==================== design 1
File: config.mk
export PLATFORM = sky130hd
export DESIGN_NAME = alu_writeback
export DESIGN_NICKNAME = d
export VERILOG_FILES = /design/src/rtl/alu_writeback_pkg.sv /design/src/rtl/alu_writeback_fifo.sv /design/src/rtl/alu_writeback.sv
export SDC_FILE = /design/constraint.sdc
export NUM_CORES = 1
export LEC_CHECK = 0
export CAP_MARGIN = 15
export CORE_UTILIZATION = 50
export CTS_CLUSTER_SIZE = 24
export DETAILED_ROUTE_END_ITERATION = 10
export DONT_BUFFER_PORTS = 1
export PLACE_DENSITY = 0.68
export SLEW_MARGIN = 5
export SYNTH_ARGS = -nofsm -noshare
export SYNTH_HDL_FRONTEND = slang
export SYNTH_SLANG_ARGS = --single-unit
File: constraint.sdc
create_clock -name clk -period 15.4 [get_ports clk]
set_input_delay 3.85 -clock clk [delete_from_list [all_inputs] [get_ports clk]]
set_output_delay 3.85 -clock clk [all_outputs]
set_load 0.01 [all_outputs]
File: src/rtl/alu_writeback_pkg.sv
// Shared types and constants for the ALU writeback stage.
// Optional feature macro: ALU_WB_FWD_EN (write-to-read forwarding).
package alu_writeback_pkg;

    localparam int DATA_W     = 20;
    localparam int REG_CNT    = 16;
    localparam int ADDR_W     = 4;
    localparam int FIFO_DEPTH = 2;
    localparam int FLAG_W     = 4;

    localparam int FLAG_Z = 0;
    localparam int FLAG_C = 1;
    localparam int FLAG_N = 2;
    localparam int FLAG_V = 3;

    typedef struct packed {
        logic [DATA_W-1:0] data;
        logic [ADDR_W-1:0] dest;
        logic              wr_en;
        logic              flag_en;
        logic [FLAG_W-1:0] flags;
    } wb_entry_t;

endpackage

File: src/rtl/alu_writeback_fifo.sv
// Two-entry FIFO buffering ALU results awaiting the shared write port.
// Push is ignored when full and pop when empty.
module alu_writeback_fifo
    import alu_writeback_pkg::*;
(
    input  logic      clk,
    input  logic      rst,
    input  logic      push_i,
    input  logic      pop_i,
    input  wb_entry_t entry_i,
    output wb_entry_t head_o,
    output logic      full_o,
    output logic      empty_o,
    output logic [1:0] count_o
);

    wb_entry_t  mem_q [FIFO_DEPTH];
    logic       wr_ptr_q;
    logic       rd_ptr_q;
    logic [1:0] count_q;
    logic [1:0] count_d;
    logic       push_ok;
    logic       pop_ok;

    assign full_o  = (count_q == 2'd2);
    assign empty_o = (count_q == 2'd0);
    assign count_o = count_q;
    assign head_o  = mem_q[rd_ptr_q];
    assign push_ok = push_i && !full_o;
    assign pop_ok  = pop_i && !empty_o;

    always_comb begin
        count_d = count_q;
        unique case ({push_ok, pop_ok})
            2'b10:   count_d = count_q + 2'd1;
            2'b01:   count_d = count_q - 2'd1;
            default: count_d = count_q;
        endcase
    end

    always_ff @(posedge clk or posedge rst) begin
        if (rst) begin
            mem_q[0] <= '0;
            mem_q[1] <= '0;
            wr_ptr_q <= 1'b0;
            rd_ptr_q <= 1'b0;
            count_q  <= 2'd0;
        end else begin
            if (push_ok) begin
                mem_q[wr_ptr_q] <= entry_i;
                wr_ptr_q        <= ~wr_ptr_q;
            end
            if (pop_ok) begin
                rd_ptr_q <= ~rd_ptr_q;
            end
            count_q <= count_d;
        end
    end

endmodule

File: src/rtl/alu_writeback.sv
// ALU writeback stage: result FIFO, load-priority write arbitration,
// 16x20 register file and flags. Macro ALU_WB_FWD_EN enables forwarding.
module alu_writeback
    import alu_writeback_pkg::*;
(
    input  logic              clk,
    input  logic              rst,
    input  logic              in_valid,
    output logic              in_ready,
    input  logic [DATA_W-1:0] in_data,
    input  logic [ADDR_W-1:0] in_dest,
    input  logic              in_wr_en,
    input  logic              in_flag_en,
    input  logic [FLAG_W-1:0] in_flags,
    input  logic              ld_valid,
    input  logic [ADDR_W-1:0] ld_dest,
    input  logic [DATA_W-1:0] ld_data,
    input  logic [ADDR_W-1:0] rd_addr_a,
    input  logic [ADDR_W-1:0] rd_addr_b,
    output logic [DATA_W-1:0] rd_data_a,
    output logic [DATA_W-1:0] rd_data_b,
    output logic [FLAG_W-1:0] flags,
    output logic [1:0]        pending
);

    logic [DATA_W-1:0] regs_q [REG_CNT];
    logic [FLAG_W-1:0] flags_q;

    wb_entry_t   in_entry;
    wb_entry_t   head;
    wb_entry_t   commit;
    logic        fifo_full;
    logic        fifo_empty;
    logic [1:0]  fifo_count;
    logic        xfer;
    logic        push;
    logic        pop;
    logic        commit_v;
    logic        we;
    logic        wr_hit;
    logic [ADDR_W-1:0] waddr;
    logic [DATA_W-1:0] wdata;

    assign in_entry = '{data: in_data, dest: in_dest, wr_en: in_wr_en,
                        flag_en: in_flag_en, flags: in_flags};
    assign in_ready = !fifo_full && !rst;
    assign xfer     = in_valid && in_ready;
    assign pending  = fifo_count;
    assign flags    = flags_q;

    alu_writeback_fifo u_fifo (
        .clk     (clk),
        .rst     (rst),
        .push_i  (push),
        .pop_i   (pop),
        .entry_i (in_entry),
        .head_o  (head),
        .full_o  (fifo_full),
        .empty_o (fifo_empty),
        .count_o (fifo_count)
    );

    // Load wins the port; an empty FIFO lets the incoming result bypass.
    always_comb begin
        push     = 1'b0;
        pop      = 1'b0;
        commit   = '0;
        commit_v = 1'b0;
        we       = 1'b0;
        waddr    = '0;
        wdata    = '0;
        if (ld_valid) begin
            we    = 1'b1;
            waddr = ld_dest;
            wdata = ld_data;
            push  = xfer;
        end else if (!fifo_empty) begin
            pop      = 1'b1;
            commit   = head;
            commit_v = 1'b1;
            push     = xfer;
        end else if (xfer) begin
            commit   = in_entry;
            commit_v = 1'b1;
        end
        if (commit_v) begin
            we    = commit.wr_en;
            waddr = commit.dest;
            wdata = commit.data;
        end
    end

    assign wr_hit = we && (waddr != '0);

    always_ff @(posedge clk or posedge rst) begin
        if (rst) begin
            for (int i = 0; i < REG_CNT; i++) begin
                regs_q[i] <= '0;
            end
            flags_q <= '0;
        end else begin
            if (wr_hit) begin
                regs_q[waddr] <= wdata;
            end
            if (commit_v && commit.flag_en) begin
                flags_q <= commit.flags;
            end
        end
    end

`ifdef ALU_WB_FWD_EN
    always_comb begin
        rd_data_a = (rd_addr_a == '0) ? '0 : regs_q[rd_addr_a];
        rd_data_b = (rd_addr_b == '0) ? '0 : regs_q[rd_addr_b];
        if (wr_hit && (waddr == rd_addr_a)) begin
            rd_data_a = wdata;
        end
        if (wr_hit && (waddr == rd_addr_b)) begin
            rd_data_b = wdata;
        end
    end
`else
    assign rd_data_a = (rd_addr_a == '0) ? '0 : regs_q[rd_addr_a];
    assign rd_data_b = (rd_addr_b == '0) ? '0 : regs_q[rd_addr_b];
`endif

endmodule
==================== design 2
[config.mk]
export PLATFORM = sky130hd
export DESIGN_NAME = fetch_queue
export DESIGN_NICKNAME = d
export VERILOG_FILES = /design/src/rtl/fetch_queue.sv
export SDC_FILE = /design/constraint.sdc
export NUM_CORES = 1
export LEC_CHECK = 0
export CAP_MARGIN = 20
export CORE_MARGIN = 4
export CORE_UTILIZATION = 52
export DETAILED_ROUTE_END_ITERATION = 8
export GPL_TIMING_DRIVEN = 1
export MAX_ROUTING_LAYER = met4
export PLACE_DENSITY_LB_ADDON = 0.3
export SLEW_MARGIN = 20
export SYNTH_ARGS = -nofsm -noshare
export SYNTH_HDL_FRONTEND = slang
export SYNTH_SLANG_ARGS = --single-unit
[constraint.sdc]
create_clock -name Clk -period 3.09 [get_ports Clk]
set_clock_uncertainty 0.05 [all_clocks]
set_input_delay 0.7725 -clock Clk [delete_from_list [all_inputs] [get_ports Clk]]
set_output_delay 0.7725 -clock Clk [all_outputs]
set_load 0.005 [all_outputs]
[src/rtl/fetch_queue.sv]
// Instruction prefetch buffer: runs ahead of IF/OF, buffering {pc, instr} pairs
// fetched over a single-outstanding req/ack memory handshake, with branch flush.
module fetch_queue #(
    parameter int unsigned DEPTH    = 4,
    parameter logic [31:0] RESET_PC = 32'h0000_0000
) (
    input  logic        Clk,
    input  logic        Reset,
    input  logic        IsBranchTaken,
    input  logic [31:0] BranchPC,
    input  logic        Stall,
    output logic        Imem_Req,
    output logic [31:0] Imem_Addr,
    input  logic        Imem_Ack,
    input  logic [31:0] Imem_Data,
    output logic        Valid,
    output logic [31:0] Instruction,
    output logic [31:0] pc_current
);
    localparam int unsigned AW = $clog2(DEPTH);
    localparam int unsigned CW = AW + 1;

    typedef enum logic [1:0] {IDLE, REQ, DROP} state_e;

    typedef struct packed {
        logic [31:0] pc;
        logic [31:0] instr;
    } entry_t;

    state_e                  state_q, state_d;
    entry_t [DEPTH-1:0]      mem_q, mem_d;
    logic   [AW-1:0]         head_q, head_d, tail_q, tail_d;
    logic   [CW-1:0]         count_q, count_d;
    logic   [31:0]           fpc_q, fpc_d, addr_q, addr_d;
    logic                    req_q, req_d;

    logic                    flush, pop, push, room;
    logic   [31:0]           bpc;

    always_comb begin
        flush = IsBranchTaken;
        bpc   = BranchPC & ~32'h3;
        pop   = (count_q != '0) && !Stall;
        push  = (state_q == REQ) && Imem_Ack && !flush;

        mem_d  = mem_q;
        head_d = head_q;
        tail_d = tail_q;
        if (push) begin
            mem_d[tail_q] = '{pc: addr_q, instr: Imem_Data};
            tail_d        = tail_q + AW'(1);
        end
        // A flush never coincides with a push, so tail_q is the post-edge tail.
        if (flush) begin
            count_d = '0;
            head_d  = tail_q;
        end else begin
            count_d = count_q + CW'(push) - CW'(pop);
            if (pop) head_d = head_q + AW'(1);
        end
        room = (count_d < CW'(DEPTH));

        state_d = state_q;
        fpc_d   = fpc_q;
        addr_d  = addr_q;
        req_d   = req_q;
        case (state_q)
            IDLE: begin
                if (flush) fpc_d = bpc;
                if (room) begin
                    state_d = REQ;
                    req_d   = 1'b1;
                    addr_d  = fpc_d;
                end
            end
            REQ: begin
                if (flush) begin
                    fpc_d = bpc;
                    if (Imem_Ack) addr_d  = bpc;
                    else          state_d = DROP;
                end else if (Imem_Ack) begin
                    fpc_d = addr_q + 32'd4;
                    if (room) begin
                        addr_d = fpc_d;
                    end else begin
                        state_d = IDLE;
                        req_d   = 1'b0;
                    end
                end
            end
            DROP: begin
                // Buffer is empty here (flushed, no pushes), so a new request always fits.
                if (flush) fpc_d = bpc;
                if (Imem_Ack) begin
                    state_d = REQ;
                    addr_d  = fpc_d;
                end
            end
            default: begin
                state_d = IDLE;
                req_d   = 1'b0;
            end
        endcase
    end

    always_ff @(posedge Clk or negedge Reset) begin
        if (!Reset) begin
            state_q <= IDLE;
            mem_q   <= '0;
            head_q  <= '0;
            tail_q  <= '0;
            count_q <= '0;
            fpc_q   <= RESET_PC;
            addr_q  <= RESET_PC;
            req_q   <= 1'b0;
        end else begin
            state_q <= state_d;
            mem_q   <= mem_d;
            head_q  <= head_d;
            tail_q  <= tail_d;
            count_q <= count_d;
            fpc_q   <= fpc_d;
            addr_q  <= addr_d;
            req_q   <= req_d;
        end
    end

    assign Imem_Req    = req_q;
    assign Imem_Addr   = addr_q;
    assign Valid       = (count_q != '0);
    assign Instruction = mem_q[head_q].instr;
    assign pc_current  = mem_q[head_q].pc;

endmodule
==================== design 3
## src/rtl/nn_pkg.sv

```systemverilog
// rtl/nn_pkg.sv - shared widths, state encoding and timing constants for the neuron sequencer
package nn_pkg;

    localparam int MAX_IN    = 256;
    localparam int MAX_NEU   = 64;
    localparam int W_AW      = 14;
    localparam int CNT_W     = $clog2(MAX_IN + 1);
    localparam int NEU_W     = $clog2(MAX_NEU + 1);
    localparam int DRAIN_CYC = 2;

    typedef enum logic [2:0] {
        S_IDLE  = 3'd0,
        S_CLR   = 3'd1,
        S_ISSUE = 3'd2,
        S_DRAIN = 3'd3,
        S_WB    = 3'd4,
        S_DONE  = 3'd5
    } state_e;

endpackage

```

## src/rtl/nn_addr_gen.sv

```systemverilog
// rtl/nn_addr_gen.sv - input index, neuron index and weight address counters with last flags
module nn_addr_gen import nn_pkg::*; (
    input  logic             clk_i,
    input  logic             rst_ni,
    input  logic             k_clr_i,
    input  logic             k_inc_i,
    input  logic             neu_clr_i,
    input  logic             neu_inc_i,
    input  logic             w_clr_i,
    input  logic             w_inc_i,
    input  logic [CNT_W-1:0] cfg_n_in_i,
    input  logic [NEU_W-1:0] cfg_n_neu_i,
    output logic [CNT_W-2:0] k_addr_o,
    output logic [NEU_W-2:0] neu_addr_o,
    output logic [W_AW-1:0]  w_addr_o,
    output logic             k_last_o,
    output logic             neu_last_o
);

    logic [CNT_W-1:0] k_q;
    logic [NEU_W-1:0] neu_q;
    logic [W_AW-1:0]  w_q;

    // Per-neuron input index: cleared before each neuron, stepped once per issued read
    always_ff @(posedge clk_i or negedge rst_ni) begin
        if (!rst_ni) begin
            k_q <= '0;
        end else if (k_clr_i) begin
            k_q <= '0;
        end else if (k_inc_i) begin
            k_q <= k_q + CNT_W'(1);
        end
    end

    // Neuron index: cleared at layer start, stepped at each write-back
    always_ff @(posedge clk_i or negedge rst_ni) begin
        if (!rst_ni) begin
            neu_q <= '0;
        end else if (neu_clr_i) begin
            neu_q <= '0;
        end else if (neu_inc_i) begin
            neu_q <= neu_q + NEU_W'(1);
        end
    end

    // Weight address runs continuously across neurons, so it is only cleared at layer start
    always_ff @(posedge clk_i or negedge rst_ni) begin
        if (!rst_ni) begin
            w_q <= '0;
        end else if (w_clr_i) begin
            w_q <= '0;
        end else if (w_inc_i) begin
            w_q <= w_q + W_AW'(1);
        end
    end

    assign k_addr_o   = k_q[CNT_W-2:0];
    assign neu_addr_o = neu_q[NEU_W-2:0];
    assign w_addr_o   = w_q;
    assign k_last_o   = (k_q + CNT_W'(1)) == cfg_n_in_i;
    assign neu_last_o = (neu_q + NEU_W'(1)) == cfg_n_neu_i;

endmodule

```

## src/rtl/nn_seq_ctrl.sv

```systemverilog
// rtl/nn_seq_ctrl.sv - layer sequencer driving memories and the binarised neuron datapath
module nn_seq_ctrl import nn_pkg::*; (
    input  logic             clk_i,
    input  logic             rst_ni,
    input  logic             start_i,
    input  logic [CNT_W-1:0] cfg_n_in_i,
    input  logic [NEU_W-1:0] cfg_n_neu_i,
    input  logic             abort_i,
    output logic             busy_o,
    output logic             done_o,
    output logic             err_o,
    output logic             in_rd_en_o,
    output logic [CNT_W-2:0] in_addr_o,
    input  logic             in_rdata_i,
    output logic             w_rd_en_o,
    output logic [W_AW-1:0]  w_addr_o,
    input  logic             w_rdata_i,
    output logic             dp_op_o,
    output logic             dp_a_lsb_o,
    output logic             dp_valid_o,
    output logic             dp_clr_o,
    input  logic             agg_acted_i,
    output logic             out_wr_en_o,
    output logic [NEU_W-2:0] out_addr_o,
    output logic             out_wdata_o
);

    state_e           state_q;
    logic             busy_q;
    logic             done_q;
    logic             err_q;
    logic             rd_en_q;
    logic             dp_valid_q;
    logic             dp_clr_q;
    logic             out_wr_en_q;
    logic [NEU_W-2:0] out_addr_q;
    logic             out_wdata_q;
    logic [0:0]       drain_q;
    logic [CNT_W-1:0] cfg_n_in_q;
    logic [NEU_W-1:0] cfg_n_neu_q;

    logic             abort_hit;
    logic             accept;
    logic             cfg_ok;
    logic [CNT_W-2:0] k_addr;
    logic [NEU_W-2:0] neu_addr;
    logic [W_AW-1:0]  w_addr;
    logic             k_last;
    logic             neu_last;

    assign abort_hit = abort_i && (state_q != S_IDLE);
    assign accept    = (state_q == S_IDLE) && start_i && !abort_i;
    assign cfg_ok    = (cfg_n_in_i != '0) && (cfg_n_neu_i != '0);

    nn_addr_gen u_addr_gen (
        .clk_i       (clk_i),
        .rst_ni      (rst_ni),
        .k_clr_i     (state_q == S_CLR),
        .k_inc_i     (state_q == S_ISSUE),
        .neu_clr_i   (accept),
        .neu_inc_i   (state_q == S_WB),
        .w_clr_i     (accept),
        .w_inc_i     (state_q == S_ISSUE),
        .cfg_n_in_i  (cfg_n_in_q),
        .cfg_n_neu_i (cfg_n_neu_q),
        .k_addr_o    (k_addr),
        .neu_addr_o  (neu_addr),
        .w_addr_o    (w_addr),
        .k_last_o    (k_last),
        .neu_last_o  (neu_last)
    );

    // Sequencer FSM with registered strobes; abort from any active state returns to IDLE
    always_ff @(posedge clk_i or negedge rst_ni) begin
        if (!rst_ni) begin
            state_q     <= S_IDLE;
            busy_q      <= 1'b0;
            done_q      <= 1'b0;
            err_q       <= 1'b0;
            rd_en_q     <= 1'b0;
            dp_valid_q  <= 1'b0;
            dp_clr_q    <= 1'b0;
            out_wr_en_q <= 1'b0;
            out_addr_q  <= '0;
            out_wdata_q <= 1'b0;
            drain_q     <= '0;
            cfg_n_in_q  <= '0;
            cfg_n_neu_q <= '0;
        end else begin
            done_q      <= 1'b0;
            err_q       <= 1'b0;
            dp_clr_q    <= 1'b0;
            out_wr_en_q <= 1'b0;
            // Read data arrives one cycle after the strobe, so the accumulate enable trails it
            dp_valid_q  <= rd_en_q && !abort_hit;
            if (abort_hit) begin
                state_q <= S_IDLE;
                busy_q  <= 1'b0;
                rd_en_q <= 1'b0;
            end else begin
                case (state_q)
                    S_IDLE: begin
                        if (accept) begin
                            if (cfg_ok) begin
                                cfg_n_in_q  <= cfg_n_in_i;
                                cfg_n_neu_q <= cfg_n_neu_i;
                                state_q     <= S_CLR;
                                busy_q      <= 1'b1;
                                dp_clr_q    <= 1'b1;
                            end else begin
                                state_q <= S_DONE;
                                done_q  <= 1'b1;
                                err_q   <= 1'b1;
                            end
                        end
                    end
                    S_CLR: begin
                        state_q <= S_ISSUE;
                        rd_en_q <= 1'b1;
                    end
                    S_ISSUE: begin
                        if (k_last) begin
                            state_q <= S_DRAIN;
                            rd_en_q <= 1'b0;
                            drain_q <= '0;
                        end
                    end
                    S_DRAIN: begin
                        if (drain_q == 1'(DRAIN_CYC - 1)) begin
                            state_q     <= S_WB;
                            out_wr_en_q <= 1'b1;
                            out_addr_q  <= neu_addr;
                            out_wdata_q <= agg_acted_i;
                        end else begin
                            drain_q <= drain_q + 1'b1;
                        end
                    end
                    S_WB: begin
                        if (neu_last) begin
                            state_q <= S_DONE;
                            busy_q  <= 1'b0;
                            done_q  <= 1'b1;
                        end else begin
                            state_q  <= S_CLR;
                            dp_clr_q <= 1'b1;
                        end
                    end
                    S_DONE: begin
                        state_q <= S_IDLE;
                    end
                    default: begin
                        state_q <= S_IDLE;
                        busy_q  <= 1'b0;
                        rd_en_q <= 1'b0;
                    end
                endcase
            end
        end
    end

    // Operands come straight from the memory output registers while the enable is up;
    // abort clears the aggregator and kills the enable in the same cycle
    always_comb begin
        dp_valid_o = dp_valid_q && !abort_hit;
        dp_clr_o   = dp_clr_q || abort_hit;
        dp_op_o    = dp_valid_o && in_rdata_i;
        dp_a_lsb_o = dp_valid_o && w_rdata_i;
    end

    assign busy_o      = busy_q;
    assign done_o      = done_q;
    assign err_o       = err_q;
    assign in_rd_en_o  = rd_en_q;
    assign w_rd_en_o   = rd_en_q;
    assign in_addr_o   = rd_en_q ? k_addr : '0;
    assign w_addr_o    = rd_en_q ? w_addr : '0;
    assign out_wr_en_o = out_wr_en_q;
    assign out_addr_o  = out_addr_q;
    assign out_wdata_o = out_wdata_q;

endmodule

```

## config.mk

```make
export PLATFORM = sky130hd
export DESIGN_NAME = nn_seq_ctrl
export DESIGN_NICKNAME = d
export VERILOG_FILES = /design/src/rtl/nn_pkg.sv /design/src/rtl/nn_addr_gen.sv /design/src/rtl/nn_seq_ctrl.sv
export SDC_FILE = /design/constraint.sdc
export NUM_CORES = 1
export LEC_CHECK = 0
export CORE_MARGIN = 2
export CORE_UTILIZATION = 50
export DETAILED_ROUTE_END_ITERATION = 16
export PLACE_DENSITY = 0.76
export SETUP_SLACK_MARGIN = 0.3
export SYNTH_ARGS = -nofsm -noshare
export SYNTH_HDL_FRONTEND = slang
export SYNTH_SLANG_ARGS = --single-unit
```

## constraint.sdc

```tcl
create_clock -name clk_i -period 3.01 [get_ports clk_i]
set_input_delay 0.4515 -clock clk_i [delete_from_list [all_inputs] [get_ports clk_i]]
set_output_delay 0.4515 -clock clk_i [all_outputs]
set_load 0.05 [all_outputs]
```

==================== design 4
## config.mk

```make
export PLATFORM = sky130hd
export DESIGN_NAME = riscv_ctrl_multicycle
export DESIGN_NICKNAME = d
export VERILOG_FILES = /design/src/rtl/riscv_ctrl_multicycle.sv
export SDC_FILE = /design/constraint.sdc
export NUM_CORES = 1
export LEC_CHECK = 0
export CAP_MARGIN = 20
export CORE_MARGIN = 2
export CORE_UTILIZATION = 25
export CTS_CLUSTER_DIAMETER = 120
export CTS_CLUSTER_SIZE = 24
export DETAILED_ROUTE_END_ITERATION = 6
export MAX_ROUTING_LAYER = met4
export PLACE_DENSITY_LB_ADDON = 0.05
export SLEW_MARGIN = 20
export SYNTH_ARGS = -nofsm -noshare
export SYNTH_HDL_FRONTEND = slang
export SYNTH_SLANG_ARGS = --single-unit
```

## constraint.sdc

```tcl
create_clock -name i_clk -period 3.28 [get_ports i_clk]
set_input_delay 0.656 -clock i_clk [delete_from_list [all_inputs] [get_ports i_clk]]
set_output_delay 0.656 -clock i_clk [all_outputs]
set_load 0.01 [all_outputs]
```

## src/rtl/riscv_ctrl_multicycle.sv

```systemverilog
// Control FSM for a multicycle RV32I datapath with a shared memory port and a bounded memory wait.
// Optional feature: define RISCV_CTRL_PERF_CNT_EN to add 64-bit cycle and retired-instruction counters.
module riscv_ctrl_multicycle #(
  parameter int unsigned MEM_WAIT_MAX = 15
) (
  input  logic       i_clk,
  input  logic       i_rstn,
  input  logic [6:0] i_ctrl_opcode,
  input  logic [2:0] i_ctrl_funct3,
  input  logic       i_ctrl_funct7_5,
  input  logic       i_ctrl_alu_zero,
  input  logic       i_ctrl_mem_ready,
  output logic       o_ctrl_pc_wen,
  output logic       o_ctrl_ir_wen,
  output logic       o_ctrl_adr_src,
  output logic       o_ctrl_mem_req,
  output logic       o_ctrl_mem_wen,
  output logic       o_ctrl_regfile_wen,
  output logic [1:0] o_ctrl_src_alu_a,
  output logic [1:0] o_ctrl_src_alu_b,
  output logic [1:0] o_ctrl_src_rd,
  output logic [2:0] o_ctrl_src_imm,
  output logic [3:0] o_ctrl_alu_ctrl,
  output logic       o_ctrl_illegal,
  output logic       o_ctrl_timeout
`ifdef RISCV_CTRL_PERF_CNT_EN
  ,
  output logic [63:0] o_ctrl_cycle_cnt,
  output logic [63:0] o_ctrl_instret_cnt
`endif
);

  localparam logic [3:0] FETCH = 4'd0,  DECODE = 4'd1,  MEMADR = 4'd2,  MEMRD = 4'd3,
                         MEMWR = 4'd4,  MEMWB  = 4'd5,  EXE_R  = 4'd6,  EXE_I = 4'd7,
                         EXE_U = 4'd8,  ALUWB  = 4'd9,  JAL    = 4'd10, JALR  = 4'd11,
                         JALR_LINK = 4'd12, BRANCH = 4'd13;

  localparam logic [6:0] OP_LOAD = 7'b0000011, OP_STORE = 7'b0100011, OP_R    = 7'b0110011,
                         OP_I    = 7'b0010011, OP_LUI   = 7'b0110111, OP_AUIPC = 7'b0010111,
                         OP_JAL  = 7'b1101111, OP_JALR  = 7'b1100111, OP_BRANCH = 7'b1100011;

  localparam logic [3:0] ALU_ADD = 4'd0, ALU_SUB = 4'd1, ALU_AND = 4'd2, ALU_OR  = 4'd3,
                         ALU_XOR = 4'd4, ALU_SLT = 4'd5, ALU_SLTU = 4'd6, ALU_SLL = 4'd7,
                         ALU_SRL = 4'd8, ALU_SRA = 4'd9;

  localparam int unsigned CW = (MEM_WAIT_MAX < 2) ? 1 : $clog2(MEM_WAIT_MAX + 1);
  localparam logic [CW-1:0] WAIT_LAST = (MEM_WAIT_MAX == 0) ? '0 : CW'(MEM_WAIT_MAX - 1);

  logic [3:0]    state, state_next;
  logic [CW-1:0] wait_cnt;
  logic          pc_wen, ir_wen, adr_src, mem_req, mem_wen, rf_wen, illegal, timeout;
  logic [1:0]    src_a, src_b, src_rd;
  logic [2:0]    src_imm;
  logic [3:0]    alu;
  logic          mem_wait, taken;

  function automatic logic [3:0] alu_op(input logic [2:0] f3, input logic alt);
    case (f3)
      3'b000:  return alt ? ALU_SUB : ALU_ADD;
      3'b001:  return ALU_SLL;
      3'b010:  return ALU_SLT;
      3'b011:  return ALU_SLTU;
      3'b100:  return ALU_XOR;
      3'b101:  return alt ? ALU_SRA : ALU_SRL;
      3'b110:  return ALU_OR;
      default: return ALU_AND;
    endcase
  endfunction

  always_comb begin
    state_next = state;
    pc_wen  = 1'b0;
    ir_wen  = 1'b0;
    adr_src = 1'b0;
    mem_req = 1'b0;
    mem_wen = 1'b0;
    rf_wen  = 1'b0;
    illegal = 1'b0;
    src_a   = 2'b00;
    src_b   = 2'b00;
    src_rd  = 2'b00;
    src_imm = 3'b000;
    alu     = ALU_ADD;
    taken   = 1'b0;
    case (state)
      FETCH: begin
        mem_req = 1'b1;
        src_b   = 2'b10;
        src_rd  = 2'b10;
        ir_wen  = i_ctrl_mem_ready;
        pc_wen  = i_ctrl_mem_ready;
        if (i_ctrl_mem_ready) state_next = DECODE;
      end
      DECODE: begin
        src_a   = 2'b01;
        src_b   = 2'b01;
        src_imm = (i_ctrl_opcode == OP_JAL) ? 3'b100 : 3'b010;
        case (i_ctrl_opcode)
          OP_LOAD, OP_STORE: state_next = MEMADR;
          OP_R:              state_next = EXE_R;
          OP_I:              state_next = EXE_I;
          OP_LUI, OP_AUIPC:  state_next = EXE_U;
          OP_JAL:            state_next = JAL;
          OP_JALR:           state_next = JALR;
          OP_BRANCH:         state_next = BRANCH;
          default: begin
            illegal    = 1'b1;
            state_next = FETCH;
          end
        endcase
      end
      MEMADR: begin
        src_a      = 2'b10;
        src_b      = 2'b01;
        src_imm    = (i_ctrl_opcode == OP_STORE) ? 3'b001 : 3'b000;
        state_next = (i_ctrl_opcode == OP_STORE) ? MEMWR : MEMRD;
      end
      MEMRD: begin
        mem_req = 1'b1;
        adr_src = 1'b1;
        if (i_ctrl_mem_ready) state_next = MEMWB;
      end
      MEMWR: begin
        mem_req = 1'b1;
        mem_wen = 1'b1;
        adr_src = 1'b1;
        if (i_ctrl_mem_ready) state_next = FETCH;
      end
      MEMWB: begin
        src_rd     = 2'b01;
        rf_wen     = 1'b1;
        state_next = FETCH;
      end
      EXE_R: begin
        src_a      = 2'b10;
        alu        = alu_op(i_ctrl_funct3, i_ctrl_funct7_5);
        state_next = ALUWB;
      end
      EXE_I: begin
        src_a      = 2'b10;
        src_b      = 2'b01;
        alu        = alu_op(i_ctrl_funct3, i_ctrl_funct7_5 && (i_ctrl_funct3 == 3'b101));
        state_next = ALUWB;
      end
      EXE_U: begin
        src_a      = (i_ctrl_opcode == OP_LUI) ? 2'b11 : 2'b01;
        src_b      = 2'b01;
        src_imm    = 3'b011;
        state_next = ALUWB;
      end
      ALUWB: begin
        rf_wen     = 1'b1;
        state_next = FETCH;
      end
      JAL: begin
        src_a      = 2'b01;
        src_b      = 2'b10;
        pc_wen     = 1'b1;
        state_next = ALUWB;
      end
      JALR: begin
        src_a      = 2'b10;
        src_b      = 2'b01;
        src_rd     = 2'b10;
        pc_wen     = 1'b1;
        state_next = JALR_LINK;
      end
      JALR_LINK: begin
        src_a      = 2'b01;
        src_b      = 2'b10;
        state_next = ALUWB;
      end
      BRANCH: begin
        src_a = 2'b10;
        case (i_ctrl_funct3[2:1])
          2'b10:   alu = ALU_SLT;
          2'b11:   alu = ALU_SLTU;
          default: alu = ALU_SUB;
        endcase
        // Equality tests branch on zero; ordered compares branch on a nonzero SLT/SLTU result.
        taken      = (i_ctrl_funct3[2] ? ~i_ctrl_alu_zero : i_ctrl_alu_zero) ^ i_ctrl_funct3[0];
        pc_wen     = taken;
        state_next = FETCH;
      end
      default: state_next = FETCH;
    endcase

    mem_wait = mem_req & ~i_ctrl_mem_ready;
    timeout  = (MEM_WAIT_MAX != 0) && mem_wait && (wait_cnt == WAIT_LAST);
    if (timeout) begin
      state_next = FETCH;
      pc_wen     = 1'b0;
      ir_wen     = 1'b0;
      mem_wen    = 1'b0;
      rf_wen     = 1'b0;
    end
  end

  always_ff @(posedge i_clk or negedge i_rstn) begin
    if (!i_rstn) begin
      state    <= FETCH;
      wait_cnt <= '0;
    end else begin
      state <= state_next;
      if ((state_next != state) || timeout)
        wait_cnt <= '0;
      else if (mem_wait && (MEM_WAIT_MAX != 0))
        wait_cnt <= wait_cnt + CW'(1);
    end
  end

`ifdef RISCV_CTRL_PERF_CNT_EN
  always_ff @(posedge i_clk or negedge i_rstn) begin
    if (!i_rstn) begin
      o_ctrl_cycle_cnt   <= '0;
      o_ctrl_instret_cnt <= '0;
    end else begin
      o_ctrl_cycle_cnt <= o_ctrl_cycle_cnt + 64'd1;
      if ((state_next == FETCH) && (state != FETCH) && !illegal && !timeout)
        o_ctrl_instret_cnt <= o_ctrl_instret_cnt + 64'd1;
    end
  end
`endif

  // Enables and pulses are forced low combinationally so reset takes effect without a clock edge.
  assign o_ctrl_pc_wen      = pc_wen  & i_rstn;
  assign o_ctrl_ir_wen      = ir_wen  & i_rstn;
  assign o_ctrl_adr_src     = adr_src;
  assign o_ctrl_mem_req     = mem_req & i_rstn;
  assign o_ctrl_mem_wen     = mem_wen & i_rstn;
  assign o_ctrl_regfile_wen = rf_wen  & i_rstn;
  assign o_ctrl_src_alu_a   = src_a;
  assign o_ctrl_src_alu_b   = src_b;
  assign o_ctrl_src_rd      = src_rd;
  assign o_ctrl_src_imm     = src_imm;
  assign o_ctrl_alu_ctrl    = alu;
  assign o_ctrl_illegal     = illegal & i_rstn;
  assign o_ctrl_timeout     = timeout & i_rstn;

endmodule
```


## Gallery

Signal wires on met2.
shot_01.png
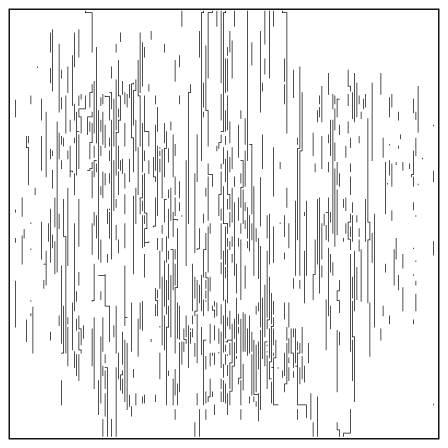
shot_02.png
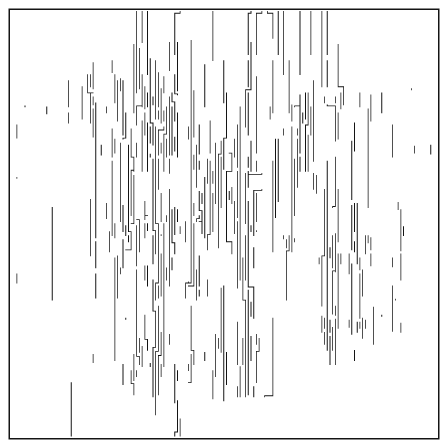
shot_03.png
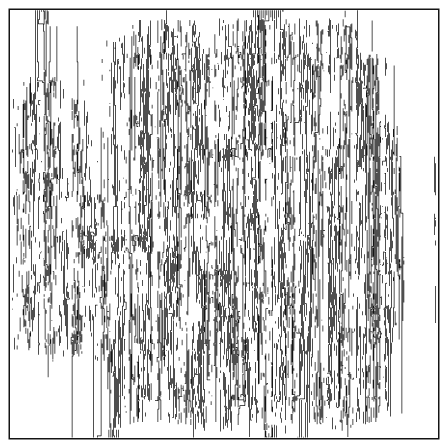
shot_04.png
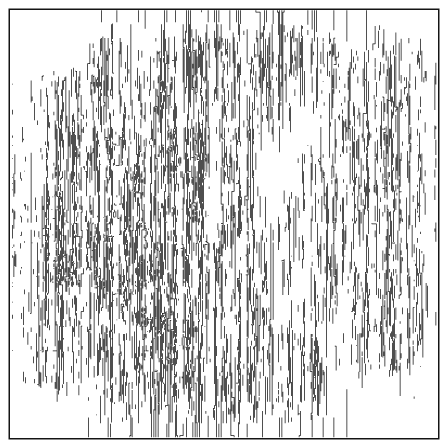
shot_04.png -> design 2
shot_02.png -> design 4
shot_03.png -> design 1
shot_01.png -> design 3

Design 1, placement by cell class:
Bar = 50 um. Fill, decap, tap and diode cells in gray.
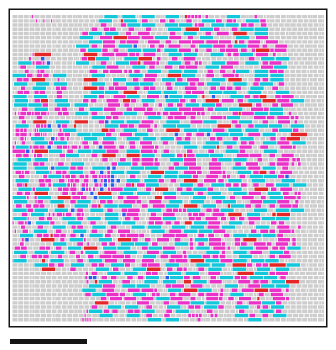
legend:
  all other logic:
    color: magenta
    cells: 803
    share_of_their_area: 47%
  other buffers and delay cells:
    color: blue
    cells: 38
    share_of_their_area: 1.3%
  flip-flops:
    color: cyan
    cells: 388
    share_of_their_area: 45%
  clock drivers and dummy loads:
    color: red
    cells: 77
    share_of_their_area: 6.8%

==> results.py, design 1 <==
# Generated from Yosys and OpenROAD reports
metrics = {
    "pwr": {
        "pwr-share-seq_pct": 41.8,
        "power.leakage_nw": 9.311,
        "p_switching_mw": 1.319,
        "peakVddDrop_mv": 0.1322,
        "p_per_area_nw_per_um2": 197.8,
    },
    "timing": {
        "fmax_mhz": 108.8,
        "setup_tns_ns": 0,
        "fin_skew_ns": 0.01278,
        "slew_headroom_pct": 22.16,
        "finalMaxSlewViolations": 0,
    },
    "worst_setup_path": {
        "criticalPathCategory": "input pin to primary output",
        "arrival_ns": 5.34,
    },
    "clocking": {
        "cts_made_buffers": 44,
        "clkSinkCount": 388,
        "cts_tree": "built",
        "clock_path_buffers": 3,
    },
    "floorplan": {
        "chipWidth_um": 204.2,
        "initial_utilization_pct": 51.10,
        "io_pins": 113,
    },
    "placement": {
        "post-dp-hpwl_um": 28490,
        "dp_slack_ns": 6.248,
    },
    "synth": {
        "synthFlopType": "dfrtp_1",
        "synth_seq_share_pct": 47.50,
        "netlist_instances": 1339,
        "syn_area_per_cell_um2": 15.27,
        "synth_flops": 388,
        "ys_types": 41,
    },
    "routing": {
        "ant_nets": 0,
        "firstDrtPassIters": 4,
        "routed.top_layer": "met4",
        "wl_met3_um": 3620,
    },
    "layout": {
        "top_register": "regs_q",
        "stdcell_area_um2": 22250,
        "flops": 388,
        "drive_gt1_share_pct": 51.76,
        "lay_top_count": "dfrtp_1",
    },
    "status": {
        "status": "finished clean",
    },
    "global_route": {
        "grt-ovfl-total": 0,
        "antenna_found_initial": 0,
        "met3_usage_pct": 6.234,
        "grt_pass1_wl_um": 77920,
    },
}
## design 1: cell families (layout without fill, tap and decap cells)
| family | Yosys count | after routing | share of synthesized area [%] |
|---|---|---|---|
| XOR/XNOR | 4 | 4 | 0.1714 |
| adder cells (fa/ha/maj) | 1 | 1 | 0.06120 |
| buffers and inverters | 174 | 141 | 3.532 |
| AND/OR/NAND/NOR | 77 | 77 | 2.320 |
| AND-OR/OR-AND | 101 | 101 | 3.575 |
| flip-flops | 388 | 388 | 47.50 |
| multiplexers | 594 | 594 | 42.84 |
## design 1: synthesized netlist by cell type, types with 20 or more instances
cell type and instances:
buf_1 20, inv_1 26, buf_2 40, mux4_2 180, mux2i_1 26, a211oi_1 41
clkbuf_1 85, a21oi_1 22, mux2_2 361, nor2b_1 44, mux2_4 20, dfrtp_1 388
a221oi_1 23
## design 1: power by group through the flow
stage                     Clock [mW]  Combinational (mW)  Sequential, mW
after floorplan                    0                1.27            1.72
after global placement             0                1.45            1.81
after detailed placement           0                1.49            1.84
after CTS                       1.09                1.50            1.83
after global routing            1.13                1.60            1.90
final                           1.07                1.50            1.84
## design 1: critical path: stages
cell and delay (ns):
nor4_2 0.78, buf_4 0.45, a211oi_1 0.23
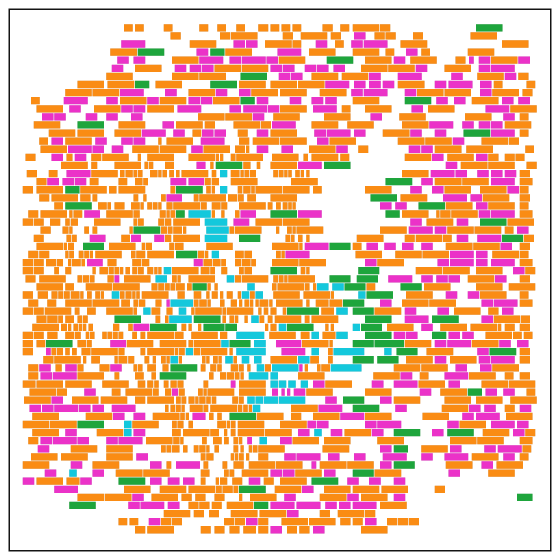
Design 2: drive-strength map
legend:
  drive 2:
    color: magenta
    cells: 334
    share: 24%
  drive 1 or less:
    color: orange
    cells: 916
    share: 66%
  drive 6 and up:
    color: green
    cells: 77
    share: 5.6%
  drive 3 to 4:
    color: cyan
    cells: 59
    share: 4.3%

==> results.py, design 2 <==
# Generated from Yosys and OpenROAD reports
metrics = {
    "worst_setup_path": {
        "critical-path-max-stage-delay_ns": 0.51,
        "rrSetupSlack_ns": 0.14,
        "cp_top_family": "buffers and inverters",
        "arrival_ns": 2.20,
    },
    "pwr": {
        "power_frac_comb_pct": 42.0,
        "pwr-share-clk_pct": 20.5,
        "seq_power_mw": 7.84,
    },
    "status": {
        "status": "finished clean",
    },
    "layout": {
        "lay_top_cells": "328 x dfrtp_1, 240 x mux2_2, 110 x clkdlybuf4s50_1",
        "post-route-util_pct": 65.67,
    },
    "timing": {
        "setup_tns_ns": 0,
        "slew_headroom_pct": 36.52,
        "worst_hold_slack_ns": 0.1537,
    },
    "floorplan": {
        "dieArea_um2": 32920,
        "chipWidth_um": 181.4,
        "io_pins": 167,
    },
    "placement": {
        "post_dp_cell_area_um2": 18200,
    },
    "routing": {
        "drc": 0,
        "wl_per_cell_um": 20.97,
        "routed_wl_um": 37250,
        "drt_iter0_markers": 707,
    },
    "synth": {
        "postSynth.asyncResetShare_pct": 100.0,
    },
    "global_route": {
        "antenna_found_initial": 0,
    },
}
[design 2: flip-flops by register name, summed over array words and instances, names as in the netlist]
| name | flops |
|---|---|
| tail_q | 2 |
| Imem_Addr | 32 |
| state_q | 2 |
| mem_q | 256 |
| head_q | 2 |
| Imem_Req | 1 |
| count_q | 3 |
| fpc_q | 32 |
[design 2: worst max-delay path by stage]
stage	start	to	slack [ns]	cells after the start
floorplan	Imem_Ack	Imem_Addr[23]	-0.22	15
global placement	Imem_Ack	Imem_Addr[10]	-0.51	15
detailed placement	Imem_Ack	Imem_Addr[10]	-0.53	15
CTS	head_q[0]	Instruction[29]	0.004	3
global route	head_q[0]	Instruction[5]	-0.03	3
finish	head_q[0]	Instruction[5]	0.06	3
[design 2: metal layers]
layer,track usage [%],share of wire [%],vias up
met1,31.08,43,5542
met4,5.224,1.7,0
li1,-,-,4766
met2,37.83,49,358
met3,3.746,5.5,55
met5,-,0,-
[design 2: area by class of cell]
class,instances,area [um2],share of cell area (%)
Multi-Input combinational cell,755,7068,36.32
Sequential cell,330,8265,42.47
Clock buffer,53,1129,5.799
Clock inverter,9,78.83,0.4050
Tap cell,390,488.0,2.507
Inverter,14,52.55,0.2700
Timing Repair Buffer,225,2381,12.23
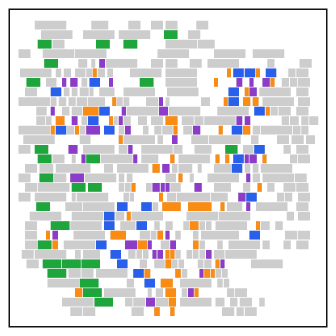
Design 3: logic cells by family
legend:
  NAND gates:
    color: purple
    cells: 47
    most_used: nand2_1
  multiplexers:
    color: green
    cells: 24
    most_used: mux2_2
  NOR gates:
    color: orange
    cells: 57
    most_used: nor2_1
  XOR/XNOR gates:
    color: blue
    cells: 28
    most_used: xnor2_1

==> results.py, design 3 <==
# Generated from Yosys and OpenROAD reports
metrics = {
    "status": {
        "status": "finished clean",
    },
    "placement": {
        "post_dp_cell_area_um2": 4259,
        "place_congestion": 0.8566,
        "dp_cells": 510,
    },
    "clocking": {
        "insertion_delay_ns": 0.33,
        "cts_made_buffers": 9,
    },
    "worst_setup_path": {
        "arrival_ns": 1.97,
        "r2r-start": "u_addr_gen.k_q[0]",
        "criticalPathCategory": "flop to primary output",
        "start_kind": "flop",
        "worstSetupEndpointType": "primary output",
    },
    "global_route": {
        "use_met2_pct": 34.03,
    },
    "floorplan": {
        "dieArea_um2": 8096,
        "num_tap_cells": 99,
    },
    "synth": {
        "postSynth.asyncResetShare_pct": 100.0,
        "ys_types": 64,
        "synth_nets": 397,
    },
    "layout": {
        "comb_share_pct": 42.28,
        "final_cells": 526,
        "mi_logic_area_um2": 1886,
        "final-nonclk-buf-share_pct": 13.86,
        "post-route-util_pct": 61.81,
        "drive_gt1_share_pct": 14.05,
        "regArea_um2": 1603,
    },
    "routing": {
        "drc": 0,
    },
    "min_path": {
        "hold_class": "input pin to asynchronous set/reset pin",
    },
    "timing": {
        "setup_tns_ns": 0,
        "fmax_mhz": 412.9,
    },
}
[design 3: Yosys cell counts (2+ instances only)]
cell type and instances:
dfrtp_1 64, nor2_1 33, o21ai_0 31, and2_1 23
nand2_1 20, a21oi_1 17, mux2_2 15, xnor2_1 15
xor2_1 13, nand3_1 12, clkbuf_1 9, nor3_1 9
mux2_4 8, and3_1 7, a31oi_1 6, inv_1 6
buf_2 5, nand2b_1 5, o31ai_1 5, clkbuf_8 4
nand4_1 4, buf_6 3, ha_1 3, nand3b_1 3
nor3b_1 3, or3_1 3, a2bb2oi_1 2, and4_1 2
nor2b_1 2, nor3_2 2, nor4_1 2, nor4_2 2
o41ai_1 2
[design 3: state kept, by name, summed over array words and instances, names as in the netlist]
register / cells
out_wdata_o: 1
u_addr_gen.neu_q: 7
err_o: 1
cfg_n_neu_q: 7
busy_o: 1
dp_clr_q: 1
done_o: 1
out_wr_en_o: 1
u_addr_gen.w_addr_o: 14
state_q: 3
dp_valid_q: 1
u_addr_gen.k_q: 9
cfg_n_in_q: 9
in_rd_en_o: 1
drain_q: 1
out_addr_o: 6
[design 3: worst max-delay path, stage by stage (launching register included)]
cell,delay (ns)
dfrtp_1,0.65
o31ai_1,0.57
and3_1,0.22
buf_4,0.19
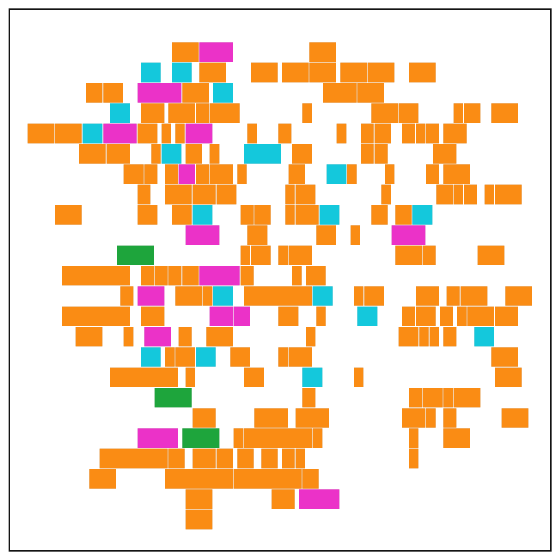
Design 4: drive-strength map
legend:
  drive 6 and up:
    color: green
    cells: 3
    share: 1.5%
  drive 2:
    color: magenta
    cells: 14
    share: 6.8%
  drive 3 to 4:
    color: cyan
    cells: 18
    share: 8.8%
  drive 1 or less:
    color: orange
    cells: 170
    share: 83%

==> results.py, design 4 <==
# Generated from Yosys and OpenROAD reports
metrics = {
    "placement": {
        "post_dp_cell_area_um2": 1645,
        "dp_slack_ns": 0.05077,
    },
    "worst_setup_path": {
        "critical_path_depth": 7,
        "crit_buf_inv": 2,
    },
    "status": {
        "status": "finished clean",
    },
    "clocking": {
        "hold_buffers": 0,
        "cts_made_buffers": 3,
        "cts_resized": 0,
    },
    "floorplan": {
        "dieHeight_um": 72.30,
    },
    "global_route": {
        "grt_pass1_vias": 1300,
    },
    "routing": {
        "route.met2.wl_um": 1907,
    },
    "flow_run": {
        "warning_count": 27,
    },
    "pwr": {
        "power_frac_comb_pct": 71.7,
        "power_mw": 1.081,
    },
    "min_path": {
        "hold_path_depth": 2,
    },
    "layout": {
        "top_regs": "state: 4 flops, wait_cnt: 4 flops",
    },
    "timing": {
        "fmax_mhz": 319.3,
    },
}
design 4: logic make-up (layout without fill, tap and decap cells):
family                     after synthesis  in the layout  synth area share (%)
buffers and inverters                   15             60                 5.794
DFF                                      8              8                 17.17
AOI/OAI and AO/OA                       48             48                 29.51
muxes                                    1              1                0.8584
xor gates and xnor gates                 7              7                 5.258
adders and majority gates                2              2                 2.146
and+or+nand+nor                         79             79                 39.27
design 4: layout make-up:
cell class / count / share of cell area (%)
sequential: 8 / 11.66
multi-input combinational: 137 / 53.06
inverter: 5 / 1.093
clock buffer: 3 / 2.405
timing repair buffer: 52 / 27.99
tap: 52 / 3.790
design 4: cells in the final DEF, fill, tap and decap left out, types with 2 or more instances in the layout:
master	netlist	layout
nand2_1	20	20
nor3_1	6	6
nor2_1	15	15
and2_1	2	2
nand2b_1	4	4
nor4_1	6	4
buf_4	0	17
dfrtp_1	8	8
inv_1	5	5
clkbuf_8	0	3
xnor2_1	4	4
nor4_2	0	2
ha_1	2	2
nand3_1	4	4
o21ai_0	7	7
or3b_1	2	2
xor2_1	3	3
nand3b_1	3	3
a21oi_1	12	12
or2_2	2	2
o31ai_1	3	3
o21bai_1	2	2
a211oi_1	7	7
clkdlybuf4s50_1	0	34

==================== design 5
Design 5, logic cells by family:
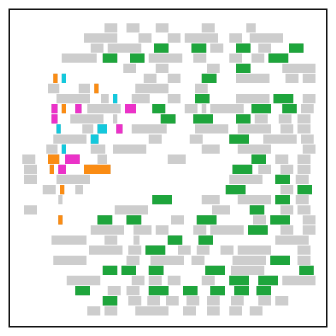

**config.mk**
```make
export PLATFORM = sky130hd
export DESIGN_NAME = sram_arbiter
export DESIGN_NICKNAME = d
export VERILOG_FILES = /design/src/rtl/sram_arbiter.sv
export SDC_FILE = /design/constraint.sdc
export NUM_CORES = 1
export LEC_CHECK = 0
export CAP_MARGIN = 20
export CELL_PAD_IN_SITES_DETAIL_PLACEMENT = 1
export CELL_PAD_IN_SITES_GLOBAL_PLACEMENT = 2
export CORE_MARGIN = 2
export CORE_UTILIZATION = 28
export DETAILED_ROUTE_END_ITERATION = 8
export PLACE_DENSITY = 0.87
export SETUP_SLACK_MARGIN = 0.4
export SLEW_MARGIN = 30
export SYNTH_ARGS = -nofsm -noshare
export SYNTH_HDL_FRONTEND = slang
export SYNTH_SLANG_ARGS = --single-unit
```
**constraint.sdc**
```tcl
create_clock -name clk -period 3.7 [get_ports clk]
set_input_delay 0.925 -clock clk [delete_from_list [all_inputs] [get_ports clk]]
set_output_delay 0.925 -clock clk [all_outputs]
set_load 0.01 [all_outputs]
```
**src/rtl/sram_arbiter.sv**
```systemverilog
// Round-robin two-port arbiter/sequencer for an asynchronous SRAM; every strobe comes straight from a flop.
// Latency from the IDLE cycle that sees a REQ: write 3 cycles, read RD_CYCLES+1 cycles; REQ must be held until its ACK.
module sram_arbiter #(
    parameter int DEPTH     = 12,
    parameter int WIDTH     = 8,
    parameter int RD_CYCLES = 2
) (
    input  logic             clk,
    input  logic             n_rst,
    input  logic             req0,
    input  logic             req1,
    input  logic             wr0,
    input  logic             wr1,
    input  logic [DEPTH-1:0] addr0,
    input  logic [DEPTH-1:0] addr1,
    input  logic [WIDTH-1:0] wdata0,
    input  logic [WIDTH-1:0] wdata1,
    output logic             ack0,
    output logic             ack1,
    output logic [WIDTH-1:0] rdata,
    output logic             busy,
    output logic [DEPTH-1:0] sram_addr,
    output logic [WIDTH-1:0] sram_wdata,
    output logic             sram_n_we,
    output logic             sram_n_oe,
    input  logic [WIDTH-1:0] sram_rdata
);

    typedef enum logic [2:0] {
        IDLE,
        WR_SETUP,
        WR_STROBE,
        WR_HOLD,
        RD_ACCESS,
        RD_DONE
    } state_t;

    localparam int CW = (RD_CYCLES > 1) ? $clog2(RD_CYCLES) : 1;
    localparam logic [CW-1:0] RD_LAST = CW'(RD_CYCLES - 1);

    state_t           state;
    state_t           state_nxt;
    logic             last_grant;
    logic             grant_nxt;
    logic [CW-1:0]    rd_cnt;
    logic [CW-1:0]    rd_cnt_nxt;
    logic [DEPTH-1:0] addr_nxt;
    logic [WIDTH-1:0] wdata_nxt;
    logic [WIDTH-1:0] rdata_nxt;
    logic             wr_sel;
    logic             done_nxt;

    always_comb begin
        state_nxt  = state;
        grant_nxt  = last_grant;
        rd_cnt_nxt = rd_cnt;
        addr_nxt   = sram_addr;
        wdata_nxt  = sram_wdata;
        rdata_nxt  = rdata;
        wr_sel     = 1'b0;
        case (state)
            IDLE: begin
                if (req0 || req1) begin
                    // On a tie the port that did not win last time goes next.
                    if (req0 && req1) begin
                        grant_nxt = ~last_grant;
                    end else begin
                        grant_nxt = req1;
                    end
                    addr_nxt   = grant_nxt ? addr1  : addr0;
                    wdata_nxt  = grant_nxt ? wdata1 : wdata0;
                    wr_sel     = grant_nxt ? wr1    : wr0;
                    rd_cnt_nxt = '0;
                    state_nxt  = wr_sel ? WR_SETUP : RD_ACCESS;
                end
            end
            WR_SETUP:  state_nxt = WR_STROBE;
            WR_STROBE: state_nxt = WR_HOLD;
            WR_HOLD:   state_nxt = IDLE;
            RD_ACCESS: begin
                if (rd_cnt == RD_LAST) begin
                    rdata_nxt = sram_rdata;
                    state_nxt = RD_DONE;
                end else begin
                    rd_cnt_nxt = rd_cnt + 1'b1;
                end
            end
            RD_DONE:   state_nxt = IDLE;
            default:   state_nxt = IDLE;
        endcase
    end

    // Strobes and ACKs are decoded from the next state so they switch with the state flops, glitch-free.
    assign done_nxt = (state_nxt == WR_HOLD) || (state_nxt == RD_DONE);

    always_ff @(posedge clk or negedge n_rst) begin
        if (!n_rst) begin
            state      <= IDLE;
            last_grant <= 1'b1;
            rd_cnt     <= '0;
            sram_addr  <= '0;
            sram_wdata <= '0;
            rdata      <= '0;
            sram_n_we  <= 1'b1;
            sram_n_oe  <= 1'b1;
            ack0       <= 1'b0;
            ack1       <= 1'b0;
            busy       <= 1'b0;
        end else begin
            state      <= state_nxt;
            last_grant <= grant_nxt;
            rd_cnt     <= rd_cnt_nxt;
            sram_addr  <= addr_nxt;
            sram_wdata <= wdata_nxt;
            rdata      <= rdata_nxt;
            sram_n_we  <= (state_nxt != WR_STROBE);
            sram_n_oe  <= (state_nxt != RD_ACCESS);
            ack0       <= done_nxt && !grant_nxt;
            ack1       <= done_nxt && grant_nxt;
            busy       <= (state_nxt != IDLE);
        end
    end

endmodule

```
==================== design 6
<file path="src/rtl/tile_move_engine.sv">
`timescale 1ns/1ps
// 2048 move sequencer: owns the 4x4 exponent grid, slides/merges one line per cycle,
// spawns a tile from a free-running LFSR and re-evaluates the won/game-over flags.
module tile_move_engine #(
    parameter logic [15:0] SEED    = 16'hACE1,
    parameter int unsigned WIN_EXP = 11
) (
    input  logic        clk,
    input  logic        reset,
    input  logic        move_valid,
    input  logic [1:0]  move_dir,
    output logic        move_ready,
    output logic        move_done,
    output logic        moved,
    input  logic        new_game,
    input  logic        ld_valid,
    input  logic [1:0]  ld_x,
    input  logic [1:0]  ld_y,
    input  logic [3:0]  ld_value,
    input  logic [1:0]  rd_x,
    input  logic [1:0]  rd_y,
    output logic [3:0]  rd_value,
    output logic [15:0] score,
    output logic        won,
    output logic        game_over
);
    typedef enum logic [1:0] {StIdle, StSlide, StSpawn, StCheck} state_e;
    localparam logic [4:0] WinExp = 5'(WIN_EXP);

    state_e      state_q, state_d;
    logic [3:0]  grid_q [16];
    logic [3:0]  grid_d [16];
    logic [15:0] lfsr_q, lfsr_d, score_q, score_d;
    logic [1:0]  dir_q, dir_d, line_q, line_d;
    logic [3:0]  start_q, start_d, val_q, val_d, k_q, k_d;
    logic        changed_q, changed_d, won_q, won_d, game_over_q, game_over_d;
    logic        move_done_q, move_done_d, moved_q, moved_d;

    logic [3:0]  line_idx [4];
    logic [3:0]  line_in  [4];
    logic [3:0]  line_out [4];
    logic [3:0]  cmp      [5];
    logic [2:0]  n;
    logic [1:0]  o;
    logic        skip, line_chg, any_win, board_full, has_pair;
    logic [16:0] gain;
    logic [17:0] score_sum;
    logic [15:0] score_sat;
    logic [3:0]  spawn_idx;

    // Element 0 of each line sits against the destination wall.
    always_comb begin
        for (int e = 0; e < 4; e++) begin
            unique case (dir_q)
                2'd0:    line_idx[e] = {2'(e), line_q};
                2'd1:    line_idx[e] = {~2'(e), line_q};
                2'd2:    line_idx[e] = {line_q, 2'(e)};
                default: line_idx[e] = {line_q, ~2'(e)};
            endcase
            line_in[e] = grid_q[line_idx[e]];
        end
        for (int e = 0; e < 5; e++) cmp[e] = '0;
        n = '0;
        for (int e = 0; e < 4; e++) begin
            if (line_in[e] != 4'd0) begin
                cmp[n] = line_in[e];
                n      = n + 3'd1;
            end
        end
        for (int e = 0; e < 4; e++) line_out[e] = '0;
        o    = '0;
        skip = 1'b0;
        gain = '0;
        for (int e = 0; e < 4; e++) begin
            if (skip) begin
                skip = 1'b0;
            end else if (cmp[e] != 4'd0) begin
                if (cmp[e] == cmp[e+1] && cmp[e] != 4'd15) begin
                    line_out[o] = cmp[e] + 4'd1;
                    gain        = gain + (17'd1 << (cmp[e] + 4'd1));
                    skip        = 1'b1;
                end else begin
                    line_out[o] = cmp[e];
                end
                o = o + 2'd1;
            end
        end
        line_chg = 1'b0;
        for (int e = 0; e < 4; e++) line_chg = line_chg | (line_out[e] != line_in[e]);
        score_sum = {2'b00, score_q} + {1'b0, gain};
        score_sat = (score_sum[17:16] != 2'b00) ? 16'hFFFF : score_sum[15:0];
    end

    always_comb begin
        any_win    = 1'b0;
        board_full = 1'b1;
        has_pair   = 1'b0;
        for (int i = 0; i < 16; i++) begin
            any_win    = any_win | ({1'b0, grid_q[i]} >= WinExp);
            board_full = board_full & (grid_q[i] != 4'd0);
        end
        for (int y = 0; y < 4; y++) begin
            for (int x = 0; x < 3; x++) begin
                has_pair = has_pair | (grid_q[4*y+x] == grid_q[4*y+x+1]);
            end
        end
        for (int i = 0; i < 12; i++) has_pair = has_pair | (grid_q[i] == grid_q[i+4]);
    end

    assign spawn_idx = start_q + k_q;

    always_comb begin
        state_d     = state_q;
        grid_d      = grid_q;
        lfsr_d      = {lfsr_q[14:0], lfsr_q[15] ^ lfsr_q[13] ^ lfsr_q[12] ^ lfsr_q[10]};
        dir_d       = dir_q;
        line_d      = line_q;
        changed_d   = changed_q;
        start_d     = start_q;
        val_d       = val_q;
        k_d         = k_q;
        score_d     = score_q;
        won_d       = won_q;
        game_over_d = game_over_q;
        move_done_d = 1'b0;
        moved_d     = moved_q;
        unique case (state_q)
            StIdle: begin
                if (ld_valid) begin
                    grid_d[{ld_y, ld_x}] = ld_value;
                end else if (move_valid && move_ready) begin
                    dir_d     = move_dir;
                    line_d    = '0;
                    changed_d = 1'b0;
                    state_d   = StSlide;
                end
            end
            StSlide: begin
                for (int e = 0; e < 4; e++) grid_d[line_idx[e]] = line_out[e];
                score_d   = score_sat;
                changed_d = changed_q | line_chg;
                line_d    = line_q + 2'd1;
                if (line_q == 2'd3) begin
                    if (changed_q | line_chg) begin
                        state_d = StSpawn;
                        start_d = lfsr_q[3:0];
                        val_d   = (lfsr_q[6:4] == 3'd0) ? 4'd2 : 4'd1;
                        k_d     = '0;
                    end else begin
                        state_d = StCheck;
                    end
                end
            end
            StSpawn: begin
                if (grid_q[spawn_idx] == 4'd0) begin
                    grid_d[spawn_idx] = val_q;
                    state_d           = StCheck;
                end else if (k_q == 4'd15) begin
                    state_d = StCheck;
                end else begin
                    k_d = k_q + 4'd1;
                end
            end
            StCheck: begin
                won_d       = won_q | any_win;
                game_over_d = board_full & ~has_pair;
                move_done_d = 1'b1;
                moved_d     = changed_q;
                state_d     = StIdle;
            end
            default: state_d = StIdle;
        endcase
        // Restart aborts whatever is in flight; the LFSR keeps running.
        if (new_game) begin
            for (int i = 0; i < 16; i++) grid_d[i] = '0;
            grid_d[5]   = 4'd1;
            grid_d[10]  = 4'd1;
            score_d     = '0;
            won_d       = 1'b0;
            game_over_d = 1'b0;
            move_done_d = 1'b0;
            moved_d     = 1'b0;
            state_d     = StIdle;
        end
    end

    always_ff @(posedge clk) begin
        if (reset) begin
            state_q <= StIdle;
            for (int i = 0; i < 16; i++) grid_q[i] <= '0;
            grid_q[5]   <= 4'd1;
            grid_q[10]  <= 4'd1;
            lfsr_q      <= SEED;
            dir_q       <= '0;
            line_q      <= '0;
            changed_q   <= 1'b0;
            start_q     <= '0;
            val_q       <= '0;
            k_q         <= '0;
            score_q     <= '0;
            won_q       <= 1'b0;
            game_over_q <= 1'b0;
            move_done_q <= 1'b0;
            moved_q     <= 1'b0;
        end else begin
            state_q     <= state_d;
            grid_q      <= grid_d;
            lfsr_q      <= lfsr_d;
            dir_q       <= dir_d;
            line_q      <= line_d;
            changed_q   <= changed_d;
            start_q     <= start_d;
            val_q       <= val_d;
            k_q         <= k_d;
            score_q     <= score_d;
            won_q       <= won_d;
            game_over_q <= game_over_d;
            move_done_q <= move_done_d;
            moved_q     <= moved_d;
        end
    end

    assign move_ready = (state_q == StIdle) && !game_over_q;
    assign move_done  = move_done_q;
    assign moved      = moved_q;
    assign rd_value   = grid_q[{rd_y, rd_x}];
    assign score      = score_q;
    assign won        = won_q;
    assign game_over  = game_over_q;
endmodule
</file>
<file path="config.mk">
export PLATFORM = sky130hd
export DESIGN_NAME = tile_move_engine
export DESIGN_NICKNAME = d
export VERILOG_FILES = /design/src/rtl/tile_move_engine.sv
export SDC_FILE = /design/constraint.sdc
export NUM_CORES = 1
export LEC_CHECK = 0
export CAP_MARGIN = 20
export CORE_MARGIN = 2
export CORE_UTILIZATION = 38
export CTS_BUF_LIST = sky130_fd_sc_hd__clkbuf_4
export DETAILED_ROUTE_END_ITERATION = 16
export SETUP_SLACK_MARGIN = 0.3
export SYNTH_ARGS = -nofsm -noshare
export SYNTH_HDL_FRONTEND = slang
export SYNTH_SLANG_ARGS = --single-unit
</file>
<file path="constraint.sdc">
create_clock -name clk -period 27.8 [get_ports clk]
set_input_delay 2.78 -clock clk [delete_from_list [all_inputs] [get_ports clk]]
set_output_delay 2.78 -clock clk [all_outputs]
set_load 0.005 [all_outputs]
</file>
==================== design 7
==> src/rtl/dh_pkg.sv <==
// Shared types and constants for the Diffie-Hellman key-verification controller.
package dh_pkg;

  localparam int unsigned MSG_W = 48;

  localparam logic [MSG_W-1:0] ACCEPT_MSG = 48'h414343455054;  // "ACCEPT"
  localparam logic [MSG_W-1:0] REJECT_MSG = 48'h52454A454354;  // "REJECT"

  typedef enum logic [1:0] {
    ST_IDLE   = 2'd0,
    ST_WAIT   = 2'd1,
    ST_RESULT = 2'd2
  } state_t;

  // Stage index width; a single-check controller still carries a 1-bit index.
  function automatic int unsigned stage_w(input int unsigned n);
    return (n > 1) ? $clog2(n) : 1;
  endfunction

endpackage

==> src/rtl/dh_key_check_ctrl_if.sv <==
// Verdict handshake and result bus between the key-comparison logic and the controller.
interface dh_key_check_ctrl_if #(
  parameter int unsigned NUM_CHECKS = 2
);
  import dh_pkg::*;

  localparam int unsigned SW = stage_w(NUM_CHECKS);

  logic             start;
  logic             check_valid;
  logic             check_pass;
  logic [MSG_W-1:0] out;
  logic             busy;
  logic             done;
  logic             accept;
  logic             timeout;
  logic [SW-1:0]    stage_idx;

  modport master (
    output start, check_valid, check_pass,
    input  out, busy, done, accept, timeout, stage_idx
  );

  modport slave (
    input  start, check_valid, check_pass,
    output out, busy, done, accept, timeout, stage_idx
  );

endinterface

==> src/rtl/dh_stage_timer.sv <==
// Per-stage wait counter; expire_c is high while the count sits at its last allowed value.
module dh_stage_timer #(
  parameter int unsigned TIMEOUT_CYCLES = 255
) (
  input  logic clk,
  input  logic rst,
  input  logic clear,
  input  logic enable,
  output logic expire_c
);

  localparam int unsigned TW    = (TIMEOUT_CYCLES == 0) ? 1 : $clog2(TIMEOUT_CYCLES + 1);
  localparam bit          ARMED = (TIMEOUT_CYCLES != 0);
  localparam logic [TW-1:0] LAST = TW'((TIMEOUT_CYCLES == 0) ? 0 : TIMEOUT_CYCLES - 1);

  logic [TW-1:0] count;

  // Holds at LAST so the count never runs past the expiry point.
  always_ff @(posedge clk or negedge rst) begin
    if (!rst) begin
      count <= '0;
    end else if (clear) begin
      count <= '0;
    end else if (ARMED && enable && !expire_c) begin
      count <= count + TW'(1);
    end
  end

  assign expire_c = ARMED && (count == LAST);

endmodule

==> src/rtl/dh_key_check_ctrl.sv <==
// Sequences NUM_CHECKS ordered verdicts with a per-stage timeout and reports ACCEPT/REJECT.
module dh_key_check_ctrl
  import dh_pkg::*;
#(
  parameter int unsigned NUM_CHECKS     = 2,
  parameter int unsigned TIMEOUT_CYCLES = 255
) (
  input logic               clk,
  input logic               rst,
  dh_key_check_ctrl_if.slave bus
);

  localparam int unsigned SW = stage_w(NUM_CHECKS);
  localparam logic [SW-1:0] LAST_STAGE = SW'(NUM_CHECKS - 1);

  state_t           state;
  logic [SW-1:0]    stage;
  logic [MSG_W-1:0] msg_q;
  logic             busy_q;
  logic             done_q;
  logic             accept_q;
  logic             timeout_q;

  logic timer_clear_c;
  logic timer_en_c;
  logic expire_c;

  // Timer runs only while waiting without a verdict; anything else restarts it.
  assign timer_clear_c = (state != ST_WAIT) || bus.check_valid;
  assign timer_en_c    = (state == ST_WAIT) && !bus.check_valid;

  dh_stage_timer #(
    .TIMEOUT_CYCLES(TIMEOUT_CYCLES)
  ) u_timer (
    .clk      (clk),
    .rst      (rst),
    .clear    (timer_clear_c),
    .enable   (timer_en_c),
    .expire_c (expire_c)
  );

  always_ff @(posedge clk or negedge rst) begin
    if (!rst) begin
      state     <= ST_IDLE;
      stage     <= '0;
      msg_q     <= '0;
      busy_q    <= 1'b0;
      done_q    <= 1'b0;
      accept_q  <= 1'b0;
      timeout_q <= 1'b0;
    end else begin
      done_q <= 1'b0;
      case (state)
        ST_IDLE, ST_RESULT: begin
          if (bus.start) begin
            state     <= ST_WAIT;
            stage     <= '0;
            msg_q     <= '0;
            busy_q    <= 1'b1;
            accept_q  <= 1'b0;
            timeout_q <= 1'b0;
          end
        end
        ST_WAIT: begin
          // A verdict in the same cycle as expiry wins over the timeout.
          if (bus.check_valid) begin
            if (!bus.check_pass) begin
              state     <= ST_RESULT;
              msg_q     <= REJECT_MSG;
              busy_q    <= 1'b0;
              done_q    <= 1'b1;
              accept_q  <= 1'b0;
              timeout_q <= 1'b0;
            end else if (stage == LAST_STAGE) begin
              state     <= ST_RESULT;
              msg_q     <= ACCEPT_MSG;
              busy_q    <= 1'b0;
              done_q    <= 1'b1;
              accept_q  <= 1'b1;
              timeout_q <= 1'b0;
            end else begin
              stage <= stage + SW'(1);
            end
          end else if (expire_c) begin
            state     <= ST_RESULT;
            msg_q     <= REJECT_MSG;
            busy_q    <= 1'b0;
            done_q    <= 1'b1;
            accept_q  <= 1'b0;
            timeout_q <= 1'b1;
          end
        end
        default: begin
          state     <= ST_IDLE;
          stage     <= '0;
          msg_q     <= '0;
          busy_q    <= 1'b0;
          accept_q  <= 1'b0;
          timeout_q <= 1'b0;
        end
      endcase
    end
  end

  assign bus.out       = msg_q;
  assign bus.busy      = busy_q;
  assign bus.done      = done_q;
  assign bus.accept    = accept_q;
  assign bus.timeout   = timeout_q;
  assign bus.stage_idx = stage;

endmodule

==> src/flat_wrapper.sv <==
// flat-port wrapper written by rule: the top's interface ports become plain ports
module dh_key_check_ctrl_flat import dh_pkg::*;
#(
  parameter int unsigned NUM_CHECKS     = 2,
  parameter int unsigned TIMEOUT_CYCLES = 255
)
  (clk, rst, bus_start, bus_check_valid, bus_check_pass, bus_out, bus_busy, bus_done, bus_accept, bus_timeout, bus_stage_idx);
  dh_key_check_ctrl_if #(.NUM_CHECKS(NUM_CHECKS)) bus_i ();
  input logic clk;
  input logic rst;
  input wire logic [$bits(bus_i.start)-1:0] bus_start;
  input wire logic [$bits(bus_i.check_valid)-1:0] bus_check_valid;
  input wire logic [$bits(bus_i.check_pass)-1:0] bus_check_pass;
  output wire logic [$bits(bus_i.out)-1:0] bus_out;
  output wire logic [$bits(bus_i.busy)-1:0] bus_busy;
  output wire logic [$bits(bus_i.done)-1:0] bus_done;
  output wire logic [$bits(bus_i.accept)-1:0] bus_accept;
  output wire logic [$bits(bus_i.timeout)-1:0] bus_timeout;
  output wire logic [$bits(bus_i.stage_idx)-1:0] bus_stage_idx;
  assign bus_i.start = bus_start;
  assign bus_i.check_valid = bus_check_valid;
  assign bus_i.check_pass = bus_check_pass;
  assign bus_out = bus_i.out;
  assign bus_busy = bus_i.busy;
  assign bus_done = bus_i.done;
  assign bus_accept = bus_i.accept;
  assign bus_timeout = bus_i.timeout;
  assign bus_stage_idx = bus_i.stage_idx;
  dh_key_check_ctrl #(.NUM_CHECKS(NUM_CHECKS), .TIMEOUT_CYCLES(TIMEOUT_CYCLES)) u_core (.clk(clk), .rst(rst), .bus(bus_i));
endmodule
==> config.mk <==
export PLATFORM = sky130hd
export DESIGN_NAME = dh_key_check_ctrl_flat
export DESIGN_NICKNAME = d
export VERILOG_FILES = /design/src/rtl/dh_pkg.sv /design/src/rtl/dh_key_check_ctrl_if.sv /design/src/rtl/dh_stage_timer.sv /design/src/rtl/dh_key_check_ctrl.sv /design/src/flat_wrapper.sv
export SDC_FILE = /design/constraint.sdc
export NUM_CORES = 1
export LEC_CHECK = 0
export CAP_MARGIN = 15
export CORE_MARGIN = 2
export CORE_UTILIZATION = 44
export DETAILED_ROUTE_END_ITERATION = 10
export PLACE_DENSITY_LB_ADDON = 0.3
export SLEW_MARGIN = 20
export SYNTH_ARGS = -nofsm -noshare
export SYNTH_HDL_FRONTEND = slang
export SYNTH_SLANG_ARGS = --single-unit
==> constraint.sdc <==
create_clock -name clk -period 2.3 [get_ports clk]
set_clock_uncertainty 0.15 [all_clocks]
set_input_delay 0.46 -clock clk [delete_from_list [all_inputs] [get_ports clk]]
set_output_delay 0.46 -clock clk [all_outputs]
set_load 0.005 [all_outputs]
==================== design 8
[src/rtl/seg_capture.sv]
// -----------------------------------------------------------------------------
// seg_capture
//   Snoops the multiplexed drive of a 4-digit, active-low 7-segment display and
//   reconstructs the hex value shown on each digit. A {anodes, segments} sample
//   must stay unchanged for STABLE_CYCLES consecutive cycles before it is
//   accepted, which filters ghosting during the driver's digit transitions.
//   Once all four digits have been accepted, the frame is latched onto the
//   outputs.
//
//   Optional feature: define SEG_CAPTURE_DP_EN to capture decimal points.
//   Without it, segments[7] is ignored everywhere and dps stays 0.
//
// Parameters
//   STABLE_CYCLES  identical consecutive samples needed to accept (1..255)
//
// Ports
//   clk         in   sole clock, rising edge
//   rst         in   synchronous active-high reset
//   anodes      in   [3:0] active-low digit select, bit n = digit n
//   segments    in   [7:0] active-low segments, [6:0] = g..a, [7] = dp
//   digits      out  [15:0] latched hex values, digit n at [4n+3:4n]
//   dps         out  [3:0]  latched decimal points, active-high
//   valid       out  [3:0]  digit n held a hex code in the last frame
//   frame_done  out  one-cycle pulse when a frame is latched
//   code_err    out  one-cycle pulse: accepted pattern neither hex nor blank
//   scan_err    out  one-cycle pulse: accepted anodes with >1 bit low
// -----------------------------------------------------------------------------
module seg_capture #(
  parameter int unsigned STABLE_CYCLES = 4
) (
  input  logic        clk,
  input  logic        rst,
  input  logic [3:0]  anodes,
  input  logic [7:0]  segments,
  output logic [15:0] digits,
  output logic [3:0]  dps,
  output logic [3:0]  valid,
  output logic        frame_done,
  output logic        code_err,
  output logic        scan_err
);

  localparam logic [7:0] STABLE_C = 8'(STABLE_CYCLES);

`ifdef SEG_CAPTURE_DP_EN
  localparam logic [7:0] SEG_MASK = 8'hFF;
`else
  // dp bit is masked out so it never disturbs the stability compare
  localparam logic [7:0] SEG_MASK = 8'h7F;
`endif

  typedef enum logic [1:0] {
    IDLE   = 2'd0,
    SETTLE = 2'd1,
    HOLD   = 2'd2
  } state_t;

  // ---------------------------------------------------------------------------
  // Input stage and previous-sample register
  // ---------------------------------------------------------------------------
  logic [3:0]  anodes_q;
  logic [7:0]  segments_q;
  logic [11:0] sample;
  logic [11:0] prev_q;

  assign sample = {anodes_q, segments_q & SEG_MASK};

  // ---------------------------------------------------------------------------
  // FSM / stability counter signals
  // ---------------------------------------------------------------------------
  state_t      state_q, state_d;
  logic [7:0]  cnt_q, cnt_d;
  logic        accept;
  logic        same;
  logic        blank_anodes;

  assign same         = (sample == prev_q);
  assign blank_anodes = (anodes_q == 4'hF);

  // ---------------------------------------------------------------------------
  // Segment decode
  // ---------------------------------------------------------------------------
  function automatic logic [4:0] decode(input logic [6:0] s);
    // returns {is_hex, value}
    case (s)
      7'h40:   return {1'b1, 4'h0};
      7'h79:   return {1'b1, 4'h1};
      7'h24:   return {1'b1, 4'h2};
      7'h30:   return {1'b1, 4'h3};
      7'h19:   return {1'b1, 4'h4};
      7'h12:   return {1'b1, 4'h5};
      7'h02:   return {1'b1, 4'h6};
      7'h78:   return {1'b1, 4'h7};
      7'h00:   return {1'b1, 4'h8};
      7'h10:   return {1'b1, 4'h9};
      7'h08:   return {1'b1, 4'hA};
      7'h03:   return {1'b1, 4'hB};
      7'h46:   return {1'b1, 4'hC};
      7'h21:   return {1'b1, 4'hD};
      7'h06:   return {1'b1, 4'hE};
      7'h0E:   return {1'b1, 4'hF};
      default: return 5'b0_0000;
    endcase
  endfunction

  logic [4:0] dec;
  logic       dec_ok;
  logic [3:0] dec_val;
  logic       is_blank;
  logic       one_hot;

  assign dec      = decode(segments_q[6:0]);
  assign dec_ok   = dec[4];
  assign dec_val  = dec[3:0];
  assign is_blank = (segments_q[6:0] == 7'h7F);
  assign one_hot  = $onehot(~anodes_q);

  // ---------------------------------------------------------------------------
  // Pending frame storage
  // ---------------------------------------------------------------------------
  logic [3:0]  pend_val_q [4];
  logic [3:0]  pend_val_d [4];
  logic [3:0]  pend_valid_q, pend_valid_d;
  logic [3:0]  pend_dp_q, pend_dp_d;
  logic [15:0] pend_flat;
  logic [3:0]  seen_q, seen_d;
  logic [3:0]  seen_next;
  logic        frame;

  logic [15:0] digits_q, digits_d;
  logic [3:0]  valid_q, valid_d;
  logic [3:0]  dps_q, dps_d;
  logic        frame_done_q, frame_done_d;
  logic        code_err_q, code_err_d;
  logic        scan_err_q, scan_err_d;

  genvar gi;
  generate
    for (gi = 0; gi < 4; gi++) begin : g_digit
      logic hit;
      assign hit = accept && one_hot && !anodes_q[gi];
      // Hex codes store their value; blank and illegal codes store 0, not valid
      assign pend_val_d[gi]   = hit ? dec_val : pend_val_q[gi];
      assign pend_valid_d[gi] = hit ? dec_ok  : pend_valid_q[gi];
`ifdef SEG_CAPTURE_DP_EN
      assign pend_dp_d[gi]    = hit ? !segments_q[7] : pend_dp_q[gi];
`else
      assign pend_dp_d[gi]    = 1'b0;
`endif
      assign pend_flat[4*gi +: 4] = pend_val_d[gi];
    end
  endgenerate

  // ---------------------------------------------------------------------------
  // Next-state: FSM and stability counter
  // ---------------------------------------------------------------------------
  always_comb begin
    state_d = state_q;
    cnt_d   = cnt_q;
    accept  = 1'b0;
    case (state_q)
      IDLE: begin
        if (!blank_anodes) begin
          state_d = SETTLE;
          cnt_d   = 8'd1;
        end
      end
      SETTLE: begin
        if (blank_anodes) begin
          state_d = IDLE;
          cnt_d   = 8'd0;
        end else if (same) begin
          cnt_d = cnt_q + 8'd1;
        end else begin
          cnt_d = 8'd1;
        end
      end
      HOLD: begin
        if (blank_anodes) begin
          state_d = IDLE;
          cnt_d   = 8'd0;
        end else if (!same) begin
          state_d = SETTLE;
          cnt_d   = 8'd1;
        end
      end
      default: begin
        state_d = IDLE;
        cnt_d   = 8'd0;
      end
    endcase
    // Single point of acceptance: covers STABLE_CYCLES == 1, where a freshly
    // loaded counter already satisfies the threshold.
    if (state_d == SETTLE && cnt_d == STABLE_C) begin
      state_d = HOLD;
      accept  = 1'b1;
    end
  end

  // ---------------------------------------------------------------------------
  // Next-state: accept side effects and frame latch
  // ---------------------------------------------------------------------------
  always_comb begin
    scan_err_d   = accept && !one_hot && !blank_anodes;
    code_err_d   = accept && one_hot && !dec_ok && !is_blank;
    seen_next    = seen_q | ((accept && one_hot) ? ~anodes_q : 4'h0);
    frame        = accept && one_hot && (seen_next == 4'hF);
    frame_done_d = frame;
    seen_d       = frame ? 4'h0 : seen_next;
    digits_d     = digits_q;
    valid_d      = valid_q;
    dps_d        = dps_q;
    if (frame) begin
      // Latch includes the digit accepted this cycle
      digits_d = pend_flat;
      valid_d  = pend_valid_d;
      dps_d    = pend_dp_d;
    end
  end

  // ---------------------------------------------------------------------------
  // Registers
  // ---------------------------------------------------------------------------
  always_ff @(posedge clk) begin
    if (rst) begin
      anodes_q     <= 4'hF;
      segments_q   <= 8'hFF;
      prev_q       <= {4'hF, SEG_MASK};
      state_q      <= IDLE;
      cnt_q        <= 8'd0;
      seen_q       <= 4'h0;
      pend_valid_q <= 4'h0;
      pend_dp_q    <= 4'h0;
      for (int i = 0; i < 4; i++) begin
        pend_val_q[i] <= 4'h0;
      end
      digits_q     <= 16'h0;
      valid_q      <= 4'h0;
      dps_q        <= 4'h0;
      frame_done_q <= 1'b0;
      code_err_q   <= 1'b0;
      scan_err_q   <= 1'b0;
    end else begin
      anodes_q     <= anodes;
      segments_q   <= segments;
      prev_q       <= sample;
      state_q      <= state_d;
      cnt_q        <= cnt_d;
      seen_q       <= seen_d;
      pend_valid_q <= pend_valid_d;
      pend_dp_q    <= pend_dp_d;
      for (int i = 0; i < 4; i++) begin
        pend_val_q[i] <= pend_val_d[i];
      end
      digits_q     <= digits_d;
      valid_q      <= valid_d;
      dps_q        <= dps_d;
      frame_done_q <= frame_done_d;
      code_err_q   <= code_err_d;
      scan_err_q   <= scan_err_d;
    end
  end

  assign digits     = digits_q;
  assign valid      = valid_q;
  assign dps        = dps_q;
  assign frame_done = frame_done_q;
  assign code_err   = code_err_q;
  assign scan_err   = scan_err_q;

endmodule

[config.mk]
export PLATFORM = sky130hd
export DESIGN_NAME = seg_capture
export DESIGN_NICKNAME = d
export VERILOG_FILES = /design/src/rtl/seg_capture.sv
export SDC_FILE = /design/constraint.sdc
export NUM_CORES = 1
export LEC_CHECK = 0
export CORE_MARGIN = 2
export CORE_UTILIZATION = 55
export CTS_CLUSTER_DIAMETER = 120
export DETAILED_ROUTE_END_ITERATION = 8
export PLACE_DENSITY = 0.78
export SYNTH_ARGS = -nofsm -noshare
export SYNTH_HDL_FRONTEND = slang
export SYNTH_SLANG_ARGS = --single-unit
[constraint.sdc]
create_clock -name clk -period 3.1 [get_ports clk]
set_clock_uncertainty 0.05 [all_clocks]
set_input_delay 0.62 -clock clk [delete_from_list [all_inputs] [get_ports clk]]
set_output_delay 0.62 -clock clk [all_outputs]
set_load 0.01 [all_outputs]
Design 5, signal wires on met2:
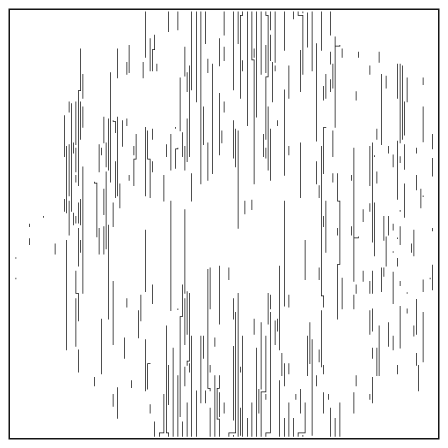
main direction: vertical
longest straight run: 34.2 um
nets with wire on the layer: 251
share of all routed wire: 53%
wire length on this layer: 2,350 um

## Picture notes: 'logic cells by family' of design 5
legend:
  NOR gates:
    color: orange
    cells: 8
    most_used: nor2_1
    where: middle left
  multiplexers:
    color: green
    cells: 49
    most_used: mux2_2
  inverting AOI/OAI gates:
    color: magenta
    cells: 7
    most_used: o21ai_0
  NAND gates:
    color: cyan
    cells: 6
    most_used: nand2_1

==> results.py, design 5 <==
# Generated from Yosys and OpenROAD reports
metrics = {
    "status": {
        "status": "finished clean",
    },
    "synth": {
        "yosys_area_um2": 1839,
        "synth_seq_share_pct": 51.90,
        "synth_nets": 179,
        "postSynth.asyncResetShare_pct": 100.0,
        "yosysTopAreaCell": "dfrtp_1",
    },
    "layout": {
        "num_antenna_cells": 0,
        "lay_top_count": "clkdlybuf4s50_1",
        "buffers": 87,
        "inverters": 2,
        "nClkBuffers": 7,
        "regArea_um2": 954.7,
        "seq-cell-share_pct": 33.91,
    },
    "floorplan": {
        "io_pins": 87,
        "num_tap_cells": 77,
        "chipWidth_um": 85.05,
        "rows": 29,
        "initial_utilization_pct": 28.97,
    },
    "worst_setup_path": {
        "arrival_ns": 2.52,
        "path_max_fanout": 21,
        "r2r-start": "state[0]",
    },
    "min_path": {
        "worstHoldStart": "sram_addr[5]",
        "hold_class": "flop to flop",
    },
    "pwr": {
        "pwr.group.clock_mw": 0.296,
        "power.leakage_nw": 1.177,
        "p_per_area_nw_per_um2": 778.9,
        "power_mw": 2.193,
        "top_power_group": "combinational cells",
    },
    "routing": {
        "drc": 0,
        "ant_nets": 0,
        "num_vias": 1311,
        "routed_wl_um": 4429,
    },
    "placement": {
        "dp_cells": 281,
        "placement.io_buffers": 86,
    },
    "timing": {
        "worst_hold_slack_ns": 0.5105,
        "min_period_ns": 2.348,
        "rsz0062_at_grt": "no",
        "tightest_slew_ns": 0.5247,
    },
    "clocking": {
        "clock_path_buffers": 2,
        "cts_max_level": 2,
        "insertion_delay_ns": 0.29,
    },
    "global_route": {
        "grt_max_degree": 39,
        "grt_pass1_vias": 1486,
        "met1_usage_pct": 14.80,
        "gr-max-usage-layer": "met2",
    },
    "flow_run": {
        "drv_cap": 0,
    },
}
## design 5: cells by family after synthesis
family / count (synthesis) / share of synthesized area (%)
muxes: 49 / 33.40
DFF: 38 / 51.91
xor gates and xnor gates: 2 / 0.9526
buffers and inverters: 10 / 4.830
and+or+nand+nor: 17 / 5.647
AOI/OAI and AO/OA: 9 / 3.266
## design 5: worst paths after layout
| path | slack (ns) | cells past startpoint | end |
|---|---|---|---|
| min reg2reg | 0.51 | 1 | sram_addr[5] |
| max reg2reg | 1.80 | 3 | sram_addr[7] |
| min | 0.51 | 1 | sram_addr[5] |
| max | 1.35 | 5 | sram_addr[4] |
| max in group asynchronous | 2.74 | 1 | sram_n_we |
| min in group asynchronous | 0.60 | 1 | rdata[7] |
## design 5: state kept, by name, summed over array words and instances (netlist names)
signal	flops
sram_wdata	8
state	3
ack1	1
last_grant	1
sram_addr	12
rd_cnt	1
sram_n_we	1
rdata	8
sram_n_oe	1
busy	1
ack0	1
## design 5: critical path: stages
cell	delay, ns
clkdlybuf4s50_1	0.48
a21boi_2	0.16
buf_4	0.30
mux2_2	0.39
mux2_4	0.26
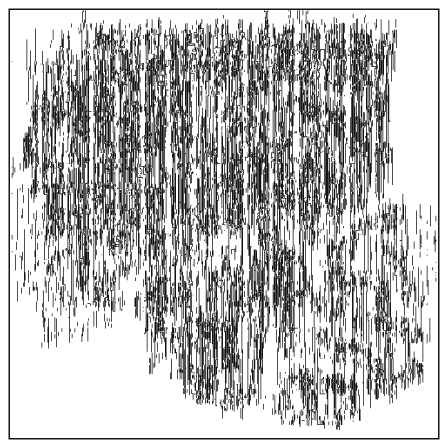
Design 6: signal wires on met2
main direction: vertical
longest straight run: 88.2 um
wire length on this layer: 37.5 mm
nets with wire on the layer: 2,171

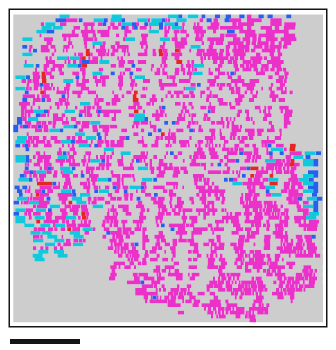
Design 6: placement by cell class
Bar = 50 um. Fill, decap, tap and diode cells in gray.
legend:
  other buffers and delay cells:
    color: blue
    cells: 142
    share_of_their_area: 6.1%
  clock drivers and dummy loads:
    color: red
    cells: 32
    share_of_their_area: 1.6%
  flip-flops:
    color: cyan
    cells: 117
    share_of_their_area: 12%
  all other logic:
    color: magenta
    cells: 2,283
    share_of_their_area: 80%

==> results.py, design 6 <==
# Generated from Yosys and OpenROAD reports
metrics = {
    "timing": {
        "setup_tns_ns": 0,
        "period_used_pct": 53.52,
    },
    "layout": {
        "lay_top_cells": "229 x nor2_1, 224 x nand2_1, 200 x a21oi_1",
        "regArea_um2": 2349,
        "nClkBuffers": 17,
        "mi_logic_area_um2": 15110,
    },
    "clocking": {
        "post_cts_buffers": 0,
        "hold_buffers": 0,
        "insertion_delay_ns": 0.71,
    },
    "routing": {
        "num_vias": 22120,
    },
    "synth": {
        "xor_share_pct": 7.922,
        "syn_area_per_cell_um2": 7.184,
        "topCellsByArea": "dfxtp_1 12%, ha_1 6.9%, a21oi_1 5.4%, o21ai_0 5.0%, xnor2_1 4.9%",
    },
    "status": {
        "status": "finished clean",
    },
    "floorplan": {
        "chipWidth_um": 226.3,
    },
    "placement": {
        "place_congestion": 1.049,
    },
    "pwr": {
        "power_frac_comb_pct": 66.2,
    },
}
design 6: power by group through the flow:
stage / clock network [mW] / logic, mW / registers (mW)
after detailed placement: 0 / 0.612 / 0.179
after global placement: 0 / 0.606 / 0.179
after floorplan: 0 / 0.436 / 0.177
after global routing: 0.156 / 0.673 / 0.176
final: 0.149 / 0.635 / 0.176
after CTS: 0.149 / 0.615 / 0.176
design 6: worst register-to-register path, delay by kind of cell (launching register included):
kind | cells | cell delay (ns)
compound gates | 24 | 6.06
xor+xnor | 2 | 0.35
fa+ha+maj | 6 | 2.43
buf+inv | 5 | 1.53
flops | 1 | 0.35
simple gates | 13 | 4.04
design 6: worst paths after layout:
path                            startpoint    endpoint  slack (ns)  depth (start not counted)
worst max-delay path             line_q[1]   score[10]       12.92                         50
worst min-delay path             lfsr_q[9]  lfsr_q[10]        0.43                          1
worst max register to register   line_q[1]   score[10]       12.92                         50
worst min register to register   lfsr_q[9]  lfsr_q[10]        0.43                          1
design 6: per-layer routing:
layer  wire, um  track usage (%)  share of wire [%]
met1      38480            47.75                 41
met2      37510            50.68                 40
met3      12660            13.35                 13
met4       5718            18.51                6.1
met5         17                0              0.018
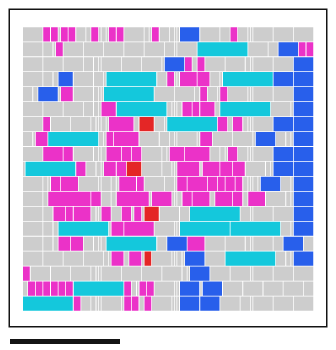
Design 7: placement by cell class
Bar = 20 um. Fill, decap, tap and diode cells in gray.
legend:
  flip-flops:
    color: cyan
    cells: 17
    share_of_their_area: 32%
  other buffers and delay cells:
    color: blue
    cells: 32
    share_of_their_area: 24%
  clock drivers and dummy loads:
    color: red
    cells: 4
    share_of_their_area: 2.0%
  all other logic:
    color: magenta
    cells: 93
    share_of_their_area: 42%

==> results.py, design 7 <==
# Generated from Yosys and OpenROAD reports
metrics = {
    "floorplan": {
        "core_um2": 2734,
        "io_pins": 58,
        "num_tap_cells": 31,
    },
    "pwr": {
        "p_per_area_nw_per_um2": 845.2,
        "power_mw": 1.155,
        "pwr-share-clk_pct": 13.4,
        "power.internal_mw": 0.7738,
    },
    "layout": {
        "post-route-util_pct": 49.98,
        "flops": 17,
        "buffers": 32,
    },
    "flow_run": {
        "drv_cap": 0,
    },
    "timing": {
        "finalMaxSlewViolations": 0,
        "worst_hold_slack_ns": 0.3459,
    },
    "clocking": {
        "clock_path_buffers": 2,
        "root_buffer": "clkbuf_4",
    },
    "synth": {
        "xor_share_pct": 0,
        "common_cells": "46 x buf_4, 17 x dfrtp_1, 6 x o21ai_0",
    },
    "global_route": {
        "use_met2_pct": 23.38,
    },
    "worst_setup_path": {
        "cp_top_family": "buffers and inverters",
        "criticalPathCategory": "flop to primary output",
        "rrSetupSlack_ns": 0.46,
    },
    "status": {
        "status": "finished clean",
    },
}
==> design 7: worst max-delay path by stage <==
stage	from	to	slack [ns]	depth (start not counted)
after floorplan	bus_check_valid	u_core.bus.out[44]	0.77	5
after global placement	bus_check_valid	u_core.bus.out[44]	0.27	4
after detailed placement	bus_check_valid	u_core.bus.out[40]	0.22	4
after CTS	u_core.bus.out[38]	bus_out[4]	0.28	1
after global routing	u_core.bus.out[38]	bus_out[38]	0.23	1
final	u_core.bus.out[38]	bus_out[4]	0.31	1
==> design 7: layout by cell type (no fill, tap or decap), types with 2 or more instances in the layout <==
master / instances
a31oi_1: 5
nand2b_1: 2
clkdlybuf4s50_1: 31
ha_1: 2
nor3_1: 4
nor2_1: 3
conb_1: 26
o311ai_1: 2
and3_1: 3
o21ai_0: 6
nand2_1: 5
nand3_1: 3
o21ai_1: 2
inv_1: 5
dfrtp_1: 17
a21oi_1: 3
clkbuf_4: 3
==> design 7: layer usage <==
metal | vias up | share of wire, % | wire length (um)
met4 | 0 | 0.59 | 13
li1 | 423 | - | -
met3 | 2 | 5.6 | 123
met2 | 29 | 54 | 1183
met1 | 427 | 40 | 881
met5 | - | 0 | 0
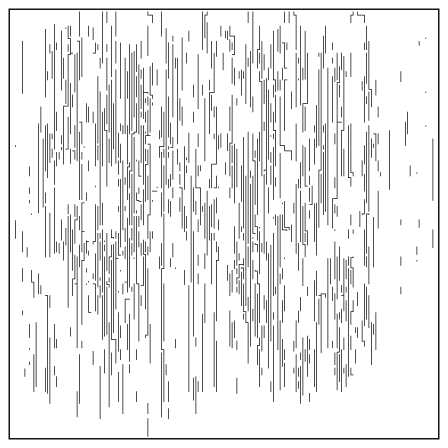
Design 8: signal wires on met2
longest straight run: 32.6 um
nets with wire on the layer: 404
wire length on this layer: 4,140 um
main direction: vertical

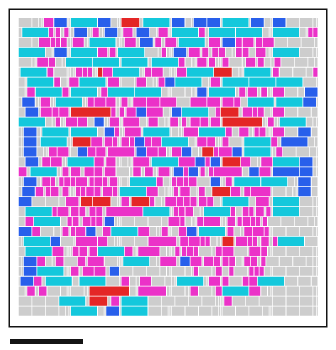
Design 8: placement by cell class
Bar = 20 um. Fill, decap, tap and diode cells in gray.
legend:
  flip-flops:
    color: cyan
    cells: 79
    share_of_their_area: 36%
  all other logic:
    color: magenta
    cells: 303
    share_of_their_area: 45%
  other buffers and delay cells:
    color: blue
    cells: 60
    share_of_their_area: 13%
  clock drivers and dummy loads:
    color: red
    cells: 16
    share_of_their_area: 5.6%

==> results.py, design 8 <==
# Generated from Yosys and OpenROAD reports
metrics = {
    "status": {
        "status": "finished clean",
    },
    "layout": {
        "nClkBuffers": 10,
        "fillers": 549,
        "synthToLayoutAreaGrowth_pct": 19.98,
        "final-nonclk-buf-share_pct": 12.57,
        "seq-cell-share_pct": 35.32,
    },
    "synth": {
        "netlist_area_um2": 3732,
        "top_area_share_pct": 42.37,
        "yosysWarnings": 0,
        "yosys_area_um2": 3732,
    },
    "placement": {
        "dp_slack_ns": 0.1690,
        "post-dp-hpwl_um": 5817,
    },
    "worst_setup_path": {
        "r2r-start": "cnt_q[0]",
        "start_kind": "flop",
        "rrSetupSlack_ns": 0.23,
        "setup.worst_path.end": "pend_val_q[3][3]",
    },
    "global_route": {
        "grt_max_degree": 43,
        "met1_usage_pct": 31.13,
    },
    "min_path": {
        "hold_path_depth": 1,
    },
    "pwr": {
        "power_mw": 2.171,
    },
    "clocking": {
        "cts_tree": "built",
    },
    "timing": {
        "finalMaxSlewViolations": 0,
    },
    "floorplan": {
        "chipWidth_um": 86.38,
        "io_pins": 41,
    },
}
design 8: state kept, by name (all words and copies together), names as in the netlist:
register and count:
frame_done 1, segments_q 7, cnt_q 8, code_err 1
seen_q 4, state_q 2, pend_val_q 16, scan_err 1
pend_valid_q 4, anodes_q 4, digits 16, valid 4
prev_q 11
design 8: through the flow:
step / utilization [%] / instances
floorplan: - / 415
global placement: 63.26 / 522
detailed placement: 63.26 / 522
CTS: 66.91 / 538
global route: 67.02 / 538
finish: 67.02 / 538
design 8: kinds of logic after synthesis:
| group | synth area share [%] |
|---|---|
| mux | 0.2682 |
| buf+inv | 6.034 |
| simple gates | 25.88 |
| flops | 42.37 |
| other cells | 0.1005 |
| xor+xnor | 5.129 |
| compound gates | 18.34 |
| fa+ha+maj | 1.877 |
design 8: worst max-delay path, cell delays in order (launching register included):
cell	delay, ns
dfxtp_1	0.41
ha_1	0.21
and3_1	0.20
nand3_1	0.15
xor2_1	0.25
nand4_1	0.20
or3_4	0.44
buf_4	0.18
nor3_2	0.26
a21oi_1	0.15
a211oi_1	0.28

==> gallery <==
Logic cells by family.
picture 1
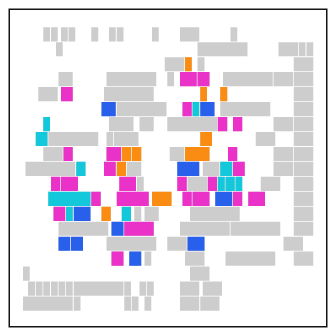
picture 2
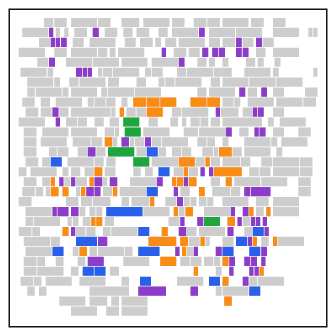
picture 3
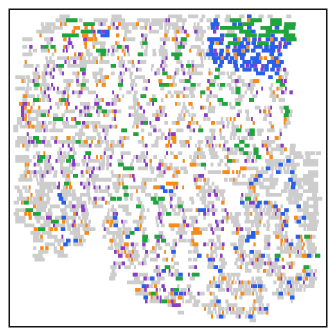
Design 6 is picture 3.
Design 8 is picture 2.
Design 7 is picture 1.

Key to picture 2:
legend:
  adder and majority cells:
    color: green
    cells: 5
    most_used: ha_1
    where: center
  NOR gates:
    color: orange
    cells: 48
    most_used: nor2_1
  NAND gates:
    color: purple
    cells: 78
    most_used: nand3_1
    where: spread over the die
  XOR/XNOR gates:
    color: blue
    cells: 18
    most_used: xnor2_1


==================== design 9
Design 9, placement by cell class:
Bar = 20 um. Fill, decap, tap and diode cells in gray.
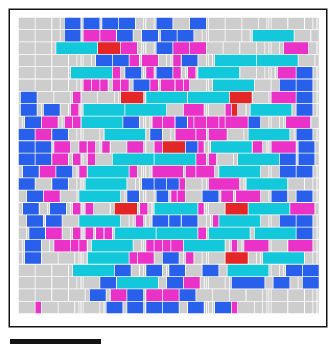

==> config.mk <==
export PLATFORM = sky130hd
export DESIGN_NAME = alu_arbiter
export DESIGN_NICKNAME = d
export VERILOG_FILES = /design/src/rtl/alu_pkg.sv /design/src/rtl/rr_arb2.sv /design/src/rtl/alu_arbiter.sv
export SDC_FILE = /design/constraint.sdc
export NUM_CORES = 1
export LEC_CHECK = 0
export CORE_MARGIN = 1.5
export CORE_UTILIZATION = 40
export DETAILED_ROUTE_END_ITERATION = 12
export HOLD_SLACK_MARGIN = 0.06
export PLACE_DENSITY = 0.78
export SLEW_MARGIN = 20
export SYNTH_ARGS = -nofsm -noshare
export SYNTH_HDL_FRONTEND = slang
export SYNTH_HIERARCHICAL = 1
export SYNTH_SLANG_ARGS = --single-unit
==> constraint.sdc <==
create_clock -name CLK -period 1.7 [get_ports CLK]
set_clock_uncertainty 0.1 [all_clocks]
set_input_delay 0.34 -clock CLK [delete_from_list [all_inputs] [get_ports CLK]]
set_output_delay 0.34 -clock CLK [all_outputs]
set_load 0.005 [all_outputs]
==> src/rtl/alu_pkg.sv <==
// Shared definitions for the ALU arbiter: ALU opcode constants and FSM state encoding.
package alu_pkg;

    localparam logic [2:0] OP_FWD = 3'b000;
    localparam logic [2:0] OP_ADD = 3'b001;
    localparam logic [2:0] OP_AND = 3'b010;
    localparam logic [2:0] OP_OR  = 3'b011;

    localparam int CNT_W = 4;

    typedef enum logic [1:0] {
        S_IDLE = 2'b00,
        S_BUSY = 2'b01,
        S_DONE = 2'b10
    } state_t;

endpackage

==> src/rtl/rr_arb2.sv <==
// Two-way round-robin selector: one-hot winner, favouring the requester not granted last.
module rr_arb2 (
    input  logic       req0_i,
    input  logic       req1_i,
    input  logic       last_i,
    output logic [1:0] win_o
);

    always_comb begin
        win_o = 2'b00;
        if (req0_i && req1_i) begin
            win_o = last_i ? 2'b01 : 2'b10;
        end else if (req0_i) begin
            win_o = 2'b01;
        end else if (req1_i) begin
            win_o = 2'b10;
        end
    end

endmodule

==> src/rtl/alu_arbiter.sv <==
// Arbitrates two requesters onto one shared, fixed-latency ALU (WAIT_CYCLES legal 1..15).
// Define ALU_ARB_SELCHK_EN to reject SEL codes above OP_OR with an ERR pulse.
module alu_arbiter
    import alu_pkg::*;
#(
    parameter int WAIT_CYCLES = 2
) (
    input  logic       CLK,
    input  logic       RESET,
    input  logic       REQ0,
    input  logic       REQ1,
    input  logic [7:0] OP0_A,
    input  logic [7:0] OP0_B,
    input  logic [7:0] OP1_A,
    input  logic [7:0] OP1_B,
    input  logic [2:0] OP0_SEL,
    input  logic [2:0] OP1_SEL,
    output logic       GNT0,
    output logic       GNT1,
    output logic [7:0] ALU_DATA1,
    output logic [7:0] ALU_DATA2,
    output logic [2:0] ALU_SELECT,
    input  logic [7:0] ALU_RESULT,
    output logic [7:0] RESULT,
    output logic       RESULT_ID,
    output logic       DONE,
    output logic       ERR
);

    state_t           state_q, state_d;
    logic [CNT_W-1:0] cnt_q, cnt_d;
    logic             last_q, last_d;
    logic             owner_q, owner_d;
    logic             errp_q, errp_d;
    logic             gnt0_q, gnt0_d;
    logic             gnt1_q, gnt1_d;
    logic [7:0]       d1_q, d1_d;
    logic [7:0]       d2_q, d2_d;
    logic [2:0]       sel_q, sel_d;
    logic [7:0]       res_q, res_d;
    logic             rid_q, rid_d;
    logic             done_q, done_d;
    logic             err_q, err_d;

    logic [1:0]       win;
    logic             win_id;
    logic [2:0]       sel_w;
    logic             sel_bad;

    rr_arb2 u_rr (
        .req0_i (REQ0),
        .req1_i (REQ1),
        .last_i (last_q),
        .win_o  (win)
    );

    assign win_id = win[1];
    assign sel_w  = win_id ? OP1_SEL : OP0_SEL;

`ifdef ALU_ARB_SELCHK_EN
    assign sel_bad = (sel_w > OP_OR);
`else
    assign sel_bad = 1'b0;
`endif

    always_comb begin
        state_d = state_q;
        cnt_d   = cnt_q;
        last_d  = last_q;
        owner_d = owner_q;
        errp_d  = 1'b0;
        gnt0_d  = 1'b0;
        gnt1_d  = 1'b0;
        d1_d    = d1_q;
        d2_d    = d2_q;
        sel_d   = sel_q;
        res_d   = res_q;
        rid_d   = rid_q;
        done_d  = 1'b0;
        err_d   = 1'b0;

        unique case (state_q)
            S_IDLE: begin
                if (win != 2'b00) begin
                    state_d = S_BUSY;
                    gnt0_d  = win[0];
                    gnt1_d  = win[1];
                    last_d  = win_id;
                    owner_d = win_id;
                    if (sel_bad) begin
                        // Rejected op: ALU drive keeps its previous values.
                        errp_d = 1'b1;
                    end else begin
                        d1_d  = win_id ? OP1_A : OP0_A;
                        d2_d  = win_id ? OP1_B : OP0_B;
                        sel_d = sel_w;
                        cnt_d = CNT_W'(WAIT_CYCLES);
                    end
                end
            end
            S_BUSY: begin
                if (errp_q) begin
                    err_d   = 1'b1;
                    rid_d   = owner_q;
                    state_d = S_IDLE;
                end else begin
                    cnt_d = cnt_q - 1'b1;
                    if (cnt_q == CNT_W'(1)) begin
                        res_d   = ALU_RESULT;
                        rid_d   = owner_q;
                        done_d  = 1'b1;
                        state_d = S_DONE;
                    end
                end
            end
            S_DONE: begin
                state_d = S_IDLE;
            end
            default: begin
                state_d = S_IDLE;
            end
        endcase
    end

    always_ff @(posedge CLK or posedge RESET) begin
        if (RESET) begin
            state_q <= S_IDLE;
            cnt_q   <= '0;
            last_q  <= 1'b1;
            owner_q <= 1'b0;
            errp_q  <= 1'b0;
            gnt0_q  <= 1'b0;
            gnt1_q  <= 1'b0;
            d1_q    <= '0;
            d2_q    <= '0;
            sel_q   <= '0;
            res_q   <= '0;
            rid_q   <= 1'b0;
            done_q  <= 1'b0;
            err_q   <= 1'b0;
        end else begin
            state_q <= state_d;
            cnt_q   <= cnt_d;
            last_q  <= last_d;
            owner_q <= owner_d;
            errp_q  <= errp_d;
            gnt0_q  <= gnt0_d;
            gnt1_q  <= gnt1_d;
            d1_q    <= d1_d;
            d2_q    <= d2_d;
            sel_q   <= sel_d;
            res_q   <= res_d;
            rid_q   <= rid_d;
            done_q  <= done_d;
            err_q   <= err_d;
        end
    end

    assign GNT0       = gnt0_q;
    assign GNT1       = gnt1_q;
    assign ALU_DATA1  = d1_q;
    assign ALU_DATA2  = d2_q;
    assign ALU_SELECT = sel_q;
    assign RESULT     = res_q;
    assign RESULT_ID  = rid_q;
    assign DONE       = done_q;
    assign ERR        = err_q;

endmodule
==================== design 10
`config.mk`:
```
export PLATFORM = sky130hd
export DESIGN_NAME = ctrl_seq
export DESIGN_NICKNAME = d
export VERILOG_FILES = /design/src/rtl/ctrl_pkg.sv /design/src/rtl/ctrl_decode.sv /design/src/rtl/ctrl_seq.sv
export SDC_FILE = /design/constraint.sdc
export NUM_CORES = 1
export LEC_CHECK = 0
export CAP_MARGIN = 20
export CORE_MARGIN = 2
export CORE_UTILIZATION = 40
export DETAILED_ROUTE_END_ITERATION = 10
export PLACE_DENSITY = 0.78
export SETUP_SLACK_MARGIN = 0.3
export SKIP_CTS_REPAIR_TIMING = 1
export SYNTH_ARGS = -nofsm -noshare
export SYNTH_HDL_FRONTEND = slang
export SYNTH_SLANG_ARGS = --single-unit
```
`constraint.sdc`:
```
create_clock -name clk -period 2.7 [get_ports clk]
set_clock_uncertainty 0.15 [all_clocks]
set_input_delay 0.54 -clock clk [delete_from_list [all_inputs] [get_ports clk]]
set_output_delay 0.54 -clock clk [all_outputs]
set_load 0.01 [all_outputs]
```
`src/rtl/ctrl_pkg.sv`:
```
// Shared types and defaults for the ctrl_seq control sequencer: opcode and
// state encodings, decoded op classes and the per-state control bundle.
package ctrl_pkg;

    localparam int IW_DEF     = 9;
    localparam int OPW_DEF    = 3;
    localparam int RAW_DEF    = 3;
    localparam int JPW_DEF    = 3;
    localparam int MEM_TO_DEF = 15;

    typedef enum logic [2:0] {
        OP_AND   = 3'b000,
        OP_ADDI  = 3'b001,
        OP_XOR   = 3'b010,
        OP_LOAD  = 3'b011,
        OP_STORE = 3'b100,
        OP_JUMP  = 3'b101,
        OP_SUB   = 3'b110,
        OP_SHIFT = 3'b111
    } op_t;

    typedef enum logic [1:0] {
        ST_IDLE,
        ST_EXEC,
        ST_MEM,
        ST_WB
    } state_t;

    typedef enum logic [2:0] {
        CLS_ALU,
        CLS_IMM,
        CLS_LOAD,
        CLS_STORE,
        CLS_JUMP,
        CLS_ILLEGAL
    } op_class_t;

    typedef struct packed {
        logic wen_r;
        logic wen_d;
        logic ldr;
        logic str;
        logic jump_en;
        logic illegal;
    } ctl_t;

    function automatic op_class_t classify(input op_t op);
        unique case (op)
            OP_AND, OP_XOR, OP_SUB: return CLS_ALU;
            OP_ADDI, OP_SHIFT:      return CLS_IMM;
            OP_LOAD:                return CLS_LOAD;
            OP_STORE:               return CLS_STORE;
            OP_JUMP:                return CLS_JUMP;
            default:                return CLS_ILLEGAL;
        endcase
    endfunction

endpackage

```
`src/rtl/ctrl_decode.sv`:
```
// Combinational decode of the instruction register: field extracts, op class,
// immediate-path Rb forcing and the state-qualified control bundle.
module ctrl_decode
    import ctrl_pkg::*;
#(
    parameter int IW  = IW_DEF,
    parameter int OPW = OPW_DEF,
    parameter int RAW = RAW_DEF,
    parameter int JPW = JPW_DEF
) (
    input  logic [IW-1:0]  ir,
    input  state_t         state,
    output logic [OPW-1:0] aluop,
    output logic [JPW-1:0] jptr,
    output logic [RAW-1:0] ra,
    output logic [RAW-1:0] rb,
    output logic [RAW-1:0] wd,
    output op_class_t      op_class,
    output ctl_t           ctl
);

    logic [OPW-1:0] op_hi;
    logic           rb_force;

    assign aluop = ir[IW-1 -: OPW];
    assign jptr  = ir[JPW-1:0];
    assign ra    = ir[IW-OPW-1 -: RAW];
    assign wd    = ra;

    // Opcodes only live in the low three bits; any upper opcode bit set is undefined.
    assign op_hi    = aluop >> 3;
    assign op_class = (op_hi != '0) ? CLS_ILLEGAL : classify(op_t'(aluop[2:0]));

    assign rb_force = (op_class == CLS_IMM) || (op_class == CLS_LOAD) || (op_class == CLS_STORE);
    assign rb       = rb_force ? '0 : ir[IW-OPW-RAW-1 -: RAW];

    always_comb begin
        // NOTE: every field gets a default first so no path leaves a latch behind.
        ctl = '0;
        unique case (state)
            ST_EXEC: begin
                unique case (op_class)
                    CLS_ALU, CLS_IMM: ctl.wen_r   = 1'b1;
                    CLS_JUMP:         ctl.jump_en = 1'b1;
                    CLS_LOAD:         ctl.ldr     = 1'b1;
                    CLS_STORE: begin
                        ctl.str   = 1'b1;
                        ctl.wen_d = 1'b1;
                    end
                    default:          ctl.illegal = 1'b1;
                endcase
            end
            ST_MEM: begin
                if (op_class == CLS_LOAD) begin
                    ctl.ldr = 1'b1;
                end else begin
                    ctl.str   = 1'b1;
                    ctl.wen_d = 1'b1;
                end
            end
            ST_WB: begin
                ctl.ldr   = 1'b1;
                ctl.wen_r = 1'b1;
            end
            default: ;
        endcase
    end

endmodule

```
`src/rtl/ctrl_seq.sv`:
```
// Multi-cycle IDLE/EXEC/MEM/WB control sequencer with memory stall and
// illegal-opcode detection. Define CTRL_MEM_TIMEOUT_EN to add the MEM_TO memory timeout.
module ctrl_seq
    import ctrl_pkg::*;
#(
    parameter int IW     = IW_DEF,
    parameter int OPW    = OPW_DEF,
    parameter int RAW    = RAW_DEF,
    parameter int JPW    = JPW_DEF,
    parameter int MEM_TO = MEM_TO_DEF
) (
    input  logic           clk,
    input  logic           rst_n,
    input  logic           instr_valid,
    output logic           instr_ready,
    input  logic [IW-1:0]  mach_code,
    input  logic           mem_ready,
    output logic [OPW-1:0] Aluop,
    output logic [JPW-1:0] Jptr,
    output logic [RAW-1:0] Ra,
    output logic [RAW-1:0] Rb,
    output logic [RAW-1:0] Wd,
    output logic           WenR,
    output logic           WenD,
    output logic           Ldr,
    output logic           Str,
    output logic           jump_en,
    output logic           pc_en,
    output logic           illegal,
    output logic           mem_err
);

    state_t        state;
    logic [IW-1:0] ir;
    op_class_t     op_class;
    ctl_t          ctl;
    logic          is_mem_op;
    logic          mem_timeout;

    if (MEM_TO < 1) begin : g_mem_to_check
        $error("ctrl_seq: MEM_TO must be at least 1");
    end

    ctrl_decode #(
        .IW (IW),
        .OPW(OPW),
        .RAW(RAW),
        .JPW(JPW)
    ) u_decode (
        .ir      (ir),
        .state   (state),
        .aluop   (Aluop),
        .jptr    (Jptr),
        .ra      (Ra),
        .rb      (Rb),
        .wd      (Wd),
        .op_class(op_class),
        .ctl     (ctl)
    );

    assign is_mem_op   = (op_class == CLS_LOAD) || (op_class == CLS_STORE);
    assign instr_ready = (state == ST_IDLE);
    assign WenR        = ctl.wen_r;
    assign WenD        = ctl.wen_d;
    assign Ldr         = ctl.ldr;
    assign Str         = ctl.str;
    assign jump_en     = ctl.jump_en;
    assign illegal     = ctl.illegal;

`ifdef CTRL_MEM_TIMEOUT_EN
    localparam int CNT_W = $clog2(MEM_TO + 1);

    logic [CNT_W-1:0] mem_cnt;

    // Cleared during EXEC so the first MEM cycle reads 0; exit happens before it can wrap.
    always_ff @(posedge clk or negedge rst_n) begin
        if (!rst_n) begin
            mem_cnt <= '0;
        end else if (state == ST_EXEC) begin
            mem_cnt <= '0;
        end else if (state == ST_MEM) begin
            mem_cnt <= mem_cnt + 1'b1;
        end
    end

    assign mem_timeout = (state == ST_MEM) && (mem_cnt == CNT_W'(MEM_TO - 1));
`else
    assign mem_timeout = 1'b0;
`endif

    always_comb begin
        pc_en   = 1'b0;
        mem_err = 1'b0;
        unique case (state)
            ST_EXEC: pc_en = !is_mem_op;
            ST_MEM: begin
                if (mem_ready) begin
                    pc_en = (op_class == CLS_STORE);
                end else if (mem_timeout) begin
                    pc_en   = 1'b1;
                    mem_err = 1'b1;
                end
            end
            ST_WB:   pc_en = 1'b1;
            default: ;
        endcase
    end

    always_ff @(posedge clk or negedge rst_n) begin
        if (!rst_n) begin
            state <= ST_IDLE;
            // NOTE: IR is a single control register, so it is reset to make Aluop/Ra/Rb/Wd read 0.
            ir    <= '0;
        end else begin
            // NOTE: non-blocking assignments keep every register sampling pre-edge values.
            unique case (state)
                ST_IDLE: begin
                    if (instr_valid) begin
                        ir    <= mach_code;
                        state <= ST_EXEC;
                    end
                end
                ST_EXEC: state <= is_mem_op ? ST_MEM : ST_IDLE;
                ST_MEM: begin
                    if (mem_ready) begin
                        state <= (op_class == CLS_LOAD) ? ST_WB : ST_IDLE;
                    end else if (mem_timeout) begin
                        state <= ST_IDLE;
                    end
                end
                default: state <= ST_IDLE;
            endcase
        end
    end

endmodule
```
==================== design 11
===== config.mk =====
export PLATFORM = sky130hd
export DESIGN_NAME = rf_access_arbiter
export DESIGN_NICKNAME = d
export VERILOG_FILES = /design/src/rtl/rf_access_arbiter.sv
export SDC_FILE = /design/constraint.sdc
export NUM_CORES = 1
export LEC_CHECK = 0
export ABC_AREA = 1
export CORE_ASPECT_RATIO = 0.8
export CORE_MARGIN = 4
export CORE_UTILIZATION = 38
export DETAILED_ROUTE_END_ITERATION = 12
export PLACE_DENSITY = 0.77
export SYNTH_ARGS = -nofsm -noshare
export SYNTH_HDL_FRONTEND = slang
export SYNTH_SLANG_ARGS = --single-unit

===== constraint.sdc =====
create_clock -name Reg_clk -period 1.55 [get_ports Reg_clk]
set_input_delay 0.155 -clock Reg_clk [delete_from_list [all_inputs] [get_ports Reg_clk]]
set_output_delay 0.155 -clock Reg_clk [all_outputs]
set_load 0.02 [all_outputs]

===== src/rtl/rf_access_arbiter.sv =====
// Two-requester arbiter in front of a 4-entry register file plus accumulator.
// Round-robin by default; define RF_ARB_FIXED_PRIO_EN for fixed priority to requester 0.
module rf_access_arbiter #(
  parameter int DW = 8
) (
  input  logic          Reg_clk,
  input  logic          Reg_rst_n,
  input  logic          req0,
  input  logic          req1,
  input  logic          wr0,
  input  logic          wr1,
  input  logic          acc0,
  input  logic          acc1,
  input  logic [1:0]    sel0,
  input  logic [1:0]    sel1,
  input  logic [DW-1:0] wdata0,
  input  logic [DW-1:0] wdata1,
  input  logic [DW-1:0] rf_data_out,
  input  logic [DW-1:0] rf_acc_out,
  output logic [1:0]    select,
  output logic          RF_we,
  output logic          Acc_we,
  output logic [DW-1:0] data_in,
  output logic [DW-1:0] Acc_in,
  output logic          done0,
  output logic          done1,
  output logic [DW-1:0] rdata,
  output logic          busy
);

  typedef enum logic [1:0] {
    ST_IDLE   = 2'd0,
    ST_ACCESS = 2'd1,
    ST_RESP   = 2'd2
  } state_t;

  state_t        state_q, state_d;
  logic          gnt_q, gnt_d;
  logic          wr_q, wr_d;
  logic          acc_q, acc_d;
  logic [1:0]    select_q, select_d;
  logic [DW-1:0] data_in_q, data_in_d;
  logic [DW-1:0] acc_in_q, acc_in_d;
  logic [DW-1:0] rdata_q, rdata_d;
  logic          win1;

`ifdef RF_ARB_FIXED_PRIO_EN
  // Requester 0 always wins; requester 1 only when alone.
  always_comb begin
    win1 = ~req0;
  end
`else
  logic last_q, last_d;

  // On contention the requester not granted last time wins.
  always_comb begin
    win1 = (req0 && req1) ? ~last_q : req1;
  end

  always_comb begin
    last_d = last_q;
    if (state_q == ST_IDLE && (req0 || req1)) begin
      last_d = win1;
    end
  end

  always_ff @(posedge Reg_clk or negedge Reg_rst_n) begin
    if (!Reg_rst_n) begin
      last_q <= 1'b1;
    end else begin
      last_q <= last_d;
    end
  end
`endif

  always_comb begin
    state_d   = state_q;
    gnt_d     = gnt_q;
    wr_d      = wr_q;
    acc_d     = acc_q;
    select_d  = select_q;
    data_in_d = data_in_q;
    acc_in_d  = acc_in_q;
    rdata_d   = rdata_q;
    case (state_q)
      ST_IDLE: begin
        if (req0 || req1) begin
          gnt_d     = win1;
          wr_d      = win1 ? wr1 : wr0;
          acc_d     = win1 ? acc1 : acc0;
          select_d  = win1 ? sel1 : sel0;
          data_in_d = win1 ? wdata1 : wdata0;
          acc_in_d  = win1 ? wdata1 : wdata0;
          state_d   = ST_ACCESS;
        end
      end
      ST_ACCESS: begin
        if (!wr_q) begin
          rdata_d = acc_q ? rf_acc_out : rf_data_out;
        end
        state_d = ST_RESP;
      end
      ST_RESP: begin
        state_d = ST_IDLE;
      end
      default: begin
        state_d = ST_IDLE;
      end
    endcase
  end

  always_ff @(posedge Reg_clk or negedge Reg_rst_n) begin
    if (!Reg_rst_n) begin
      state_q   <= ST_IDLE;
      gnt_q     <= 1'b0;
      wr_q      <= 1'b0;
      acc_q     <= 1'b0;
      select_q  <= 2'b00;
      data_in_q <= '0;
      acc_in_q  <= '0;
      rdata_q   <= '0;
    end else begin
      state_q   <= state_d;
      gnt_q     <= gnt_d;
      wr_q      <= wr_d;
      acc_q     <= acc_d;
      select_q  <= select_d;
      data_in_q <= data_in_d;
      acc_in_q  <= acc_in_d;
      rdata_q   <= rdata_d;
    end
  end

  // Enables and done decode straight from state so an async reset kills them at once.
  assign RF_we   = (state_q == ST_ACCESS) && wr_q && !acc_q;
  assign Acc_we  = (state_q == ST_ACCESS) && wr_q && acc_q;
  assign done0   = (state_q == ST_RESP) && !gnt_q;
  assign done1   = (state_q == ST_RESP) && gnt_q;
  assign busy    = (state_q != ST_IDLE);
  assign select  = select_q;
  assign data_in = data_in_q;
  assign Acc_in  = acc_in_q;
  assign rdata   = rdata_q;

endmodule


Design 10, drive-strength map:
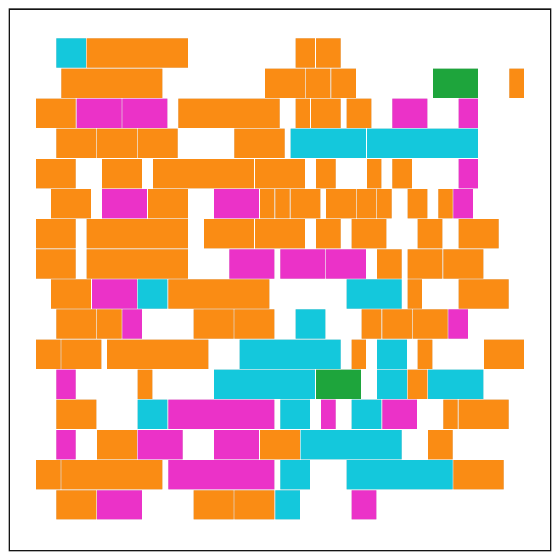
legend:
  drive 2:
    color: magenta
    cells: 24
    share: 20%
  drive 3 to 4:
    color: cyan
    cells: 18
    share: 15%
  drive 6 and up:
    color: green
    cells: 2
    share: 1.6%
  drive 1 or less:
    color: orange
    cells: 78
    share: 64%

==> results.py, design 10 <==
# Generated from Yosys and OpenROAD reports
metrics = {
    "status": {
        "status": "finished clean",
    },
    "synth": {
        "synth-adder-area-share_pct": 10.92,
        "netlist_instances": 81,
        "ys_cells": 81,
        "synth_nets": 101,
        "simple_gate_share_pct": 20.28,
        "yosysTopAreaCell": "dfrtp_1",
    },
    "timing": {
        "finalHoldViolations": 0,
        "fmax_mhz": 399.5,
    },
    "worst_setup_path": {
        "required_ns": 2.01,
        "r2r-start": "state[0]",
        "rrSetupSlack_ns": 0.97,
        "slowest_stage": "dfrtp_2",
    },
    "pwr": {
        "p_switching_mw": 0.7176,
        "power.leakage_nw": 0.5997,
        "pwr-share-clk_pct": 6.3,
    },
    "routing": {
        "firstDrtPassIters": 4,
        "viasPerCell": 5.087,
    },
    "clocking": {
        "cts_made_buffers": 3,
    },
    "min_path": {
        "worstHoldStart": "ir[0]",
    },
    "layout": {
        "lay_top_count": "clkdlybuf4s50_1",
    },
}
## design 10: layer usage
metal,global-route usage [%],share of wire (%),routed length [um],vias to the layer above
met2,24.43,48,927,46
li1,-,-,-,361
met4,10.00,2.1,40,0
met1,16.93,41,787,341
met3,3.681,9.3,179,10
met5,0,0,0,-
## design 10: cell usage after synthesis
master and number:
a311oi_1 1, nor3b_1 1, inv_1 7, a211oi_1 1
nand3_1 2, a21o_1 1, and3_1 1, and2_1 3
o21ai_1 1, and4b_2 1, nor3b_2 1, o2111ai_1 2
nor2b_1 4, a21oi_1 2, conb_1 1, buf_2 1
and2b_2 1, mux2_2 9, a2bb2oi_1 1, o21ai_0 3
and3b_1 1, buf_4 5, ha_1 7, o211ai_1 1
nand2_1 3, or2_0 1, dfrtp_1 11, nor4_1 1
nor2_1 3, a2111oi_2 1, nand2b_1 3
## design 10: final cells by class
| class | instances | area [um2] | share of cell area (%) |
|---|---|---|---|
| well taps | 27 | 33.78 | 2.576 |
| repair buffers | 43 | 390.4 | 29.77 |
| inverters | 7 | 28.78 | 2.195 |
| multi-input cells | 57 | 554.3 | 42.27 |
| flip-flops and latches | 11 | 277.8 | 21.18 |
| clock buffers | 4 | 26.28 | 2.004 |
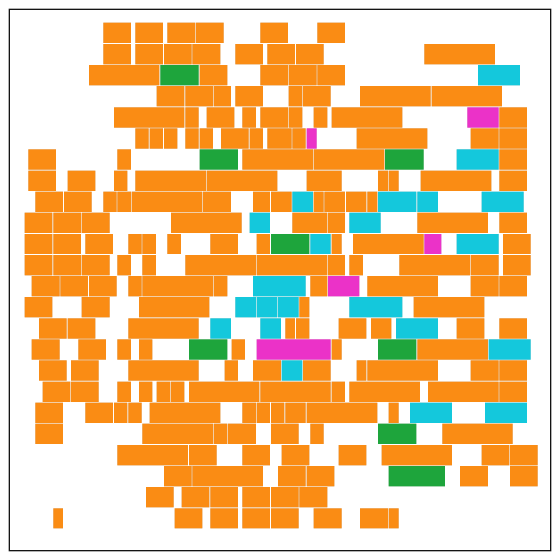
Design 9: drive-strength map
legend:
  drive 6 and up:
    color: green
    cells: 8
    share: 3.3%
  drive 1 or less:
    color: orange
    cells: 205
    share: 85%
  drive 3 to 4:
    color: cyan
    cells: 22
    share: 9.2%
  drive 2:
    color: magenta
    cells: 5
    share: 2.1%

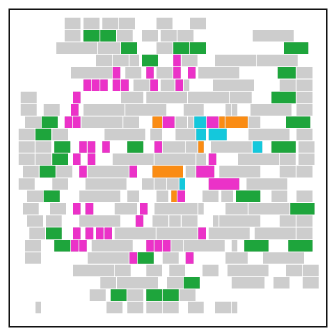
Design 9: logic cells by family
legend:
  multiplexers:
    color: green
    cells: 29
    most_used: mux2i_1
    where: spread over the die
  NOR gates:
    color: orange
    cells: 6
    most_used: nor2_1
    where: center
  NAND gates:
    color: cyan
    cells: 5
    where: center
  inverting AOI/OAI gates:
    color: magenta
    cells: 46
    most_used: o21ai_0

Notes on 'placement by cell class' of design 9 above:
legend:
  all other logic:
    color: magenta
    cells: 102
    share_of_their_area: 28%
  other buffers and delay cells:
    color: blue
    cells: 91
    share_of_their_area: 33%
  clock drivers and dummy loads:
    color: red
    cells: 8
    share_of_their_area: 3.6%
  flip-flops:
    color: cyan
    cells: 39
    share_of_their_area: 36%

==> results.py, design 9 <==
# Generated from Yosys and OpenROAD reports
metrics = {
    "status": {
        "status": "finished clean",
    },
    "pwr": {
        "pwr.group.clock_mw": 0.663,
        "switching_share_pct": 30.90,
        "power_frac_comb_pct": 46.9,
        "seq_power_mw": 1.64,
        "power.leakage_nw": 1.261,
    },
    "timing": {
        "period_used_pct": 96.59,
        "rsz0062_at_grt": "no",
    },
    "flow_run": {
        "drv_cap": 0,
    },
    "layout": {
        "fin_nets": 291,
    },
    "synth": {
        "synth-edff-count": 0,
    },
    "worst_setup_path": {
        "cp_top_family": "simple AND/OR/NAND/NOR gates",
    },
    "placement": {
        "placement.io_buffers": 80,
    },
    "routing": {
        "wl_per_cell_um": 13.65,
        "drt_iter0_markers": 103,
    },
    "global_route": {
        "grtUsageTotal_pct": 17.23,
    },
    "floorplan": {
        "rows": 24,
    },
}
## design 9: routing by layer
metal,up-vias,track usage [%],wire [um]
li1,698,-,-
met1,694,22.71,1757
met2,54,27.78,1944
met3,5,5.669,248
met4,0,3.922,34
met5,-,0,0
## design 9: flip-flops by register name (all words and copies together) (netlist names)
signal	cells
owner_q	1
GNT1	1
cnt_q	4
last_q	1
GNT0	1
DONE	1
state_q	2
ALU_DATA2	8
RESULT	8
ALU_DATA1	8
RESULT_ID	1
ALU_SELECT	3
## design 9: placed cells by master (no fill, tap or decap), drive strengths merged
cell type,Yosys,routed
a22oi,1,1
inv,7,7
ha,2,2
dfrtp,38,38
clkbuf,6,8
conb,1,1
or2,1,1
nand2,2,3
nand2b,1,1
mux2i,20,20
dfstp,1,1
a21o,2,2
o21ai,42,42
nor4,1,1
o211ai,1,1
a21boi,2,2
nor3b,1,1
mux2,9,9
nor2b,1,1
nand3b,1,1
nor2,3,3
xnor2,1,1
buf,5,11
and2,2,2
clkdlybuf4s50,0,80
## design 9: layout make-up
type                    count  area, um2
fillers                   348       1516
flip-flops and latches     39      977.2
repair buffers             91      895.9
multi-input cells          95      743.2
clock buffers               8      100.1
well taps                  52      65.06
inverters                   7      26.28
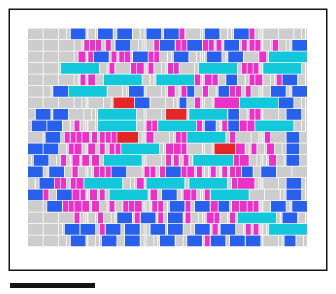
Design 11: placement by cell class
Bar = 20 um. Fill, decap, tap and diode cells in gray.
legend:
  all other logic:
    color: magenta
    cells: 153
    share_of_their_area: 31%
  flip-flops:
    color: cyan
    cells: 24
    share_of_their_area: 29%
  other buffers and delay cells:
    color: blue
    cells: 82
    share_of_their_area: 38%
  clock drivers and dummy loads:
    color: red
    cells: 4
    share_of_their_area: 2.6%

==> results.py, design 11 <==
# Generated from Yosys and OpenROAD reports
metrics = {
    "status": {
        "status": "finished clean",
    },
    "timing": {
        "fmax_mhz": 697.5,
        "final-setup-viol-count": 0,
        "fin_skew_ns": 0.009572,
        "finalMaxSlewViolations": 0,
    },
    "routing": {
        "firstDrtPassIters": 4,
        "wl_met3_um": 296,
    },
    "worst_setup_path": {
        "arrival_ns": 1.28,
        "cp_top_family": "buffers and inverters",
        "worstSetupEndpointType": "primary output",
        "r2r_end": "rdata[1]",
        "rrSetupSlack_ns": 0.23,
        "r2r_cells": 3,
    },
    "layout": {
        "fillers": 347,
        "final_cells": 305,
        "regArea_um2": 601.8,
        "drive_gt1_share_pct": 7.985,
        "mi_logic_area_um2": 504.2,
    },
    "synth": {
        "yosysWarnings": 0,
        "ys_types": 17,
    },
    "pwr": {
        "power_mw": 3.886,
        "peakVddDrop_mv": 0.9930,
    },
    "min_path": {
        "hold_class": "input pin to asynchronous set/reset pin",
    },
    "global_route": {
        "gr-max-usage-layer": "met2",
        "grt_pass1_vias": 1255,
    },
    "placement": {
        "placement.io_buffers": 74,
    },
    "clocking": {
        "cts_resized": 5,
    },
}
-- design 11: report_power, final --
group / internal (mW) / total (mW) / switching, mW
Combinational: 1.04 / 2.29 / 1.25
Clock: 0.227 / 0.420 / 0.194
Sequential: 0.947 / 1.18 / 0.229
-- design 11: layout by cell type, fill, tap and decap left out, drive strengths merged --
cell type | Yosys | final
o21ai | 9 | 9
clkdlybuf4s50 | 0 | 69
dfstp | 1 | 1
nand3 | 24 | 24
nand4 | 1 | 1
buf | 15 | 8
nand2 | 74 | 74
dfrtp | 23 | 23
clkbuf | 0 | 6
nor3 | 3 | 3
clkinv | 1 | 1
dlygate4sd2 | 0 | 3
nor2 | 5 | 5
inv | 36 | 36
-- design 11: area by class of cell --
cell class	count	area share (%)
clock buffers	4	2.573
flip-flops and latches	24	28.13
well taps	42	2.456
repair buffers	82	36.78
inverters	37	6.491
multi-input cells	116	23.57
-- design 11: cells by family (layout without fill, tap and decap cells) --
family / count (synthesis) / after routing / synth area share [%]
buffers and inverters: 52 / 123 / 18.37
and+or+nand+nor: 107 / 107 / 33.89
AOI/OAI and AO/OA: 9 / 9 / 3.324
DFF: 24 / 24 / 44.41


==> screenshots <==
Placement by cell class.
image #1
Bar = 10 um. Fill, decap, tap and diode cells in gray.
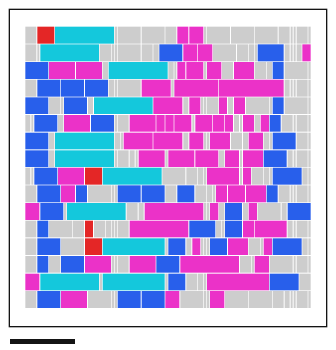
image #2
Bar = 50 um. Fill, decap, tap and diode cells in gray.
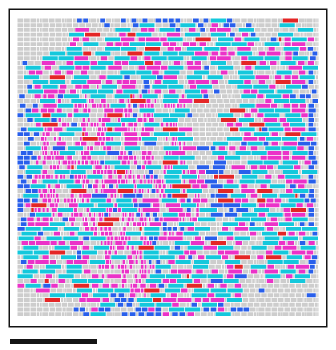
image #3
Bar = 20 um. Fill, decap, tap and diode cells in gray.
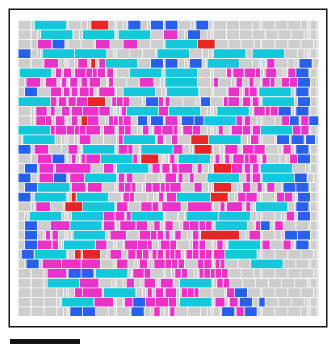
image #4
Bar = 20 um. Fill, decap, tap and diode cells in gray.
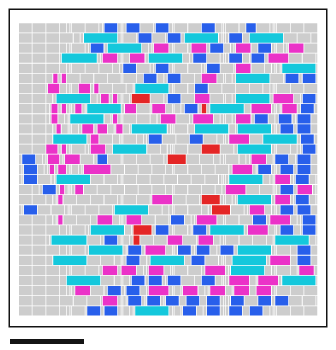
image #5
Bar = 20 um. Fill, decap, tap and diode cells in gray.
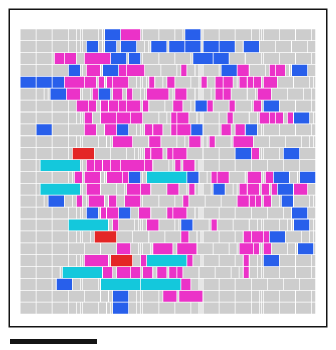
The one with the smallest die is image #1.
The one with the most cells is image #2.
image #2: design 2
image #1: design 10
image #3: design 3
image #4: design 5
image #5: design 4

Key to image #1:
legend:
  flip-flops:
    color: cyan
    cells: 11
    share_of_their_area: 22%
  all other logic:
    color: magenta
    cells: 64
    share_of_their_area: 46%
  clock drivers and dummy loads:
    color: red
    cells: 4
    share_of_their_area: 2.1%
  other buffers and delay cells:
    color: blue
    cells: 43
    share_of_their_area: 31%


## Gallery

The clock network.
panel A
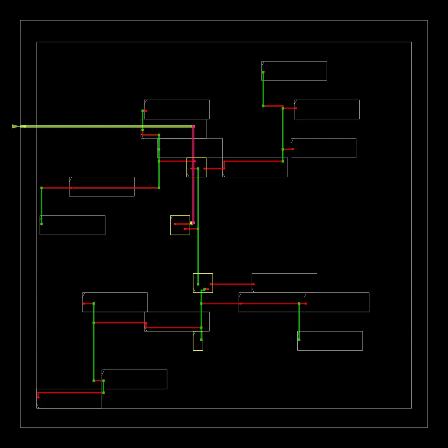
panel B
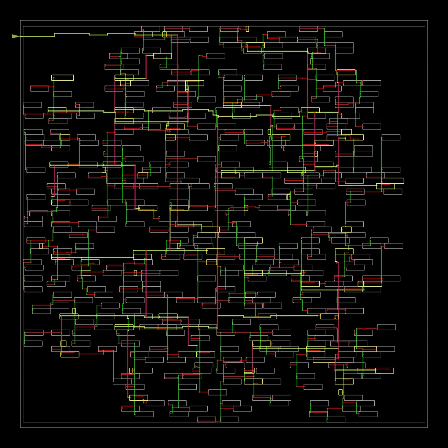
panel C
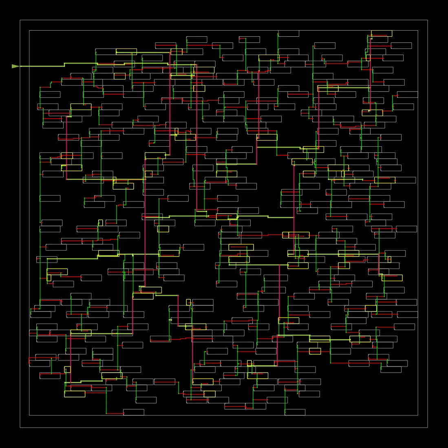
panel D
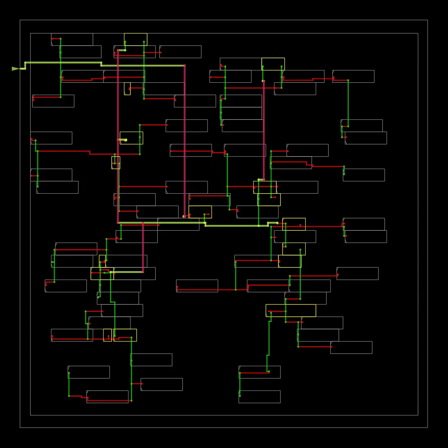
panel E
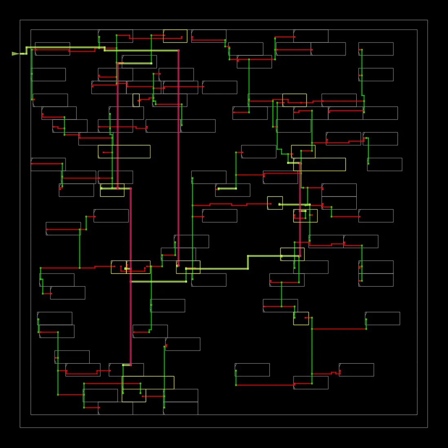
panel F
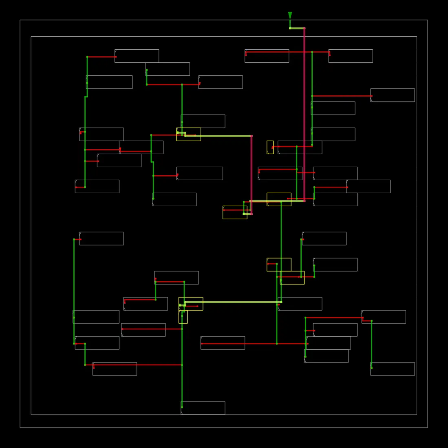
Design 3 is panel D.
Design 5 is panel F.
Design 2 is panel C.
Design 7 is panel A.
Design 1 is panel B.
Design 8 is panel E.

No activity file was given, so power comes from the tool's default toggle rates.
